==================== codebook_synthesis
Fig. 1: codebook_synthesis, PDN straps and rails
Pins as bars on the die edge. Tap cells in gray.
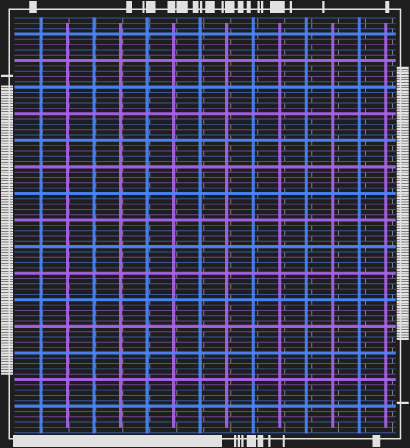

===== src/rtl/codebook_synthesis_pkg.sv =====
// codebook_synthesis_pkg
// Shared definitions for the Huffman codebook walker:
//   - FSM state encoding (the numeric values are visible on curr_state)
//   - bit positions of the fields inside a 71-bit node word
//   - child-flag meaning and the helper that decodes it
package codebook_synthesis_pkg;

  typedef enum logic [2:0] {
    ST_LEFT      = 3'd0,
    ST_RIGHT     = 3'd1,
    ST_TRACK     = 3'd2,
    ST_BACKTRACK = 3'd3,
    ST_FINISH    = 3'd4,
    ST_INIT      = 3'd5,
    ST_SEND      = 3'd6
  } state_e;

  // Node word layout: {max_index[6:0], left[8:0], right[8:0], sum[45:0]}
  localparam int NODE_W     = 71;
  localparam int LEFT_MSB   = 63;
  localparam int LEFT_LSB   = 55;
  localparam int RIGHT_MSB  = 54;
  localparam int RIGHT_LSB  = 46;

  // Child field is {flag, value}; flag set means value is a node index
  localparam logic CHILD_NODE = 1'b1;
  localparam logic CHILD_LEAF = 1'b0;

  // Which side of the current node produced the leaf being serialized
  localparam logic SIDE_LEFT  = 1'b0;
  localparam logic SIDE_RIGHT = 1'b1;

  function automatic logic child_is_node(input logic [8:0] child);
    return (child[8] == CHILD_NODE);
  endfunction

endpackage


===== src/rtl/codebook_synthesis_header_serializer.sv =====
// header_serializer
// Turns each emitted leaf into a 9-bit header record {1'b1, char} and shifts
// it out MSB first, one bit per cycle, starting the cycle after char_found.
// write_finish pulses for one cycle right after the last bit.
// Ports:
//   clk, rst            clock, async active-low reset
//   char_found          one-cycle leaf pulse from the walker
//   char_index[7:0]     leaf character
//   header[8:0]         last latched record
//   bit1, enable        serial bit and its qualifier
//   write_finish        record complete pulse
module header_serializer (
  input  logic       clk,
  input  logic       rst,
  input  logic       char_found,
  input  logic [7:0] char_index,
  output logic [8:0] header,
  output logic       bit1,
  output logic       enable,
  output logic       write_finish
);

  logic [8:0] r_header;
  logic [7:0] r_shift;        // bits still to send, next one at [7]
  logic [3:0] r_cnt;          // number of bits still in r_shift
  logic       r_bit1;
  logic       r_enable;
  logic       r_write_finish;

  // Load the record on char_found, then shift it out and flag completion
  always_ff @(posedge clk or negedge rst) begin
    if (!rst) begin
      r_header       <= 9'd0;
      r_shift        <= 8'd0;
      r_cnt          <= 4'd0;
      r_bit1         <= 1'b0;
      r_enable       <= 1'b0;
      r_write_finish <= 1'b0;
    end else if (char_found) begin
      // The leading 1 goes out immediately; the character follows
      r_header       <= {1'b1, char_index};
      r_bit1         <= 1'b1;
      r_enable       <= 1'b1;
      r_shift        <= char_index;
      r_cnt          <= 4'd8;
      r_write_finish <= 1'b0;
    end else if (r_cnt != 4'd0) begin
      r_bit1         <= r_shift[7];
      r_shift        <= {r_shift[6:0], 1'b0};
      r_cnt          <= r_cnt - 4'd1;
      r_enable       <= 1'b1;
      r_write_finish <= 1'b0;
    end else if (r_enable) begin
      // Last bit was on the line during the previous cycle
      r_bit1         <= 1'b0;
      r_enable       <= 1'b0;
      r_write_finish <= 1'b1;
    end else begin
      r_bit1         <= 1'b0;
      r_enable       <= 1'b0;
      r_write_finish <= 1'b0;
    end
  end

  assign header       = r_header;
  assign bit1         = r_bit1;
  assign enable       = r_enable;
  assign write_finish = r_write_finish;

endmodule


===== src/rtl/codebook_synthesis.sv =====
// codebook_synthesis
// Depth-first walk of a Huffman tree in external node memory. Every leaf is
// reported with its code on char_found/char_index/char_path and then
// serialized as a header record by header_serializer.
// Ports:
//   clk, rst               clock, async active-low reset
//   max_index[6:0]         root node index
//   h_element[70:0]        node word at curr_index (one cycle latency)
//   curr_index[6:0]        node address being fetched
//   curr_state[2:0]        FSM state
//   curr_path[127:0]       path to current node, LSB = latest decision
//   track_length[6:0]      depth of current node
//   pos[6:0]               TRACK step counter
//   wait_cycle             memory-latency cycle
//   least1/least2[8:0]     left/right child of current node
//   char_found, char_index[7:0], char_path[127:0]   leaf report
//   finished[3:0]          4'b0001 in FINISH
//   write_finish, bit1, enable, header[8:0]         header record output
module codebook_synthesis
  import codebook_synthesis_pkg::*;
(
  input  logic         clk,
  input  logic         rst,
  input  logic [6:0]   max_index,
  input  logic [70:0]  h_element,
  output logic [6:0]   curr_index,
  output logic [2:0]   curr_state,
  output logic [127:0] curr_path,
  output logic [6:0]   track_length,
  output logic [6:0]   pos,
  output logic         wait_cycle,
  output logic [8:0]   least1,
  output logic [8:0]   least2,
  output logic         char_found,
  output logic [7:0]   char_index,
  output logic [127:0] char_path,
  output logic [3:0]   finished,
  output logic         write_finish,
  output logic         bit1,
  output logic         enable,
  output logic [8:0]   header
);

  state_e         r_state, w_state_nxt;
  logic [127:0]   r_path, w_path_nxt;
  logic [6:0]     r_len, w_len_nxt;
  logic [6:0]     r_pos, w_pos_nxt;
  logic [6:0]     r_curr_index, w_fetch_addr;
  logic           r_addr_ph;      // address cycle of a fetch
  logic           r_wait;         // latency cycle of a fetch
  logic [8:0]     r_least1, r_least2;
  logic           r_char_found, w_char_found;
  logic [7:0]     r_char_index, w_char_index_nxt;
  logic [127:0]   r_char_path, w_char_path_nxt;
  logic [3:0]     r_finished;
  logic           r_side, w_side_nxt;
  logic           w_fetch;
  logic           w_busy;
  logic [6:0]     w_bit_idx;
  logic           w_write_finish;
  logic           w_unused_node_bits;

  // Max-index and subtree-sum fields are not needed for code generation
  assign w_unused_node_bits = ^{h_element[70:64], h_element[45:0]};

  // The FSM only acts once the node fetch has landed in least1/least2
  assign w_busy = r_addr_ph | r_wait;

  // Next-state and datapath decisions for the tree walk
  always_comb begin
    w_state_nxt      = r_state;
    w_path_nxt       = r_path;
    w_len_nxt        = r_len;
    w_pos_nxt        = r_pos;
    w_fetch          = 1'b0;
    w_fetch_addr     = r_curr_index;
    w_char_found     = 1'b0;
    w_char_index_nxt = r_char_index;
    w_char_path_nxt  = r_char_path;
    w_side_nxt       = r_side;
    // TRACK replays the surviving path oldest decision first
    w_bit_idx        = r_len - r_pos - 7'd1;
    if (!w_busy) begin
      case (r_state)
        ST_INIT: begin
          w_path_nxt   = 128'd0;
          w_len_nxt    = 7'd0;
          w_pos_nxt    = 7'd0;
          w_fetch      = 1'b1;
          w_fetch_addr = max_index;
          w_state_nxt  = ST_LEFT;
        end
        ST_LEFT: begin
          if (child_is_node(r_least1)) begin
            w_path_nxt   = {r_path[126:0], 1'b0};
            w_len_nxt    = r_len + 7'd1;
            w_fetch      = 1'b1;
            w_fetch_addr = r_least1[6:0];
          end else begin
            w_char_index_nxt = r_least1[7:0];
            w_char_path_nxt  = {r_path[126:0], 1'b0};
            w_char_found     = 1'b1;
            w_side_nxt       = SIDE_LEFT;
            w_state_nxt      = ST_SEND;
          end
        end
        ST_RIGHT: begin
          if (child_is_node(r_least2)) begin
            w_path_nxt   = {r_path[126:0], 1'b1};
            w_len_nxt    = r_len + 7'd1;
            w_fetch      = 1'b1;
            w_fetch_addr = r_least2[6:0];
            w_state_nxt  = ST_LEFT;
          end else begin
            w_char_index_nxt = r_least2[7:0];
            w_char_path_nxt  = {r_path[126:0], 1'b1};
            w_char_found     = 1'b1;
            w_side_nxt       = SIDE_RIGHT;
            w_state_nxt      = ST_SEND;
          end
        end
        ST_SEND: begin
          // After a left leaf the same node's right child is still loaded
          if (w_write_finish) begin
            w_state_nxt = (r_side == SIDE_RIGHT) ? ST_BACKTRACK : ST_RIGHT;
          end else begin
            w_state_nxt = ST_SEND;
          end
        end
        ST_BACKTRACK: begin
          if (r_len == 7'd0) begin
            w_state_nxt = ST_FINISH;
          end else if (r_path[0]) begin
            // Right branch already explored: keep climbing
            w_path_nxt = {1'b0, r_path[127:1]};
            w_len_nxt  = r_len - 7'd1;
          end else begin
            // Left branch done: re-descend from root to reach its parent
            w_path_nxt   = {1'b0, r_path[127:1]};
            w_len_nxt    = r_len - 7'd1;
            w_pos_nxt    = 7'd0;
            w_fetch      = 1'b1;
            w_fetch_addr = max_index;
            w_state_nxt  = ST_TRACK;
          end
        end
        ST_TRACK: begin
          if (r_pos < r_len) begin
            w_fetch      = 1'b1;
            w_fetch_addr = r_path[w_bit_idx] ? r_least2[6:0] : r_least1[6:0];
            w_pos_nxt    = r_pos + 7'd1;
          end else begin
            w_state_nxt = ST_RIGHT;
          end
        end
        ST_FINISH: begin
          w_state_nxt = ST_FINISH;
        end
        default: begin
          w_state_nxt = ST_INIT;
        end
      endcase
    end else begin
      w_state_nxt = r_state;
    end
  end

  // State register
  always_ff @(posedge clk or negedge rst) begin
    if (!rst) begin
      r_state <= ST_INIT;
    end else begin
      r_state <= w_state_nxt;
    end
  end

  // Path, leaf report and node-fetch sequencing registers
  always_ff @(posedge clk or negedge rst) begin
    if (!rst) begin
      r_path       <= 128'd0;
      r_len        <= 7'd0;
      r_pos        <= 7'd0;
      r_curr_index <= 7'd0;
      r_addr_ph    <= 1'b0;
      r_wait       <= 1'b0;
      r_least1     <= 9'd0;
      r_least2     <= 9'd0;
      r_char_found <= 1'b0;
      r_char_index <= 8'd0;
      r_char_path  <= 128'd0;
      r_finished   <= 4'd0;
      r_side       <= 1'b0;
    end else begin
      r_path       <= w_path_nxt;
      r_len        <= w_len_nxt;
      r_pos        <= w_pos_nxt;
      r_char_found <= w_char_found;
      r_char_index <= w_char_index_nxt;
      r_char_path  <= w_char_path_nxt;
      r_side       <= w_side_nxt;
      r_finished   <= (w_state_nxt == ST_FINISH) ? 4'b0001 : 4'b0000;
      if (w_fetch) begin
        r_curr_index <= w_fetch_addr;
        r_addr_ph    <= 1'b1;
        r_wait       <= 1'b0;
      end else if (r_addr_ph) begin
        r_addr_ph    <= 1'b0;
        r_wait       <= 1'b1;
      end else if (r_wait) begin
        r_wait       <= 1'b0;
        r_least1     <= h_element[LEFT_MSB:LEFT_LSB];
        r_least2     <= h_element[RIGHT_MSB:RIGHT_LSB];
      end else begin
        r_addr_ph    <= 1'b0;
        r_wait       <= 1'b0;
      end
    end
  end

  header_serializer u_header_serializer (
    .clk          (clk),
    .rst          (rst),
    .char_found   (r_char_found),
    .char_index   (r_char_index),
    .header       (header),
    .bit1         (bit1),
    .enable       (enable),
    .write_finish (w_write_finish)
  );

  assign curr_index   = r_curr_index;
  assign curr_state   = r_state;
  assign curr_path    = r_path;
  assign track_length = r_len;
  assign pos          = r_pos;
  assign wait_cycle   = r_wait;
  assign least1       = r_least1;
  assign least2       = r_least2;
  assign char_found   = r_char_found;
  assign char_index   = r_char_index;
  assign char_path    = r_char_path;
  assign finished     = r_finished;
  assign write_finish = w_write_finish;

endmodule


===== config.mk =====
export PLATFORM = sky130hd
export DESIGN_NAME = codebook_synthesis
export DESIGN_NICKNAME = d
export VERILOG_FILES = /design/src/rtl/codebook_synthesis_pkg.sv /design/src/rtl/codebook_synthesis_header_serializer.sv /design/src/rtl/codebook_synthesis.sv
export SDC_FILE = /design/constraint.sdc
export NUM_CORES = 1
export LEC_CHECK = 0
export CORE_ASPECT_RATIO = 1.1
export CORE_MARGIN = 2
export CORE_UTILIZATION = 40
export DETAILED_ROUTE_END_ITERATION = 12
export PLACE_DENSITY = 0.67
export SKIP_LAST_GASP = 1
export SYNTH_ARGS = -nofsm -noshare
export SYNTH_HDL_FRONTEND = slang
export SYNTH_SLANG_ARGS = --single-unit
export TNS_END_PERCENT = 50

===== constraint.sdc =====
create_clock -name clk -period 4 [get_ports clk]
set_input_delay 0.6 -clock clk [delete_from_list [all_inputs] [get_ports clk]]
set_output_delay 0.6 -clock clk [all_outputs]
set_load 0.01 [all_outputs]

==================== dict_value_stream_scheduler
[src/rtl/dict_value_pkg.sv]
// Shared constants and FSM state type for the dictionary-value stream scheduler.
package dict_value_pkg;

  localparam int unsigned DEFAULT_CHUNK_SIZE    = 4;
  localparam int unsigned DEFAULT_CODEBOOK_SIZE = 8;
  localparam int unsigned DEFAULT_NUM_CHUNKS    = 32;
  localparam int unsigned DEFAULT_INDEX_BITS    = $clog2(DEFAULT_CODEBOOK_SIZE);
  localparam int unsigned DEFAULT_STREAM_LEN    = DEFAULT_NUM_CHUNKS * DEFAULT_CHUNK_SIZE;
  localparam int unsigned DEFAULT_OUT_BITS      = DEFAULT_NUM_CHUNKS * DEFAULT_INDEX_BITS;

  typedef enum logic [1:0] {
    IDLE      = 2'd0,
    SHIFT     = 2'd1,
    WAIT_DONE = 2'd2,
    RESULT    = 2'd3
  } sched_state_t;

endpackage

[src/rtl/dict_value_rr_arbiter.sv]
// Combinational round-robin pick: first set request at or above ptr, wrapping.
module dict_value_rr_arbiter #(
  parameter int unsigned NUM_REQ = 4,
  parameter int unsigned ID_BITS = $clog2(NUM_REQ)
) (
  input  logic [NUM_REQ-1:0] req,
  input  logic [ID_BITS-1:0] ptr,
  output logic [NUM_REQ-1:0] grant,
  output logic [ID_BITS-1:0] grant_id,
  output logic               any
);

  // Index reached by stepping off positions above base, modulo NUM_REQ.
  function automatic logic [ID_BITS-1:0] wrap_idx(input int unsigned base, input int unsigned off);
    int unsigned s;
    s = base + off;
    if (s >= NUM_REQ) s = s - NUM_REQ;
    return ID_BITS'(s);
  endfunction

  logic [ID_BITS-1:0] idx;

  // Scan from ptr upward; the first asserted request wins.
  always_comb begin
    grant    = '0;
    grant_id = '0;
    any      = 1'b0;
    idx      = '0;
    for (int unsigned off = 0; off < NUM_REQ; off++) begin
      idx = wrap_idx(32'(ptr), off);
      if (!any && req[idx]) begin
        any         = 1'b1;
        grant[idx]  = 1'b1;
        grant_id    = idx;
      end
    end
  end

endmodule

[src/rtl/dict_value_stream_scheduler.sv]
// Round-robin scheduler feeding one serial dictionary-value compressor from NUM_REQ block sources.
module dict_value_stream_scheduler
  import dict_value_pkg::*;
#(
  parameter int unsigned NUM_REQ       = 4,
  parameter int unsigned CHUNK_SIZE    = DEFAULT_CHUNK_SIZE,
  parameter int unsigned CODEBOOK_SIZE = DEFAULT_CODEBOOK_SIZE,
  parameter int unsigned NUM_CHUNKS    = DEFAULT_NUM_CHUNKS,
  parameter int unsigned TIMEOUT       = 16,
  localparam int unsigned INDEX_BITS   = $clog2(CODEBOOK_SIZE),
  localparam int unsigned STREAM_LEN   = NUM_CHUNKS * CHUNK_SIZE,
  localparam int unsigned OUT_BITS     = NUM_CHUNKS * INDEX_BITS,
  localparam int unsigned ID_BITS      = $clog2(NUM_REQ)
) (
  input  logic                          clk,
  input  logic                          rst_n,
  input  logic [NUM_REQ-1:0]            req_valid,
  input  logic [NUM_REQ*STREAM_LEN-1:0] req_data,
  output logic [NUM_REQ-1:0]            req_ready,
  output logic                          cmp_data_in,
  output logic                          cmp_data_valid,
  input  logic [OUT_BITS-1:0]           cmp_compressed_output,
  input  logic                          cmp_done,
  output logic                          res_valid,
  input  logic                          res_ready,
  output logic [OUT_BITS-1:0]           res_data,
  output logic [ID_BITS-1:0]            res_id,
  output logic                          res_error,
  output logic                          busy
);

  localparam int unsigned CNT_BITS = $clog2(STREAM_LEN);
  localparam int unsigned TO_BITS  = $clog2(TIMEOUT + 1);

  sched_state_t          state_q, state_d;
  logic [STREAM_LEN-1:0] shift_q, shift_d;
  logic [CNT_BITS-1:0]   bit_cnt_q, bit_cnt_d;
  logic [TO_BITS-1:0]    to_cnt_q, to_cnt_d;
  logic [ID_BITS-1:0]    grant_id_q, grant_id_d;
  logic [ID_BITS-1:0]    rr_ptr_q, rr_ptr_d;
  logic [OUT_BITS-1:0]   res_data_d;
  logic [ID_BITS-1:0]    res_id_d;
  logic                  res_error_d;

  logic [NUM_REQ-1:0]    arb_grant;
  logic [ID_BITS-1:0]    arb_grant_id;
  logic                  arb_any;

  logic [STREAM_LEN-1:0] req_block [NUM_REQ];

  // Split the flat request bus into one block per requester.
  for (genvar gi = 0; gi < NUM_REQ; gi++) begin : g_unpack
    assign req_block[gi] = req_data[gi*STREAM_LEN +: STREAM_LEN];
  end

  dict_value_rr_arbiter #(
    .NUM_REQ (NUM_REQ),
    .ID_BITS (ID_BITS)
  ) u_arb (
    .req      (req_valid),
    .ptr      (rr_ptr_q),
    .grant    (arb_grant),
    .grant_id (arb_grant_id),
    .any      (arb_any)
  );

  // Handshake and stream outputs decode straight from the state register.
  assign req_ready      = (state_q == IDLE) ? arb_grant : '0;
  assign cmp_data_valid = (state_q == SHIFT);
  assign cmp_data_in    = (state_q == SHIFT) & shift_q[STREAM_LEN-1];
  assign res_valid      = (state_q == RESULT);
  assign busy           = (state_q != IDLE);

  // Next-state and datapath update for the grant/shift/wait/result sequence.
  always_comb begin
    state_d     = state_q;
    shift_d     = shift_q;
    bit_cnt_d   = bit_cnt_q;
    to_cnt_d    = to_cnt_q;
    grant_id_d  = grant_id_q;
    rr_ptr_d    = rr_ptr_q;
    res_data_d  = res_data;
    res_id_d    = res_id;
    res_error_d = res_error;
    case (state_q)
      IDLE: begin
        if (arb_any) begin
          shift_d    = req_block[arb_grant_id];
          grant_id_d = arb_grant_id;
          bit_cnt_d  = '0;
          state_d    = SHIFT;
        end
      end
      SHIFT: begin
        shift_d   = {shift_q[STREAM_LEN-2:0], 1'b0};
        bit_cnt_d = bit_cnt_q + CNT_BITS'(1);
        if (bit_cnt_q == CNT_BITS'(STREAM_LEN - 1)) begin
          to_cnt_d = '0;
          state_d  = WAIT_DONE;
        end
      end
      WAIT_DONE: begin
        to_cnt_d = to_cnt_q + TO_BITS'(1);
        if (cmp_done) begin
          res_data_d  = cmp_compressed_output;
          res_error_d = 1'b0;
          res_id_d    = grant_id_q;
          state_d     = RESULT;
        end else if (to_cnt_q == TO_BITS'(TIMEOUT - 1)) begin
          res_data_d  = '0;
          res_error_d = 1'b1;
          res_id_d    = grant_id_q;
          state_d     = RESULT;
        end
      end
      RESULT: begin
        if (res_ready) begin
          rr_ptr_d = (grant_id_q == ID_BITS'(NUM_REQ - 1)) ? '0 : grant_id_q + ID_BITS'(1);
          state_d  = IDLE;
        end
      end
      default: state_d = IDLE;
    endcase
  end

  // State and datapath registers; reset discards any in-flight block or result.
  always_ff @(posedge clk or negedge rst_n) begin
    if (!rst_n) begin
      state_q    <= IDLE;
      shift_q    <= '0;
      bit_cnt_q  <= '0;
      to_cnt_q   <= '0;
      grant_id_q <= '0;
      rr_ptr_q   <= '0;
      res_data   <= '0;
      res_id     <= '0;
      res_error  <= 1'b0;
    end else begin
      state_q    <= state_d;
      shift_q    <= shift_d;
      bit_cnt_q  <= bit_cnt_d;
      to_cnt_q   <= to_cnt_d;
      grant_id_q <= grant_id_d;
      rr_ptr_q   <= rr_ptr_d;
      res_data   <= res_data_d;
      res_id     <= res_id_d;
      res_error  <= res_error_d;
    end
  end

endmodule

[config.mk]
export PLATFORM = sky130hd
export DESIGN_NAME = dict_value_stream_scheduler
export DESIGN_NICKNAME = d
export VERILOG_FILES = /design/src/rtl/dict_value_pkg.sv /design/src/rtl/dict_value_rr_arbiter.sv /design/src/rtl/dict_value_stream_scheduler.sv
export SDC_FILE = /design/constraint.sdc
export NUM_CORES = 1
export LEC_CHECK = 0
export CORE_AREA = 2 2 277 279
export DETAILED_ROUTE_END_ITERATION = 16
export DIE_AREA = 0 0 279 281
export HOLD_SLACK_MARGIN = 0.1
export PLACE_DENSITY = 0.47
export SETUP_SLACK_MARGIN = 0.4
export SLEW_MARGIN = 20
export SYNTH_ARGS = -nofsm -noshare
export SYNTH_HDL_FRONTEND = slang
export SYNTH_SLANG_ARGS = --single-unit
[constraint.sdc]
create_clock -name clk -period 7 [get_ports clk]
set_clock_uncertainty 0.2 [all_clocks]
set_input_delay 1.4 -clock clk [delete_from_list [all_inputs] [get_ports clk]]
set_output_delay 1.4 -clock clk [all_outputs]
set_load 0.01 [all_outputs]
==================== seq_multiplier
`src/rtl/seq_multiplier.sv`:
```
// Sequential shift-add multiplier with signed/unsigned operands, a full-width
// product and zero/negative/overflow status, one iteration per clock.
module seq_multiplier #(
    parameter int WIDTH = 4
) (
    input  logic                 clk,
    input  logic                 rst,
    input  logic                 start,
    input  logic                 signed_mode,
    input  logic [WIDTH-1:0]     ra,
    input  logic [WIDTH-1:0]     rb,
    output logic [2*WIDTH-1:0]   res,
    output logic [7:0]           flags,
    output logic                 busy,
    output logic                 done
);

    localparam int PW    = 2 * WIDTH;
    localparam int CNT_W = (WIDTH > 2) ? $clog2(WIDTH) : 1;
    localparam logic [CNT_W-1:0] LAST_ITER = CNT_W'(WIDTH - 1);
    // A signed product fits in WIDTH bits only when bits [PW-1:WIDTH-1] are all equal.
    localparam logic [PW-1:0] SIGN_RUN = {{(WIDTH-1){1'b0}}, {(WIDTH+1){1'b1}}};

    typedef enum logic [1:0] {
        IDLE = 2'd0,
        CALC = 2'd1,
        DONE = 2'd2
    } state_t;

    state_t              state_q,  state_d;
    logic [PW-1:0]       mcand_q,  mcand_d;
    logic [WIDTH-1:0]    mplier_q, mplier_d;
    logic [PW-1:0]       acc_q,    acc_d;
    logic                negate_q, negate_d;
    logic                smode_q,  smode_d;
    logic [CNT_W-1:0]    cnt_q,    cnt_d;
    logic [PW-1:0]       res_q,    res_d;
    logic [7:0]          flags_q,  flags_d;
    logic                busy_q,   busy_d;
    logic                done_q,   done_d;

    logic                a_neg;
    logic                b_neg;
    logic [WIDTH-1:0]    a_mag;
    logic [WIDTH-1:0]    b_mag;
    logic [PW-1:0]       partial_sum;
    logic [PW-1:0]       product;

    function automatic logic [7:0] calc_flags(input logic [PW-1:0] p, input logic sm);
        logic [PW-1:0] upper;
        logic          ovf;
        upper = p >> (WIDTH - 1);
        if (sm) begin
            ovf = (upper != '0) && (upper != SIGN_RUN);
        end else begin
            ovf = (p >> WIDTH) != '0;
        end
        return {5'b00000, ovf, sm & p[PW-1], p == '0};
    endfunction

    // Magnitudes are taken as unsigned WIDTH-bit values, so the most-negative
    // operand maps to 2**(WIDTH-1) without loss.
    always_comb begin
        a_neg = signed_mode & ra[WIDTH-1];
        b_neg = signed_mode & rb[WIDTH-1];
        a_mag = a_neg ? -ra : ra;
        b_mag = b_neg ? -rb : rb;
    end

    always_comb begin
        partial_sum = acc_q + (mplier_q[0] ? mcand_q : '0);
        product     = negate_q ? -partial_sum : partial_sum;
    end

    always_comb begin
        state_d  = state_q;
        mcand_d  = mcand_q;
        mplier_d = mplier_q;
        acc_d    = acc_q;
        negate_d = negate_q;
        smode_d  = smode_q;
        cnt_d    = cnt_q;
        res_d    = res_q;
        flags_d  = flags_q;
        busy_d   = busy_q;
        done_d   = 1'b0;

        unique case (state_q)
            IDLE, DONE: begin
                if (start) begin
                    state_d  = CALC;
                    mcand_d  = {{WIDTH{1'b0}}, a_mag};
                    mplier_d = b_mag;
                    acc_d    = '0;
                    negate_d = a_neg ^ b_neg;
                    smode_d  = signed_mode;
                    cnt_d    = '0;
                    busy_d   = 1'b1;
                end else begin
                    state_d  = IDLE;
                    busy_d   = 1'b0;
                end
            end
            CALC: begin
                acc_d    = partial_sum;
                mcand_d  = mcand_q << 1;
                mplier_d = mplier_q >> 1;
                cnt_d    = cnt_q + 1'b1;
                if (cnt_q == LAST_ITER) begin
                    state_d = DONE;
                    res_d   = product;
                    flags_d = calc_flags(product, smode_q);
                    busy_d  = 1'b0;
                    done_d  = 1'b1;
                end
            end
            default: begin
                state_d = IDLE;
                busy_d  = 1'b0;
            end
        endcase
    end

    always_ff @(posedge clk or posedge rst) begin
        if (rst) begin
            state_q  <= IDLE;
            mcand_q  <= '0;
            mplier_q <= '0;
            acc_q    <= '0;
            negate_q <= 1'b0;
            smode_q  <= 1'b0;
            cnt_q    <= '0;
            res_q    <= '0;
            flags_q  <= '0;
            busy_q   <= 1'b0;
            done_q   <= 1'b0;
        end else begin
            state_q  <= state_d;
            mcand_q  <= mcand_d;
            mplier_q <= mplier_d;
            acc_q    <= acc_d;
            negate_q <= negate_d;
            smode_q  <= smode_d;
            cnt_q    <= cnt_d;
            res_q    <= res_d;
            flags_q  <= flags_d;
            busy_q   <= busy_d;
            done_q   <= done_d;
        end
    end

    assign res   = res_q;
    assign flags = flags_q;
    assign busy  = busy_q;
    assign done  = done_q;

endmodule

```
`config.mk`:
```
export PLATFORM = sky130hd
export DESIGN_NAME = seq_multiplier
export DESIGN_NICKNAME = d
export VERILOG_FILES = /design/src/rtl/seq_multiplier.sv
export SDC_FILE = /design/constraint.sdc
export NUM_CORES = 1
export LEC_CHECK = 0
export CAP_MARGIN = 30
export CELL_PAD_IN_SITES_DETAIL_PLACEMENT = 1
export CELL_PAD_IN_SITES_GLOBAL_PLACEMENT = 2
export CORE_ASPECT_RATIO = 0.8
export CORE_MARGIN = 1
export CORE_UTILIZATION = 35
export CTS_CLUSTER_DIAMETER = 80
export CTS_CLUSTER_SIZE = 12
export DETAILED_ROUTE_END_ITERATION = 10
export PLACE_DENSITY_LB_ADDON = 0.1
export SYNTH_ARGS = -nofsm -noshare
export SYNTH_HDL_FRONTEND = slang
export SYNTH_SLANG_ARGS = --single-unit
```
`constraint.sdc`:
```
create_clock -name clk -period 3.4 [get_ports clk]
set_input_delay 0.34 -clock clk [delete_from_list [all_inputs] [get_ports clk]]
set_output_delay 0.34 -clock clk [all_outputs]
set_load 0.01 [all_outputs]
```

==> layout pictures side by side <==
The clock network.
panel A
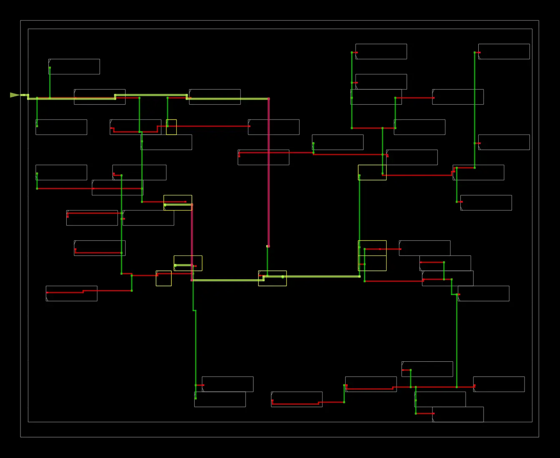
panel B
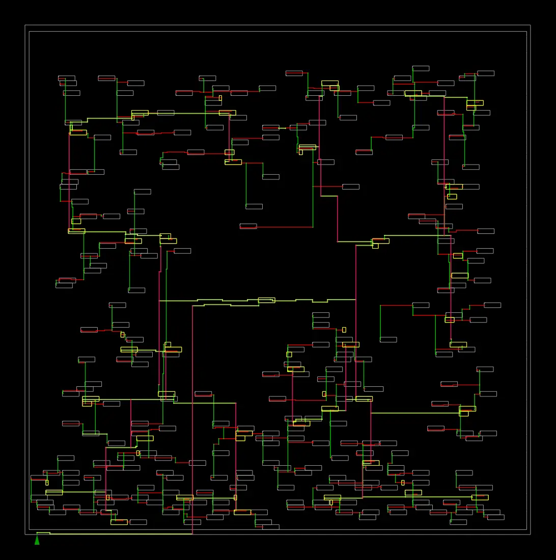
panel C
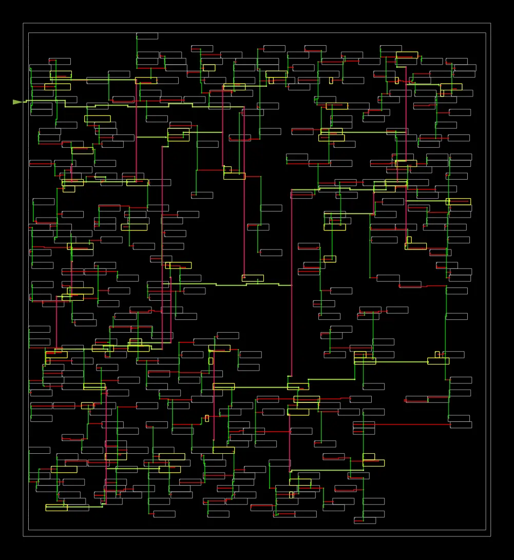
- panel C = codebook_synthesis
- panel B = dict_value_stream_scheduler
- panel A = seq_multiplier
Of these, fewest sequential cells: panel A

Fig. 2: seq_multiplier, PDN straps and rails
Pins as bars on the die edge. Tap cells in gray.
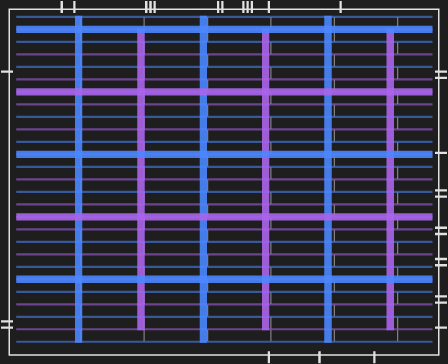
Key: purple = VDD; blue = VSS
27 met1 rails follow the rows. The core has 26 rows. 30 signal pins sit on the boundary.
die height: 75.0 um
worst IR drop on VDD: 272 uV
placeable core area: 6410 um^2
x dimension of the die: 93.2 um

==> run notes, seq_multiplier <==
Notes on the physical implementation.

- The number of global-route vias before repair is 1,658, for reference.
- The biggest power consumer among the groups is combinational logic, for reference.
- The cell class with the largest area share is logic gates, for reference.
- By area the synthesized netlist is led by dfrtp_1 41%, ha_1 5.9%, a22o_1 4.1%.
- The core utilization of the finished layout is 43.1%, for reference.
- The worst slew margin relative to its limit is 46.1%, for reference.
- Per the synthesis report, the number of distinct cell types is 57.
- Of the total standard cell area in the layout, the sequential portion is about 34%.
- The run finished with clean final reports.
- The power density over the cells is 1020 nW/um^2, for reference.
- The power in sequential cells is 792 uW, for reference.
- The layout summary lists the proportion of cells stronger than drive strength 1 as 12.9%.
- The leakage power figure is 0.00121 uW, for reference.
- The pin count of the biggest net entering global routing is 21, for reference.
- After synthesis, the most frequently instantiated cells are 38 x dfrtp_1, 25 x nand2_1, 16 x o21ai_0, 14 x nor2_1, 13 x inv_1.
- The Yosys warning count is 0, for reference.
- For this run, the post-layout net count is 286.
[seq_multiplier: worst paths after layout]
check,from,to,slack [ns],cells past startpoint
max reg2reg,mplier_q[0],flags[2],0.17,10
min,res[1],res[1],0.48,2
min in group asynchronous,rst,mplier_q[3],0.52,2
max in group asynchronous,rst,res[0],2.12,3
max,mplier_q[0],flags[2],0.17,10
min reg2reg,res[1],res[1],0.48,2
[seq_multiplier: per-layer routing]
metal	GRT usage (%)	wire, um
met1	24.8	3030
met2	23.3	2160
met3	3.54	145
met4	4.10	40
met5	0	0
[seq_multiplier: tightest hold or removal path: stages, from the launching register on]
cell and delay [ns]:
dfrtp_1 0.35, nand2_1 0.05, o21ai_0 0.06
[seq_multiplier: metrics by stage]
stage | instances | setup WS (ns) | hold WS [ns]
finish | 347 | 0.173 | 0.481
global placement | 338 | 0.186 | 0.463
detailed placement | 339 | 0.102 | 0.473
floorplan | 237 | 0.366 | 0.456
global route | 347 | 0.00683 | 0.493
CTS | 347 | 0.0861 | 0.492
[seq_multiplier: timing repair]
item | CTS | global route
endpoints found under the setup margin | 0 | 2
setup buffers | 0 | 0
resized | 0 | 3
hold buffers | 0 | 0
Fig. 3: codebook_synthesis, clock wires, drivers and flops
The bar under the picture is 50 um long.
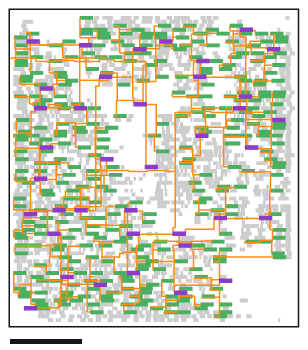
Key: orange = clock wires [length 4,590 um]; purple = clock-net drivers [count 38]; green = flip-flops [count 334]
There are 39 routed clock nets.

Fig. 4: codebook_synthesis, gate-type map
The bar under the picture is 50 um long.
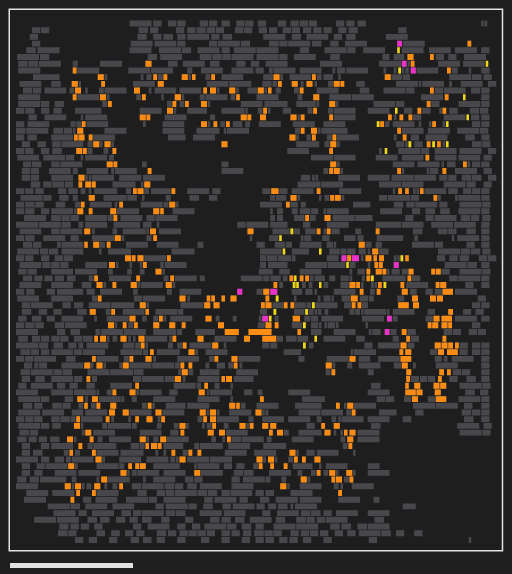
Key: yellow = inv cells [cells 32]; orange = aoi and oai cells [cells 392, where spread over the die]; magenta = and/or cells [cells 11]
share of cell area taken by multi-input logic gates: 35.1%
most used logic cell in the final layout: clkdlybuf4s50_1
count of placed standard cells in the final layout, fillers left out: 2,400

About Fig. 1:
Key: purple = VDD; blue = VSS
79 met1 rails follow the rows. The core has 78 rows. 14 straps on met4. 15 straps on met5. 404 signal pins sit on the boundary.
worst IR drop on VDD: 421 uV
die height: 219 um
placeable core area: 41,400 um^2
x dimension of the die: 199 um

==> run notes, codebook_synthesis <==
Notes on the physical implementation.

- The run finished with clean final reports.
- The arrival time at the worst endpoint is 3.89 ns, for reference.
- The simple logic cell fraction of the synthesized area is 10.9%, for reference.
- The power density over the cells is between 600 and 700 nW/um^2, for reference.
- The last timing report of the flow puts the setup violation total at 0.
- The pre-CTS worst setup slack is 0.511 ns, for reference.
- The critical path endpoint is curr_index[5], for reference.
- In this run the maximum-capacitance check reported violations numbering 0.
- The part of the power in combinational logic is about two fifths, for reference.
- The routability congestion estimate is approximately 0.86, for reference.
- The number of different library cells in the post-synthesis netlist is between 50 and 60, for reference.
- The cell area after placement is 20,700 um^2, for reference.
- Per the log, the first TritonRoute iteration ended with a DRC count of 747.
- The share of the yosys chip area belonging to registers is 49.7%, for reference.
- Including well taps, the total number of placed cells is 2,330.
- The worst setup path is captured at a register.
- The critical-path maximum fanout is 25, for reference.
- The script extracted a net switching power of 5500 uW.
- The number of cells reported by Yosys stat comes to 1,515.
- The main kind of combinational logic by area is multiplexers, for reference.
- The detail route stage leaves a number of antenna-violating nets equal to 0.
- The worst setup path is launched from a register.
- The final antenna diode tally reported by the flow is 0.
- In this run, CTS created clock tree buffers numbering 38.
- Combinational cells consume a total of between 5000 and 6000 uW.
- Measured on the finished design, the core utilization comes to 53.6%.
- The clock latency at the later pin of the worst-skew pair is between 0.5 and 0.6 ns, for reference.
- Entering global routing, the biggest net connects 125 pins.
## codebook_synthesis: area by class of cell
cell class	count	area, um^2
Clock buffer	54	1140
Clock inverter	16	284
Fill cell	3664	19200
Inverter	32	120
Multi-Input combinational cell	1030	7780
Sequential cell	334	8370
Tap cell	560	701
Timing Repair Buffer	374	3780
## codebook_synthesis: layer usage
metal / global-route usage [%] / vias to the layer above / routed length, um
met5: 0 / - / 0
met4: 5.83 / 0 / 926
met3: 4.98 / 61 / 3500
met2: 35.9 / 434 / 23100
met1: 30.2 / 6641 / 21300
li1: - / 6052 / -
## codebook_synthesis: synthesized netlist by cell type (20+ instances only)
| library cell | instances | area, um^2 |
|---|---|---|
| a21oi_1 | 155 | 776 |
| nand2_1 | 154 | 578 |
| o21ai_0 | 44 | 220 |
| mux4_1 | 23 | 604 |
| mux2_2 | 150 | 1690 |
| ha_1 | 20 | 250 |
| o31ai_1 | 132 | 991 |
| inv_1 | 32 | 120 |
| clkbuf_1 | 88 | 330 |
| nor2b_1 | 138 | 863 |
| mux2i_1 | 31 | 310 |
| dfrtp_1 | 332 | 8310 |
| nor2_1 | 33 | 124 |
Fig. 5: dict_value_stream_scheduler, PDN straps and rails
Pins as bars on the die edge. Tap cells in gray.
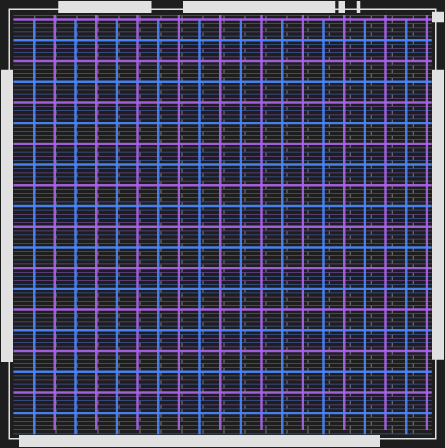
Key: purple = VDD; blue = VSS
20 straps on met5. The core has 101 rows. 102 met1 rails follow the rows. 723 signal pins sit on the boundary. 978 tap cells.

==> run notes, dict_value_stream_scheduler <==
Notes on the physical implementation.

- The most used flip-flop cell after synthesis is dfrtp_1, for reference.
- Buffers placed on the I/O ports in this run total roughly 720.
- The final max-slew violation count is 0, for reference.
- In the Yosys report the total cell count is 2,018.
- From synthesis to final layout, the design area changed by 51.9%.
- Once layout is complete, the utilization of the core stands at between 30% and 40%.
- Counting instances in the post-synthesis netlist gives the leading cell types as 277 x nand2_1, 261 x nand3_1, 255 x o22ai_1, 245 x dfrtp_1, 169 x clkbuf_1.
- Grouping non-sequential cells by family puts the most area in AND-OR/OR-AND gates.
- The total clock network power is 1800 uW, for reference.
- The number of global-route vias before repair was 20,500.
- The critical path endpoint is req_ready[0], for reference.
- Setup repair after global routing left no endpoint under its margin.
- The terminus of the critical flop-to-flop path is shift_q[96], for reference.
- The run finished with clean final reports.
- The type of element capturing the critical path is a primary output, for reference.
- The part of the total power dissipated in sequential elements is 19.4%, for reference.
- Looking at the VDD voltage map, the peak drop is between 400 and 500 uV.
[dict_value_stream_scheduler: critical path: stages]
cell             delay, ns
clkdlybuf4s50_1       0.59
mux4_2                0.60
or2_2                 0.33
a2111oi_2             0.48
a221oi_1              0.19
nor2_1                0.16
clkdlybuf4s50_1       0.59
[dict_value_stream_scheduler: layer usage]
| layer | routed length [um] | vias up | share of wire (%) | track usage (%) |
|---|---|---|---|---|
| met3 | 6560 | 126 | 7.3 | 4.97 |
| li1 | - | 9278 | - | - |
| met4 | 1920 | 28 | 2.1 | 5.50 |
| met2 | 44100 | 885 | 49 | 37.1 |
| met5 | 189 | - | 0.21 | 0 |
| met1 | 37200 | 10500 | 41 | 27.6 |
[dict_value_stream_scheduler: state kept, by name, summed over array words and instances, names as in the netlist]
register	cells
res_error	1
rr_ptr_q	2
res_id	2
shift_q	128
grant_id_q	2
bit_cnt_q	7
res_data	96
to_cnt_q	5
state_q	2
[dict_value_stream_scheduler: cell type report]
type	count	area, um^2
clock inverters	8	61.3
multi-input cells	1519	10600
clock buffers	55	1070
inverters	10	37.5
well taps	978	1220
flip-flops and latches	245	6130
repair buffers	768	7760
fillers	7567	48500
diodes	12	30.0

==================== harvest_vote_alarm
$ cat src/rtl/harvest_alarm_pkg.sv
// Shared types and defaults for the harvest vote alarm.
// State encoding, count width and default timing values.
package harvest_alarm_pkg;

    typedef enum logic [1:0] {
        ST_FILL    = 2'd0,
        ST_MONITOR = 2'd1,
        ST_ALARM   = 2'd2,
        ST_MUTED   = 2'd3
    } state_e;

    localparam int CNT_W          = 5;

    localparam int DEF_WINDOW     = 8;
    localparam int DEF_ON_THRESH  = 6;
    localparam int DEF_OFF_THRESH = 2;
    localparam int DEF_BEEP_ON    = 6250000;
    localparam int DEF_BEEP_OFF   = 6250000;
    localparam int DEF_TONE_DIV   = 12500;

endpackage

$ cat src/rtl/beep_envelope_gen.sv
// Buzzer on/off envelope, restarted on every alarm entry.
// Macro BUZZER_TONE_EN adds a square-wave tone for passive piezos.
module beep_envelope_gen
    import harvest_alarm_pkg::*;
#(
    parameter int BEEP_ON  = DEF_BEEP_ON,
    parameter int BEEP_OFF = DEF_BEEP_OFF,
    parameter int TONE_DIV = DEF_TONE_DIV
) (
    input  logic clk,
    input  logic rst_n,
    input  logic ena,
    input  logic run,
    output logic buzzer
);

    localparam int PERIOD = BEEP_ON + BEEP_OFF;
    localparam int EW     = (PERIOD > 2) ? $clog2(PERIOD) : 1;

    localparam logic [EW-1:0] ON_L   = EW'(BEEP_ON);
    localparam logic [EW-1:0] LAST_L = EW'(PERIOD - 1);

    logic [EW-1:0] env_q, env_d;
    logic          env_on;
    logic          buz_q, buz_d;

    assign env_on = run && (env_q < ON_L);

    // Envelope phase: held at zero when idle, wraps once per beep period.
    always_comb begin
        env_d = env_q;
        if (!run) begin
            env_d = '0;
        end else if (env_q == LAST_L) begin
            env_d = '0;
        end else begin
            env_d = env_q + EW'(1);
        end
    end

`ifdef BUZZER_TONE_EN
    localparam int TW = (TONE_DIV > 1) ? $clog2(TONE_DIV) : 1;
    localparam logic [TW-1:0] TLAST_L = TW'(TONE_DIV - 1);

    logic [TW-1:0] tcnt_q, tcnt_d;
    logic          tone_q, tone_d;

    // Tone divider runs only during the on-phase and restarts each beep.
    always_comb begin
        tcnt_d = tcnt_q;
        tone_d = tone_q;
        if (!env_on) begin
            tcnt_d = '0;
            tone_d = 1'b0;
        end else if (tcnt_q == TLAST_L) begin
            tcnt_d = '0;
            tone_d = ~tone_q;
        end else begin
            tcnt_d = tcnt_q + TW'(1);
        end
    end

    // Tone state registers, frozen while disabled.
    always_ff @(posedge clk or negedge rst_n) begin
        if (!rst_n) begin
            tcnt_q <= '0;
            tone_q <= 1'b0;
        end else if (ena) begin
            tcnt_q <= tcnt_d;
            tone_q <= tone_d;
        end
    end

    assign buz_d = env_on & tone_q;
`else
    // A tone divider below one cycle is meaningless.
    if (TONE_DIV < 1) begin : g_bad_tone_div
    end

    assign buz_d = env_on;
`endif

    // Envelope and registered buzzer drive, frozen while disabled.
    always_ff @(posedge clk or negedge rst_n) begin
        if (!rst_n) begin
            env_q <= '0;
            buz_q <= 1'b0;
        end else if (ena) begin
            env_q <= env_d;
            buz_q <= buz_d;
        end
    end

    assign buzzer = buz_q & ena;

endmodule

$ cat src/rtl/harvest_vote_alarm.sv
// Majority vote over recent classifier frames with hysteresis.
// Drives harvest buzzer/LED; optional tone via BUZZER_TONE_EN.
module harvest_vote_alarm
    import harvest_alarm_pkg::*;
#(
    parameter int WINDOW     = DEF_WINDOW,
    parameter int ON_THRESH  = DEF_ON_THRESH,
    parameter int OFF_THRESH = DEF_OFF_THRESH,
    parameter int BEEP_ON    = DEF_BEEP_ON,
    parameter int BEEP_OFF   = DEF_BEEP_OFF,
    parameter int TONE_DIV   = DEF_TONE_DIV
) (
    input  logic             clk,
    input  logic             rst_n,
    input  logic             ena,
    input  logic             result_valid,
    input  logic             result_class,
    input  logic             ack,
    output logic             buzzer,
    output logic             led_ready,
    output logic             alarm_active,
    output logic [CNT_W-1:0] vote_count,
    output logic             window_full
);

    localparam logic [CNT_W-1:0] WIN_L = CNT_W'(WINDOW);
    localparam logic [CNT_W-1:0] ON_L  = CNT_W'(ON_THRESH);
    localparam logic [CNT_W-1:0] OFF_L = CNT_W'(OFF_THRESH);

    logic [WINDOW-1:0] win_q, win_d;
    logic [CNT_W-1:0]  cnt_q, cnt_d;
    logic [CNT_W-1:0]  frm_q, frm_d;
    logic              ack_prev_q, ack_prev_d;
    state_e            state_q, state_d;

    logic              upd;
    logic              ack_rise;
    logic [CNT_W-1:0]  next_cnt;

    assign upd      = ena & result_valid;
    assign ack_rise = ena & ack & ~ack_prev_q;

    // Oldest slot leaves as the new frame enters; empty slots are zero.
    assign next_cnt = cnt_q
                    + CNT_W'(result_class)
                    - CNT_W'(win_q[WINDOW-1]);

    // Window shift, running count, saturating frame count, ack history.
    always_comb begin
        win_d      = win_q;
        cnt_d      = cnt_q;
        frm_d      = frm_q;
        ack_prev_d = ena ? ack : ack_prev_q;
        if (upd) begin
            win_d = {win_q[WINDOW-2:0], result_class};
            cnt_d = next_cnt;
            if (frm_q != WIN_L) begin
                frm_d = frm_q + CNT_W'(1);
            end
        end
    end

    // Next state: clear beats ack, ack beats arm.
    always_comb begin
        state_d = state_q;
        unique case (state_q)
            ST_FILL: begin
                if (upd && frm_d == WIN_L) begin
                    state_d = (next_cnt >= ON_L) ? ST_ALARM
                                                 : ST_MONITOR;
                end
            end
            ST_MONITOR: begin
                if (upd && next_cnt >= ON_L) begin
                    state_d = ST_ALARM;
                end
            end
            ST_ALARM: begin
                if (upd && next_cnt <= OFF_L) begin
                    state_d = ST_MONITOR;
                end else if (ack_rise) begin
                    state_d = ST_MUTED;
                end
            end
            ST_MUTED: begin
                if (upd && next_cnt <= OFF_L) begin
                    state_d = ST_MONITOR;
                end
            end
            default: state_d = ST_FILL;
        endcase
    end

    // All vote state registers; ena low freezes everything.
    always_ff @(posedge clk or negedge rst_n) begin
        if (!rst_n) begin
            win_q      <= '0;
            cnt_q      <= '0;
            frm_q      <= '0;
            ack_prev_q <= 1'b0;
            state_q    <= ST_FILL;
        end else if (ena) begin
            win_q      <= win_d;
            cnt_q      <= cnt_d;
            frm_q      <= frm_d;
            ack_prev_q <= ack_prev_d;
            state_q    <= state_d;
        end
    end

    assign alarm_active = (state_q == ST_ALARM);
    assign led_ready    = (state_q == ST_ALARM)
                       || (state_q == ST_MUTED);
    assign vote_count   = cnt_q;
    assign window_full  = (frm_q == WIN_L);

    beep_envelope_gen #(
        .BEEP_ON  (BEEP_ON),
        .BEEP_OFF (BEEP_OFF),
        .TONE_DIV (TONE_DIV)
    ) u_env (
        .clk    (clk),
        .rst_n  (rst_n),
        .ena    (ena),
        .run    (alarm_active),
        .buzzer (buzzer)
    );

endmodule
$ cat config.mk
export PLATFORM = sky130hd
export DESIGN_NAME = harvest_vote_alarm
export DESIGN_NICKNAME = d
export VERILOG_FILES = /design/src/rtl/harvest_alarm_pkg.sv /design/src/rtl/beep_envelope_gen.sv /design/src/rtl/harvest_vote_alarm.sv
export SDC_FILE = /design/constraint.sdc
export NUM_CORES = 1
export LEC_CHECK = 0
export CORE_ASPECT_RATIO = 1.2
export CORE_MARGIN = 2
export CORE_UTILIZATION = 55
export CTS_CLUSTER_DIAMETER = 150
export DETAILED_ROUTE_END_ITERATION = 12
export GPL_TIMING_DRIVEN = 0
export MAX_ROUTING_LAYER = met4
export PLACE_DENSITY_LB_ADDON = 0.15
export RECOVER_POWER = 100
export SLEW_MARGIN = 20
export SYNTH_ARGS = -nofsm -noshare
export SYNTH_HDL_FRONTEND = slang
export SYNTH_HIERARCHICAL = 1
export SYNTH_SLANG_ARGS = --single-unit
$ cat constraint.sdc
create_clock -name clk -period 3.3 [get_ports clk]
set_input_delay 0.495 -clock clk [delete_from_list [all_inputs] [get_ports clk]]
set_output_delay 0.495 -clock clk [all_outputs]
set_load 0.02 [all_outputs]
==================== trigger_encoder_flat
## config.mk

```make
export PLATFORM = sky130hd
export DESIGN_NAME = trigger_encoder_flat
export DESIGN_NICKNAME = d
export VERILOG_FILES = /design/src/rtl/trigger_encoder_pkg.sv /design/src/rtl/trigger_encoder_if.sv /design/src/rtl/trigger_encoder_queue.sv /design/src/rtl/trigger_encoder.sv /design/src/flat_wrapper.sv
export SDC_FILE = /design/constraint.sdc
export NUM_CORES = 1
export LEC_CHECK = 0
export ABC_CLOCK_PERIOD_IN_PS = 3050
export CAP_MARGIN = 0
export CELL_PAD_IN_SITES_DETAIL_PLACEMENT = 0
export CELL_PAD_IN_SITES_GLOBAL_PLACEMENT = 1
export CORE_UTILIZATION = 45
export CTS_BUF_LIST = sky130_fd_sc_hd__clkbuf_8
export DETAILED_ROUTE_END_ITERATION = 8
export GPL_ROUTABILITY_DRIVEN = 0
export HOLD_SLACK_MARGIN = 0.08
export MAX_ROUTING_LAYER = met4
export PLACE_DENSITY = 0.85
export SLEW_MARGIN = 20
export SYNTH_ARGS = -nofsm -noshare
export SYNTH_HDL_FRONTEND = slang
export SYNTH_SLANG_ARGS = --single-unit
```

## constraint.sdc

```tcl
create_clock -name clk -period 3.05 [get_ports clk]
set_input_delay 0.7625 -clock clk [delete_from_list [all_inputs] [get_ports clk]]
set_output_delay 0.7625 -clock clk [all_outputs]
set_load 0.05 [all_outputs]
```

## src/rtl/trigger_encoder_pkg.sv

```systemverilog
// trigger_encoder shared definitions: command codes,
// left-aligned serial patterns, lengths and FSM states.
package trigger_encoder_pkg;

   localparam logic [2:0] CMD_TRIG    = 3'd0;
   localparam logic [2:0] CMD_CAL     = 3'd1;
   localparam logic [2:0] CMD_RES_ROC = 3'd2;
   localparam logic [2:0] CMD_RES_TBM = 3'd3;
   localparam logic [2:0] CMD_SYNC    = 3'd4;
   localparam logic [2:0] CMD_TOKEN   = 3'd5;

   localparam logic [4:0] PAT_TRIG    = 5'b10000;
   localparam logic [4:0] PAT_CAL     = 5'b11000;
   localparam logic [4:0] PAT_RES_ROC = 5'b10100;
   localparam logic [4:0] PAT_RES_TBM = 5'b11100;
   localparam logic [4:0] PAT_SYNC    = 5'b10110;
   localparam logic [4:0] PAT_TOKEN   = 5'b11010;

   localparam logic [2:0] LEN_TRIG    = 3'd2;
   localparam logic [2:0] LEN_CAL     = 3'd3;
   localparam logic [2:0] LEN_RES_ROC = 3'd4;
   localparam logic [2:0] LEN_RES_TBM = 3'd4;
   localparam logic [2:0] LEN_SYNC    = 3'd5;
   localparam logic [2:0] LEN_TOKEN   = 3'd5;

   typedef enum logic [1:0] {
      S_IDLE,
      S_SHIFT,
      S_GAP
   } state_e;

   function automatic logic cmd_valid(
      input logic [2:0] c
   );
      return c <= CMD_TOKEN;
   endfunction

   function automatic logic [4:0] cmd_pat(
      input logic [2:0] c
   );
      case (c)
         CMD_TRIG:    return PAT_TRIG;
         CMD_CAL:     return PAT_CAL;
         CMD_RES_ROC: return PAT_RES_ROC;
         CMD_RES_TBM: return PAT_RES_TBM;
         CMD_SYNC:    return PAT_SYNC;
         CMD_TOKEN:   return PAT_TOKEN;
         default:     return 5'b00000;
      endcase
   endfunction

   function automatic logic [2:0] cmd_len(
      input logic [2:0] c
   );
      case (c)
         CMD_TRIG:    return LEN_TRIG;
         CMD_CAL:     return LEN_CAL;
         CMD_RES_ROC: return LEN_RES_ROC;
         CMD_RES_TBM: return LEN_RES_TBM;
         CMD_SYNC:    return LEN_SYNC;
         CMD_TOKEN:   return LEN_TOKEN;
         default:     return 3'd1;
      endcase
   endfunction

endpackage

```

## src/rtl/trigger_encoder_if.sv

```systemverilog
// Command-in / serial-out bundle of the trigger encoder.
interface trigger_encoder_if;

   logic       sync;
   logic       trg_in;
   logic [2:0] data_in;
   logic       ser;
   logic       busy;
   logic       start;
   logic [7:0] drop_cnt;

   modport master (
      output sync, trg_in, data_in,
      input  ser, busy, start, drop_cnt
   );

   modport slave (
      input  sync, trg_in, data_in,
      output ser, busy, start, drop_cnt
   );

endinterface

```

## src/rtl/trigger_encoder_queue.sv

```systemverilog
// Two-entry command FIFO; push and pop act only on sync
// cycles and may both happen on the same edge.
module trigger_encoder_queue (
   input  logic       clk,
   input  logic       reset,
   input  logic       sync,
   input  logic       push,
   input  logic       pop,
   input  logic [2:0] din,
   output logic       full,
   output logic       empty,
   output logic [2:0] head,
   output logic [1:0] level
);

   logic [2:0] e0_q, e0_d;
   logic [2:0] e1_q, e1_d;
   logic [1:0] cnt_q, cnt_d;
   logic [1:0] slot;
   logic       do_pop;
   logic       do_push;

   assign full  = (cnt_q == 2'd2);
   assign empty = (cnt_q == 2'd0);
   assign head  = e0_q;
   assign level = cnt_q;

   always_comb begin
      e0_d    = e0_q;
      e1_d    = e1_q;
      do_pop  = sync && pop && !empty;
      do_push = sync && push && (!full || do_pop);
      slot    = cnt_q - {1'b0, do_pop};
      if (do_pop)
         e0_d = e1_q;
      // new entry lands behind whatever survives the pop
      if (do_push) begin
         if (slot == 2'd0)
            e0_d = din;
         else
            e1_d = din;
      end
      cnt_d = cnt_q - {1'b0, do_pop} + {1'b0, do_push};
   end

   always_ff @(posedge clk) begin
      if (reset) begin
         e0_q  <= 3'd0;
         e1_q  <= 3'd0;
         cnt_q <= 2'd0;
      end else begin
         e0_q  <= e0_d;
         e1_q  <= e1_d;
         cnt_q <= cnt_d;
      end
   end

endmodule

```

## src/rtl/trigger_encoder.sv

```systemverilog
// Serialises trigger commands onto the ROC/TBM line, one
// pattern per command, stepping only on sync cycles.
module trigger_encoder
   import trigger_encoder_pkg::*;
#(
   parameter int unsigned GAP = 2
) (
   input  logic              clk,
   input  logic              reset,
   trigger_encoder_if.slave  bus
);

   localparam logic [3:0] GAP_W = 4'(GAP);

   state_e     state_q, state_d;
   logic [4:0] sr_q, sr_d;
   logic [2:0] bit_q, bit_d;
   logic [3:0] gap_q, gap_d;
   logic       ser_q, ser_d;
   logic       busy_q, busy_d;
   logic       start_q, start_d;
   logic [7:0] drop_q, drop_d;

   logic       q_push, q_pop, q_acc;
   logic       q_full, q_empty;
   logic [2:0] q_head;
   logic [1:0] q_level, lvl_nxt;
   logic       cmd_ok, cmd_bad;
   logic       idle_ev, ld_en;
   logic [2:0] ld_code;
   logic [4:0] ld_pat;

   trigger_encoder_queue u_queue (
      .clk   (clk),
      .reset (reset),
      .sync  (bus.sync),
      .push  (q_push),
      .pop   (q_pop),
      .din   (bus.data_in),
      .full  (q_full),
      .empty (q_empty),
      .head  (q_head),
      .level (q_level)
   );

   assign cmd_ok  = bus.trg_in && cmd_valid(bus.data_in);
   assign cmd_bad = bus.trg_in && !cmd_valid(bus.data_in);

   always_comb begin
      state_d = state_q;
      sr_d    = sr_q;
      bit_d   = bit_q;
      gap_d   = gap_q;
      ser_d   = ser_q;
      busy_d  = busy_q;
      drop_d  = drop_q;
      start_d = 1'b0;
      q_pop   = 1'b0;
      q_push  = 1'b0;
      q_acc   = 1'b0;
      idle_ev = 1'b0;
      ld_en   = 1'b0;
      ld_code = bus.data_in;
      lvl_nxt = q_level;
      if (bus.sync) begin
         unique case (state_q)
            S_IDLE: idle_ev = 1'b1;
            S_SHIFT: begin
               if (bit_q != 3'd0) begin
                  ser_d = sr_q[4];
                  sr_d  = {sr_q[3:0], 1'b0};
                  bit_d = bit_q - 3'd1;
               end else if (GAP_W != 4'd0) begin
                  ser_d   = 1'b0;
                  state_d = S_GAP;
                  gap_d   = GAP_W;
               end else begin
                  idle_ev = 1'b1;
               end
            end
            S_GAP: begin
               if (gap_q > 4'd1)
                  gap_d = gap_q - 4'd1;
               else
                  idle_ev = 1'b1;
            end
            default: idle_ev = 1'b1;
         endcase
         // queued work always beats a fresh command
         if (idle_ev) begin
            if (!q_empty) begin
               q_pop   = 1'b1;
               ld_en   = 1'b1;
               ld_code = q_head;
            end else if (cmd_ok) begin
               ld_en = 1'b1;
            end else begin
               ser_d   = 1'b0;
               state_d = S_IDLE;
            end
         end
      end
      ld_pat = cmd_pat(ld_code);
      if (ld_en) begin
         ser_d   = ld_pat[4];
         sr_d    = {ld_pat[3:0], 1'b0};
         bit_d   = cmd_len(ld_code) - 3'd1;
         state_d = S_SHIFT;
         start_d = 1'b1;
      end
      if (bus.sync) begin
         q_push  = cmd_ok && !(ld_en && !q_pop);
         q_acc   = q_push && (!q_full || q_pop);
         lvl_nxt = q_level - {1'b0, q_pop} + {1'b0, q_acc};
         if ((cmd_bad || (q_push && !q_acc)) && drop_q != 8'hFF)
            drop_d = drop_q + 8'd1;
         busy_d = (state_d != S_IDLE) || (lvl_nxt != 2'd0);
      end
   end

   always_ff @(posedge clk) begin
      if (reset) begin
         state_q <= S_IDLE;
         sr_q    <= 5'd0;
         bit_q   <= 3'd0;
         gap_q   <= 4'd0;
         ser_q   <= 1'b0;
         busy_q  <= 1'b0;
         start_q <= 1'b0;
         drop_q  <= 8'd0;
      end else begin
         state_q <= state_d;
         sr_q    <= sr_d;
         bit_q   <= bit_d;
         gap_q   <= gap_d;
         ser_q   <= ser_d;
         busy_q  <= busy_d;
         start_q <= start_d;
         drop_q  <= drop_d;
      end
   end

   assign bus.ser      = ser_q;
   assign bus.busy     = busy_q;
   assign bus.start    = start_q;
   assign bus.drop_cnt = drop_q;

endmodule

```

## src/flat_wrapper.sv

```systemverilog
// flat-port wrapper written by rule: the top's interface ports become plain ports
module trigger_encoder_flat import trigger_encoder_pkg::*;
#(
   parameter int unsigned GAP = 2
)
  (clk, reset, bus_sync, bus_trg_in, bus_data_in, bus_ser, bus_busy, bus_start, bus_drop_cnt);
  trigger_encoder_if bus_i ();
  input  logic clk;
  input  logic reset;
  input wire logic [$bits(bus_i.sync)-1:0] bus_sync;
  input wire logic [$bits(bus_i.trg_in)-1:0] bus_trg_in;
  input wire logic [$bits(bus_i.data_in)-1:0] bus_data_in;
  output wire logic [$bits(bus_i.ser)-1:0] bus_ser;
  output wire logic [$bits(bus_i.busy)-1:0] bus_busy;
  output wire logic [$bits(bus_i.start)-1:0] bus_start;
  output wire logic [$bits(bus_i.drop_cnt)-1:0] bus_drop_cnt;
  assign bus_i.sync = bus_sync;
  assign bus_i.trg_in = bus_trg_in;
  assign bus_i.data_in = bus_data_in;
  assign bus_ser = bus_i.ser;
  assign bus_busy = bus_i.busy;
  assign bus_start = bus_i.start;
  assign bus_drop_cnt = bus_i.drop_cnt;
  trigger_encoder #(.GAP(GAP)) u_core (.clk(clk), .reset(reset), .bus(bus_i));
endmodule
```

==================== fifo_rd_stream
$ cat config.mk
export PLATFORM = sky130hd
export DESIGN_NAME = fifo_rd_stream
export DESIGN_NICKNAME = d
export VERILOG_FILES = /design/src/rtl/fifo_rd_stream.sv
export SDC_FILE = /design/constraint.sdc
export NUM_CORES = 1
export LEC_CHECK = 0
export CORE_MARGIN = 1.5
export CORE_UTILIZATION = 47
export CTS_BUF_LIST = sky130_fd_sc_hd__clkbuf_4 sky130_fd_sc_hd__clkbuf_8
export DETAILED_ROUTE_END_ITERATION = 12
export GPL_TIMING_DRIVEN = 0
export PLACE_DENSITY = 0.89
export SLEW_MARGIN = 20
export SYNTH_ARGS = -nofsm -noshare
export SYNTH_HDL_FRONTEND = slang
export SYNTH_SLANG_ARGS = --single-unit
$ cat constraint.sdc
create_clock -name clk -period 3.5 [get_ports clk]
set_clock_uncertainty 0.05 [all_clocks]
set_input_delay 0.7 -clock clk [delete_from_list [all_inputs] [get_ports clk]]
set_output_delay 0.7 -clock clk [all_outputs]
set_load 0.005 [all_outputs]
$ cat src/rtl/fifo_rd_stream.sv
// rtl/fifo_rd_stream.sv - read-side adapter turning a 1-cycle-latency FIFO read port into a valid/ready stream
//
// Purpose: issues FIFO reads only when the small circular output buffer is
// guaranteed to have room for every word already in flight. This lets the
// stream consumer stall on any cycle while still sustaining 1 beat/cycle.
//
// Ports:
//   clk, rst        - clock; asynchronous active-high reset
//   fifo_empty      - FIFO empty flag (registered in the FIFO)
//   fifo_read_en    - FIFO read strobe, one word per asserted cycle
//   fifo_read_data  - FIFO SRAM output, valid the cycle after fifo_read_en
//   m_valid/m_ready - stream handshake
//   m_data          - head of the output buffer
//   buf_count       - entries currently held in the output buffer
//   beat_count      - accepted stream beats, wraps modulo 2^CNT_WIDTH
module fifo_rd_stream #(
  parameter int DATA_WIDTH = 32,
  parameter int BUF_DEPTH  = 2,
  parameter int CNT_WIDTH  = 32
) (
  input  logic                               clk,
  input  logic                               rst,
  input  logic                               fifo_empty,
  output logic                               fifo_read_en,
  input  logic [DATA_WIDTH-1:0]              fifo_read_data,
  output logic                               m_valid,
  input  logic                               m_ready,
  output logic [DATA_WIDTH-1:0]              m_data,
  output logic [$clog2(BUF_DEPTH+1)-1:0]     buf_count,
  output logic [CNT_WIDTH-1:0]               beat_count
);

  localparam int OCC_W = $clog2(BUF_DEPTH + 1);
  localparam int SUM_W = $clog2(BUF_DEPTH + 2);
  localparam int PTR_W = $clog2(BUF_DEPTH);

  logic [DATA_WIDTH-1:0] mem_q [BUF_DEPTH];
  logic [OCC_W-1:0]      occ_q, occ_d;
  logic [PTR_W-1:0]      rd_ptr_q, rd_ptr_d;
  logic [PTR_W-1:0]      wr_ptr_q, wr_ptr_d;
  logic                  inflight_q, inflight_d;
  logic [CNT_WIDTH-1:0]  beat_q, beat_d;

  logic                  pop;
  logic [SUM_W-1:0]      occ_after;

  always_comb begin
    m_valid      = (occ_q != '0);
    m_data       = mem_q[rd_ptr_q];
    buf_count    = occ_q;
    beat_count   = beat_q;

    pop          = m_valid & m_ready;
    // Occupancy at the end of this cycle, counting the word arriving now.
    // pop implies occ_q >= 1, so the subtraction cannot underflow.
    occ_after    = SUM_W'(occ_q) + SUM_W'(inflight_q) - SUM_W'(pop);
    // A read issued now lands next cycle; only issue if that slot is free.
    fifo_read_en = ~fifo_empty & (occ_after < SUM_W'(BUF_DEPTH));

    inflight_d   = fifo_read_en;
    occ_d        = OCC_W'(occ_after);

    wr_ptr_d     = wr_ptr_q;
    if (inflight_q) begin
      wr_ptr_d = (wr_ptr_q == PTR_W'(BUF_DEPTH - 1)) ? '0 : wr_ptr_q + PTR_W'(1);
    end

    rd_ptr_d     = rd_ptr_q;
    beat_d       = beat_q;
    if (pop) begin
      rd_ptr_d = (rd_ptr_q == PTR_W'(BUF_DEPTH - 1)) ? '0 : rd_ptr_q + PTR_W'(1);
      beat_d   = beat_q + CNT_WIDTH'(1);
    end
  end

  always_ff @(posedge clk or posedge rst) begin
    if (rst) begin
      occ_q      <= '0;
      rd_ptr_q   <= '0;
      wr_ptr_q   <= '0;
      inflight_q <= 1'b0;
      beat_q     <= '0;
    end else begin
      occ_q      <= occ_d;
      rd_ptr_q   <= rd_ptr_d;
      wr_ptr_q   <= wr_ptr_d;
      inflight_q <= inflight_d;
      beat_q     <= beat_d;
    end
  end

  // Capture is unconditional: the issue rule already reserved the slot.
  always_ff @(posedge clk or posedge rst) begin
    if (rst) begin
      for (int i = 0; i < BUF_DEPTH; i++) begin
        mem_q[i] <= '0;
      end
    end else if (inflight_q) begin
      mem_q[wr_ptr_q] <= fifo_read_data;
    end
  end

  a_no_overflow: assert property (@(posedge clk) disable iff (rst)
    !(inflight_q && (occ_q == OCC_W'(BUF_DEPTH)) && !pop));

endmodule
==================== xnor_popcount_accum_flat
$ cat src/rtl/xnor_popcount_accum_if.sv
// Beat/result handshake bundle between the XNOR-popcount stage, the accumulator
// and the next layer's input buffer.
interface xnor_popcount_accum_if #(
  parameter int POP_W = 9,
  parameter int ACC_W = 13
);
  logic                    pop_valid;
  logic [POP_W-1:0]        pop_in;
  logic                    pop_last;
  logic signed [ACC_W:0]   thresh;
  logic                    in_ready;
  logic                    out_valid;
  logic                    out_ready;
  logic                    out_bit;
  logic signed [ACC_W:0]   out_dot;
  logic                    out_err;

  modport master (
    output pop_valid, pop_in, pop_last, thresh, out_ready,
    input  in_ready, out_valid, out_bit, out_dot, out_err
  );

  modport slave (
    input  pop_valid, pop_in, pop_last, thresh, out_ready,
    output in_ready, out_valid, out_bit, out_dot, out_err
  );
endinterface

$ cat src/rtl/xnor_popcount_accum.sv
// Sums per-chunk popcounts for one neuron, converts the total to a signed
// binarized dot product and thresholds it into a single activation bit.
module xnor_popcount_accum #(
  parameter int CHUNK_BITS = 256,
  parameter int POP_W      = 9,
  parameter int MAX_CHUNKS = 16,
  parameter int CNT_W      = 5,
  parameter int ACC_W      = 13
) (
  input logic                 clk,
  input logic                 rst,
  xnor_popcount_accum_if.slave bus
);
  localparam int DOT_W       = ACC_W + 1;
  localparam int CHUNK_SHIFT = $clog2(CHUNK_BITS);

  typedef enum logic {ACCUM, HOLD} state_t;

  state_t                   state;
  logic [ACC_W-1:0]         acc;
  logic [CNT_W-1:0]         cnt;
  logic                     out_bit_q;
  logic signed [DOT_W-1:0]  out_dot_q;
  logic                     out_err_q;

  logic                     accept;
  logic                     terminate;
  logic [ACC_W-1:0]         acc_next;
  logic [CNT_W-1:0]         cnt_next;
  logic signed [DOT_W-1:0]  dot_next;

  assign accept    = (state == ACCUM) && bus.pop_valid;
  assign terminate = bus.pop_last || (cnt == CNT_W'(MAX_CHUNKS - 1));
  assign acc_next  = acc + {{(ACC_W-POP_W){1'b0}}, bus.pop_in};
  assign cnt_next  = cnt + CNT_W'(1);
  // 2*acc can exceed the signed range on its own, but the difference always
  // fits, so modular DOT_W-bit arithmetic yields the exact result.
  assign dot_next  = $signed({acc_next, 1'b0})
                   - $signed(DOT_W'(cnt_next) << CHUNK_SHIFT);

  // Handshake flags decode the state register only: no path from out_ready/pop_valid.
  assign bus.in_ready  = (state == ACCUM);
  assign bus.out_valid = (state == HOLD);
  assign bus.out_bit   = out_bit_q;
  assign bus.out_dot   = out_dot_q;
  assign bus.out_err   = out_err_q;

  // NOTE: non-blocking assignments so every register samples pre-edge values;
  // all state, including the result registers, is cleared by the async reset.
  always_ff @(posedge clk or posedge rst) begin
    if (rst) begin
      state     <= ACCUM;
      acc       <= '0;
      cnt       <= '0;
      out_bit_q <= 1'b0;
      out_dot_q <= '0;
      out_err_q <= 1'b0;
    end else begin
      case (state)
        ACCUM: begin
          if (accept) begin
            if (terminate) begin
              out_dot_q <= dot_next;
              out_bit_q <= (dot_next >= $signed(bus.thresh));
              out_err_q <= ~bus.pop_last;
              acc       <= '0;
              cnt       <= '0;
              state     <= HOLD;
            end else begin
              acc <= acc_next;
              cnt <= cnt_next;
            end
          end
        end
        HOLD: begin
          if (bus.out_ready) state <= ACCUM;
        end
        default: state <= ACCUM;
      endcase
    end
  end
endmodule

$ cat src/flat_wrapper.sv
// flat-port wrapper written by rule: the top's interface ports become plain ports
module xnor_popcount_accum_flat 
#(
  parameter int CHUNK_BITS = 256,
  parameter int POP_W      = 9,
  parameter int MAX_CHUNKS = 16,
  parameter int CNT_W      = 5,
  parameter int ACC_W      = 13
)
  (clk, rst, bus_pop_valid, bus_pop_in, bus_pop_last, bus_thresh, bus_out_ready, bus_in_ready, bus_out_valid, bus_out_bit, bus_out_dot, bus_out_err);
  xnor_popcount_accum_if #(.POP_W(POP_W), .ACC_W(ACC_W)) bus_i ();
  input logic clk;
  input logic rst;
  input wire logic [$bits(bus_i.pop_valid)-1:0] bus_pop_valid;
  input wire logic [$bits(bus_i.pop_in)-1:0] bus_pop_in;
  input wire logic [$bits(bus_i.pop_last)-1:0] bus_pop_last;
  input wire logic [$bits(bus_i.thresh)-1:0] bus_thresh;
  input wire logic [$bits(bus_i.out_ready)-1:0] bus_out_ready;
  output wire logic [$bits(bus_i.in_ready)-1:0] bus_in_ready;
  output wire logic [$bits(bus_i.out_valid)-1:0] bus_out_valid;
  output wire logic [$bits(bus_i.out_bit)-1:0] bus_out_bit;
  output wire logic [$bits(bus_i.out_dot)-1:0] bus_out_dot;
  output wire logic [$bits(bus_i.out_err)-1:0] bus_out_err;
  assign bus_i.pop_valid = bus_pop_valid;
  assign bus_i.pop_in = bus_pop_in;
  assign bus_i.pop_last = bus_pop_last;
  assign bus_i.thresh = bus_thresh;
  assign bus_i.out_ready = bus_out_ready;
  assign bus_in_ready = bus_i.in_ready;
  assign bus_out_valid = bus_i.out_valid;
  assign bus_out_bit = bus_i.out_bit;
  assign bus_out_dot = bus_i.out_dot;
  assign bus_out_err = bus_i.out_err;
  xnor_popcount_accum #(.CHUNK_BITS(CHUNK_BITS), .POP_W(POP_W), .MAX_CHUNKS(MAX_CHUNKS), .CNT_W(CNT_W), .ACC_W(ACC_W)) u_core (.clk(clk), .rst(rst), .bus(bus_i));
endmodule
$ cat config.mk
export PLATFORM = sky130hd
export DESIGN_NAME = xnor_popcount_accum_flat
export DESIGN_NICKNAME = d
export VERILOG_FILES = /design/src/rtl/xnor_popcount_accum_if.sv /design/src/rtl/xnor_popcount_accum.sv /design/src/flat_wrapper.sv
export SDC_FILE = /design/constraint.sdc
export NUM_CORES = 1
export LEC_CHECK = 0
export CAP_MARGIN = 20
export CELL_PAD_IN_SITES_DETAIL_PLACEMENT = 2
export CELL_PAD_IN_SITES_GLOBAL_PLACEMENT = 2
export CORE_MARGIN = 2
export CORE_UTILIZATION = 34
export CTS_CLUSTER_SIZE = 8
export DETAILED_ROUTE_END_ITERATION = 8
export PLACE_DENSITY = 0.95
export SLEW_MARGIN = 20
export SYNTH_ARGS = -nofsm -noshare
export SYNTH_HDL_FRONTEND = slang
export SYNTH_SLANG_ARGS = --single-unit
$ cat constraint.sdc
create_clock -name clk -period 8.4 [get_ports clk]
set_input_delay 0.84 -clock clk [delete_from_list [all_inputs] [get_ports clk]]
set_output_delay 0.84 -clock clk [all_outputs]
set_load 0.01 [all_outputs]
Fig. 6: xnor_popcount_accum_flat, gate-type map
The bar under the picture is 20 um long.
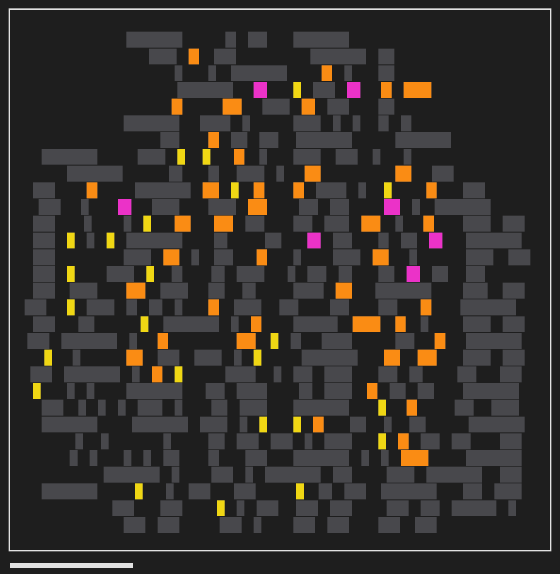
Key: orange = aoi and oai cells [cells 43]; magenta = and/or cells [cells 7]; yellow = inv cells [cells 24]

Fig. 7: xnor_popcount_accum_flat, clock wires, drivers and flops
The bar under the picture is 20 um long.
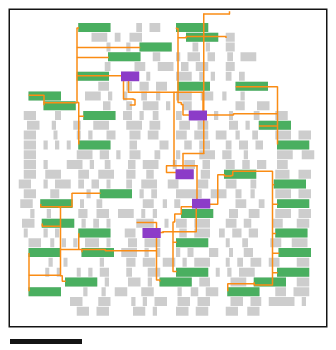
Key: orange = clock wires [length 611 um]; purple = clock-net drivers [count 5]; green = flip-flops [count 34]
Position of the flops: spread over the die.
P_clk: 136 uW
Clk pwr share: 11.8%

==> run notes, xnor_popcount_accum_flat <==
Notes on the physical implementation.

- The class of the worst hold path is reg2reg, for reference.
- Entering global routing, the biggest net connects 35 pins.
- The number of different library cells used by synthesis comes to 52.
- The flow ran to the end, and the final reports show no timing, DRC or antenna violations.
- The post-route report lists met1 wire length as around 3500 um.
- The placed wire-length estimate after detailed placement is roughly 5900 um, for reference.
- The met3 wire length is 337 um, for reference.
- The final antenna diode tally reported by the flow is 0.
- The routability congestion estimate is 0.847, for reference.
- The leakage power figure is 0.00149 uW, for reference.
- Between the synthesized netlist and the finished layout, the area growth was recorded as 26.9%.
- The clock latency at the later pin of the worst-skew pair is 0.30 ns, for reference.
- The number of antenna violations at the first check in global routing came to 0.
- The top-level port count is about 46, for reference.
- The arrival time at the worst endpoint is approximately 5.4 ns, for reference.
- The share of the yosys chip area belonging to registers is 35.6%, for reference.
- The number of hold-slack violations in the final timing report is 0, for reference.
- The post-layout net count is 366, for reference.
- The overall global routing resource usage is about a quarter, for reference.
- The mapped netlist covers 2390 um^2.
-- xnor_popcount_accum_flat: worst paths after layout --
path | end | slack, ns | cells past startpoint
min in group asynchronous | u_core.bus.out_dot[5] | 0.94 | 3
max reg2reg | u_core.bus.out_bit | 3.81 | 17
max in group asynchronous | u_core.acc[6] | 7.11 | 3
min reg2reg | u_core.bus.out_dot[5] | 0.49 | 2
min | u_core.bus.out_dot[5] | 0.49 | 2
max | u_core.bus.out_bit | 3.26 | 18
-- xnor_popcount_accum_flat: per-stage QoR --
stage / hold WS [ns] / worst slack (ns) / utilization, % / cells
after floorplan: 0.470 / 3.84 / - / 261
after global placement: 0.462 / 3.24 / 43.2 / 396
after detailed placement: 0.475 / 2.97 / 43.2 / 396
after CTS: 0.496 / 3.22 / 44.6 / 404
after global routing: 0.525 / 2.91 / 44.6 / 404
final: 0.488 / 3.26 / 44.6 / 404
-- xnor_popcount_accum_flat: power by group through the flow --
stage          Clock [uW]  Sequential (uW)  Combinational, uW
2_1_floorplan           0              260                460
3_3_place_gp            0              255                666
3_5_place_dp            0              259                720
4_1_cts               137              258                761
5_1_grt               146              265                839
6_report              136              257                761
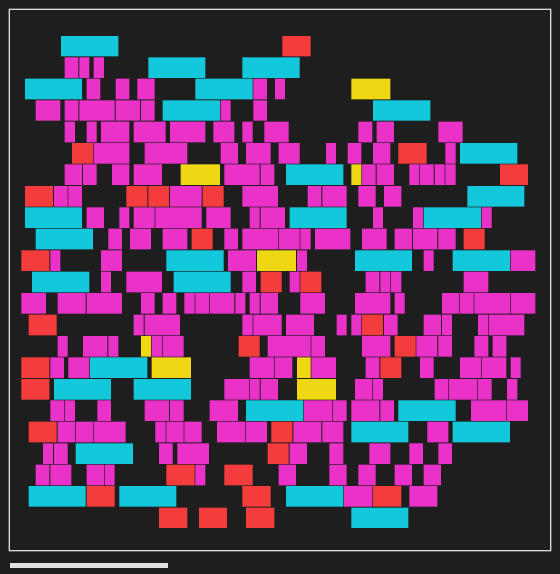
Fig. 8. Cell classes on the final placement (trigger_encoder_flat).
The bar under the picture is 20 um long.
Key: cyan = sequential cells [cells 31, share of their area 27%]; yellow = clock drivers and dummy loads [cells 8, share of their area 3.5%]; red = remaining buffers and delay cells [cells 31, share of their area 12%]; magenta = remaining logic cells [cells 196, share of their area 57%]

Fig. 9: trigger_encoder_flat, PDN straps and rails
Pins as bars on the die edge. Tap cells in gray.
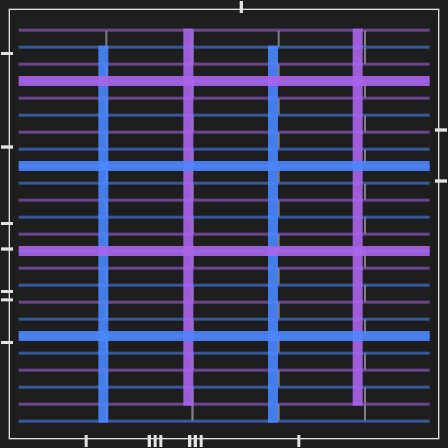
Key: purple = VDD; blue = VSS
4 straps on met4. 4 straps on met5. 50 tap cells. 24 met1 rails follow the rows.
x dimension of the die: 68.5 um
worst IR drop on VDD: 334 uV

==> run notes, trigger_encoder_flat <==
Notes on the physical implementation.

- The clock buffers instantiated in the layout total 5.
- The layout report gives the register share of total cell area as 26.3%.
- The number of remaining DRC errors is 0, for reference.
- Per the detail_route report, vias per standard cell equal 5.50.
- The fraction of final layout cells sized beyond drive strength 1 is 12.8%, for reference.
- The number of hold-slack violations in the final timing report is 0, for reference.
- The first-pass GRT wire length is 7400 um, for reference.
- Entering global routing, the biggest net connects 17 pins.
- The count of inserted antenna diode cells is 0, for reference.
- The overall global routing resource usage is approximately 22%, for reference.
- The main kind of combinational logic by area is AND-OR/OR-AND gates, for reference.
- Clock tree synthesis inserted a total of 5 buffers.
- The type of element capturing the critical path is a register, for reference.
- The critical path class is in2reg, for reference.
- The setup TNS is 0 ns, for reference.
- The number of antenna violations at the first check in global routing is 0, for reference.
- Tap insertion was completed with around 50 tapcells.
- In this run, synthesis inferred 0 flip-flops with an integrated enable.
- The clock net in this run drives a total of 31 sinks.
- The highest-count logic cell in the final layout is dfxtp_1, for reference.
- After layout, the minimum clock period comes to 2.82 ns.
- The run finished with clean final reports.
trigger_encoder_flat: layer usage:
layer | vias up | global-route usage (%) | share of wire [%]
li1 | 909 | - | -
met5 | - | - | 0
met4 | 0 | 7.03 | 1.1
met2 | 22 | 35.4 | 46
met3 | 6 | 5.10 | 4.4
met1 | 800 | 27.6 | 48
trigger_encoder_flat: worst max-delay path, stage by stage:
cell and delay, ns:
clkdlybuf4s50_1 0.50, or3b_4 0.41, o21ai_4 0.07, xnor2_1 0.12, o21ai_0 0.09, ha_1 0.29
inv_1 0.04, ha_1 0.28, nor4b_1 0.30, a211oi_1 0.11
trigger_encoder_flat: worst max-delay path by stage:
stage	slack (ns)	start	endpoint
after floorplan	0.47	bus_sync	u_core.bus.busy
after global placement	-0.05	bus_sync	u_core.bus.busy
after detailed placement	-0.05	bus_sync	u_core.bus.busy
after CTS	0.24	bus_sync	u_core.bus.busy
after global routing	0.13	u_core.state_q[0]	u_core.u_queue.head[0]
final	0.23	bus_sync	u_core.bus.busy
trigger_encoder_flat: where the power goes:
group          switching (uW)  leakage [uW]  total [uW]  internal, uW
logic                     400      0.000574         692           291
registers                55.5      0.000252         516           460
clock network             152     0.0000505         305           153
total                     608      0.000876        1510           905
Fig. 10: fifo_rd_stream, gate-type map
The bar under the picture is 20 um long.
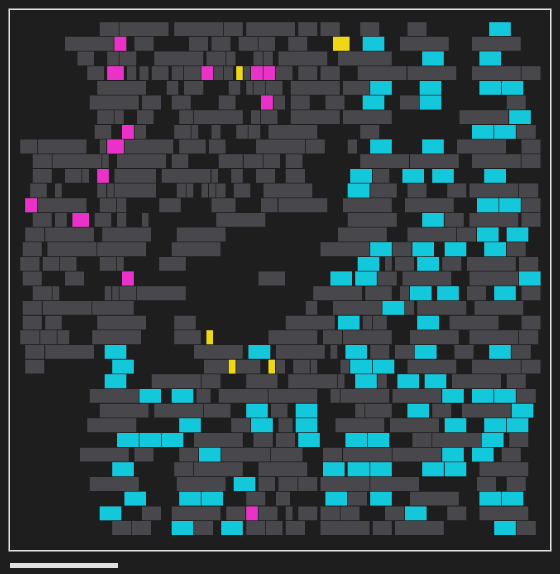
Key: cyan = mux cells [cells 96, where spread over the die]; magenta = and/or cells [cells 13]; yellow = inv cells [cells 5]
share of cell area taken by multi-input logic gates: 31.4%
count of placed standard cells in the final layout, fillers left out: 549
most used logic cell in the final layout: clkdlybuf4s50_1

==> run notes, fifo_rd_stream <==
Notes on the physical implementation.

- The area fraction of the largest cell type after synthesis is between 50% and 60%.
- The script extracted a net switching power of 1370 uW.
- Nets still carrying antenna violations after routing amount to 0.
- The flow ran to the end, and the final reports show no timing, DRC or antenna violations.
- The cell sequence reported for the critical path is clkdlybuf4s50_1, o21ai_4, inv_2, ha_1, inv_1, ha_1, xnor2_2, xnor2_1, nor2_1, dlygate4sd2_1.
- The fraction of final layout cells sized beyond drive strength 1 is 30.1%, for reference.
- The master of the slowest instance on the critical path is clkdlybuf4s50_1, for reference.
- In the Yosys report, the sequential cells make up 57.0% of the chip area.
- The layer flagged by global routing as most heavily used is met2.
- The overall power after layout is 4640 uW, for reference.
- The Yosys warning count is 0, for reference.
- The site row count is 35, for reference.
- The script extracted a total leakage power of 0.00244 uW.
- The pre-placement core utilization is between 40% and 50%, for reference.
- Per the OpenROAD timing report, the critical path contains 10 cells.
- In this run, CTS created clock tree buffers numbering 9.
- The critical-path maximum fanout is 4, for reference.
==> fifo_rd_stream: cell type report <==
| type | instances | area, um^2 |
|---|---|---|
| Fill cell | 729 | 3360 |
| Sequential cell | 101 | 2530 |
| Multi-Input combinational cell | 197 | 1830 |
| Timing Repair Buffer | 106 | 1070 |
| Tap cell | 111 | 139 |
| Clock buffer | 9 | 124 |
| Buffer | 13 | 60.1 |
| Clock inverter | 7 | 58.8 |
| Inverter | 5 | 23.8 |
==> fifo_rd_stream: repair_timing <==
item | in CTS | in global routing
setup endpoints to repair | 1 | 0
buffers inserted | 2 | 0
gates resized | 3 | 0
hold buffers | 0 | 0
==> fifo_rd_stream: state kept, by name (all words and copies together), names as in the netlist <==
signal / cells
mem_q: 64
beat_count: 32
buf_count: 2
inflight_q: 1
rd_ptr_q: 1
wr_ptr_q: 1
==> fifo_rd_stream: routing by layer <==
| layer | vias up | routed length (um) |
|---|---|---|
| li1 | 1343 | - |
| met1 | 1426 | 3940 |
| met2 | 61 | 4640 |
| met3 | 7 | 336 |
| met4 | 0 | 85 |
| met5 | - | 0 |
Fig. 11: harvest_vote_alarm, PDN straps and rails
Pins as bars on the die edge. Tap cells in gray.
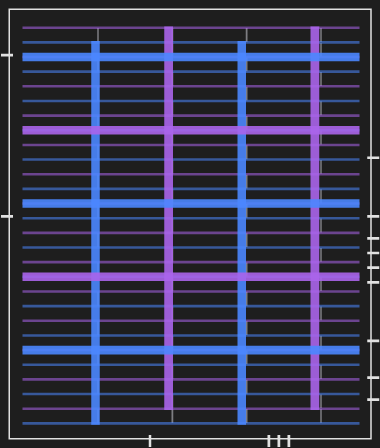
Key: blue = VSS; purple = VDD
4 straps on met4. 28 met1 rails follow the rows. The core has 27 rows. 58 tap cells. 5 straps on met5.
x dimension of the die: 66.9 um
placeable core area: 4590 um^2
die height: 79.4 um

Fig. 12: harvest_vote_alarm, clock wires, drivers and flops
The bar under the picture is 20 um long.
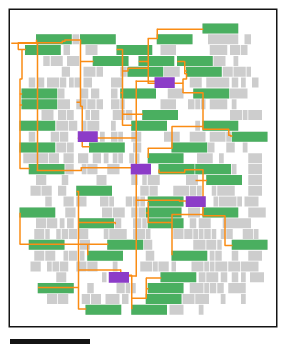
Key: purple = clock-net drivers [count 5]; green = flip-flops [count 46]; orange = clock wires [length 566 um]
There are 6 routed clock nets.

==> run notes, harvest_vote_alarm <==
Notes on the physical implementation.

- Global routing consumed, on the met1 layer, 28.0% of the routing resources.
- Per the breakdown, switching nets consume 39.0% of all power.
- The site row count is 27, for reference.
- The flow ran to the end, and the final reports show no timing, DRC or antenna violations.
- In this run the biggest area consumer among cell types represents 44.1% of the synthesized area.
- Yosys reported a register bit count of 46.
- In the final design database the tool counted roughly 300 nets.
- Counting distinct cell types in the post-synthesis netlist gives roughly 48.
- The share of the yosys chip area belonging to registers is 44.1%, for reference.
- Routability-driven placement finished with a final weighted congestion of about 0.86.
- The wire-length estimate of the detail-placed layout is between 3000 and 4000 um.
- The layer carrying the most global-route usage is met2, for reference.
- The pin closest to its max-slew limit shows a slew of 1.28 ns.
- The first-pass GRT wire length is 9000 um, for reference.
- The met3 wire length is 192 um, for reference.
- Sequential cells placed in the final layout were counted as approximately 46.
- The most common cell in the synthesized netlist is dfrtp_1, for reference.
- Leaving out fill and tap cells, the most frequent cells in the layout are 46 x dfrtp_1, 23 x nand2_1, 15 x clkbuf_1, 14 x inv_1, 14 x a21oi_1.
- Looking at the clock tree report, the H-tree level count equals 2.
## harvest_vote_alarm: state kept, by name (all words and copies together) (netlist names)
name,count
ack_prev_q,1
frm_q,5
u_env/env_q,24
vote_count,5
win_q,8
u_env/buz_q,1
state_q,2
## harvest_vote_alarm: worst max-delay path, stage by stage
cell and delay [ns]:
dlygate4sd3_1 0.68, clkbuf_1 0.39, inv_1 0.22, nor2_1 0.18
clkdlybuf4s50_1 0.62
## harvest_vote_alarm: stage by stage
step                      total power, uW  hold slack, ns  instances
after floorplan                      1380           0.199        263
after global placement               1600           0.469        335
after detailed placement             1620           0.475        336
after CTS                            1980           0.192        344
after global routing                 2070           0.505        344
final                                1920           0.444        344
## harvest_vote_alarm: final timing paths
path                       slack, ns  depth (start not counted)         endpoint            start
setup / recovery                0.21                          5           buzzer              ena
hold / removal                  0.44                          1    vote_count[3]            rst_n
setup reg to reg                0.44                          5  u_env/env_q[15]  u_env/env_q[16]
hold reg to reg                 0.49                          1         frm_q[4]         frm_q[4]
max in group asynchronous       1.14                          2         win_q[7]            rst_n
min in group clk                0.49                          1         frm_q[4]         frm_q[4]


==> notes/layouts.md <==
Pictures saved along the way, in no particular order.

Gate-type map.
image #1
The bar under the picture is 20 um long.
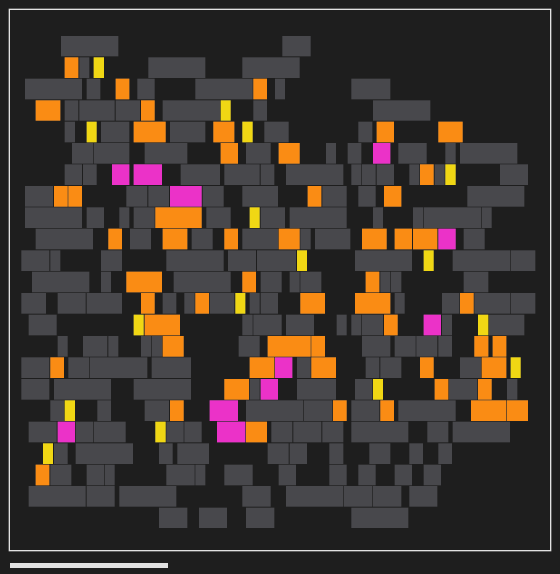
image #2
The bar under the picture is 20 um long.
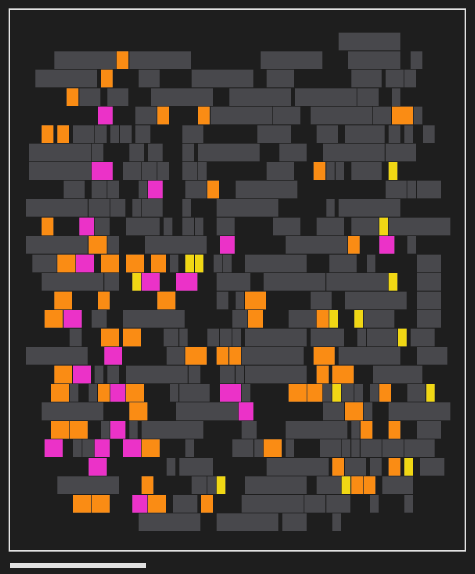
image #3
The bar under the picture is 100 um long.
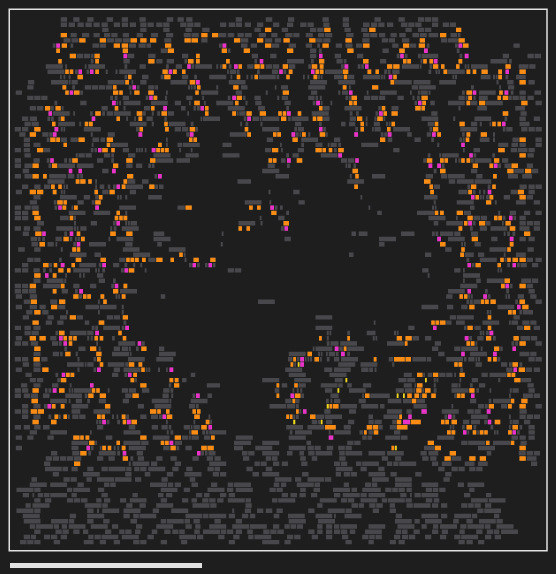
image #4
The bar under the picture is 20 um long.
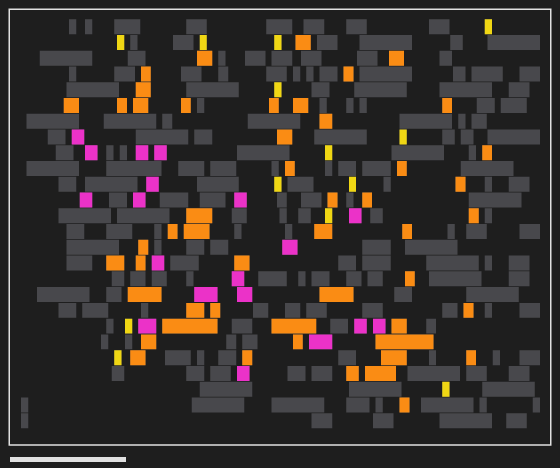
For dict_value_stream_scheduler, see image #3.
For harvest_vote_alarm, see image #2.
For seq_multiplier, see image #4.
For trigger_encoder_flat, see image #1.
The one with the most cells is image #3.
The one with the largest die is image #3.


==> layout pictures side by side <==
The clock network.
Plate I
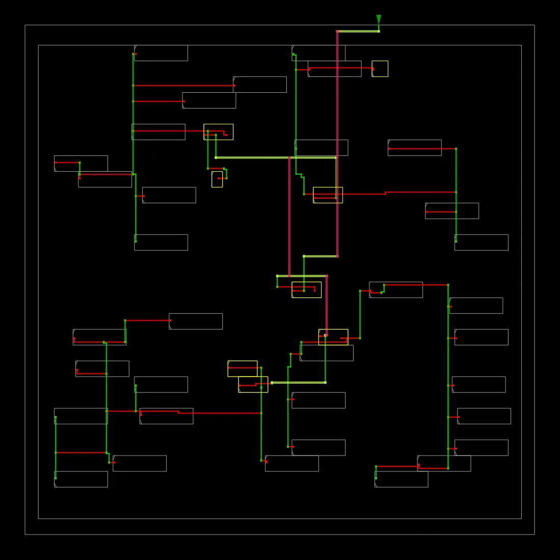
Plate II
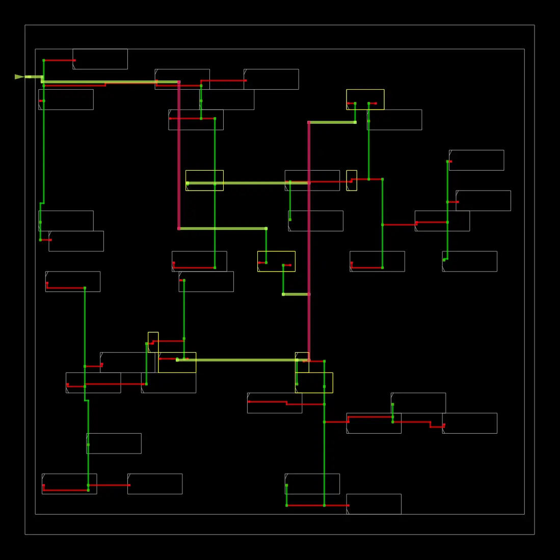
Plate III
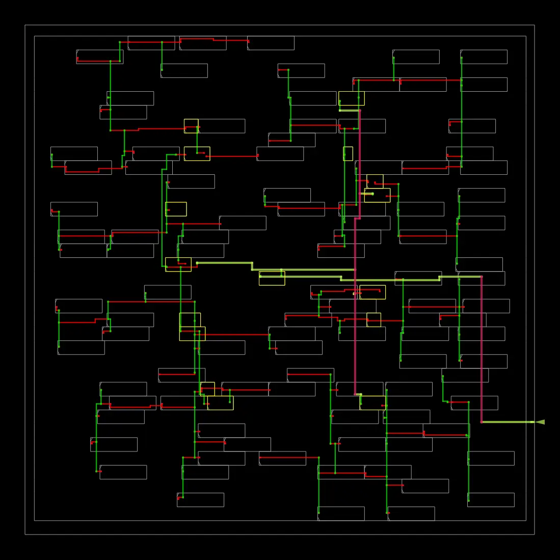
| from | picture |
|---|---|
| trigger_encoder_flat | Plate II |
| xnor_popcount_accum_flat | Plate I |
| fifo_rd_stream | Plate III |
Of these, most sequential cells: Plate III
Of these, most clock buffers: Plate III

Power and IR drop assume default switching activity.
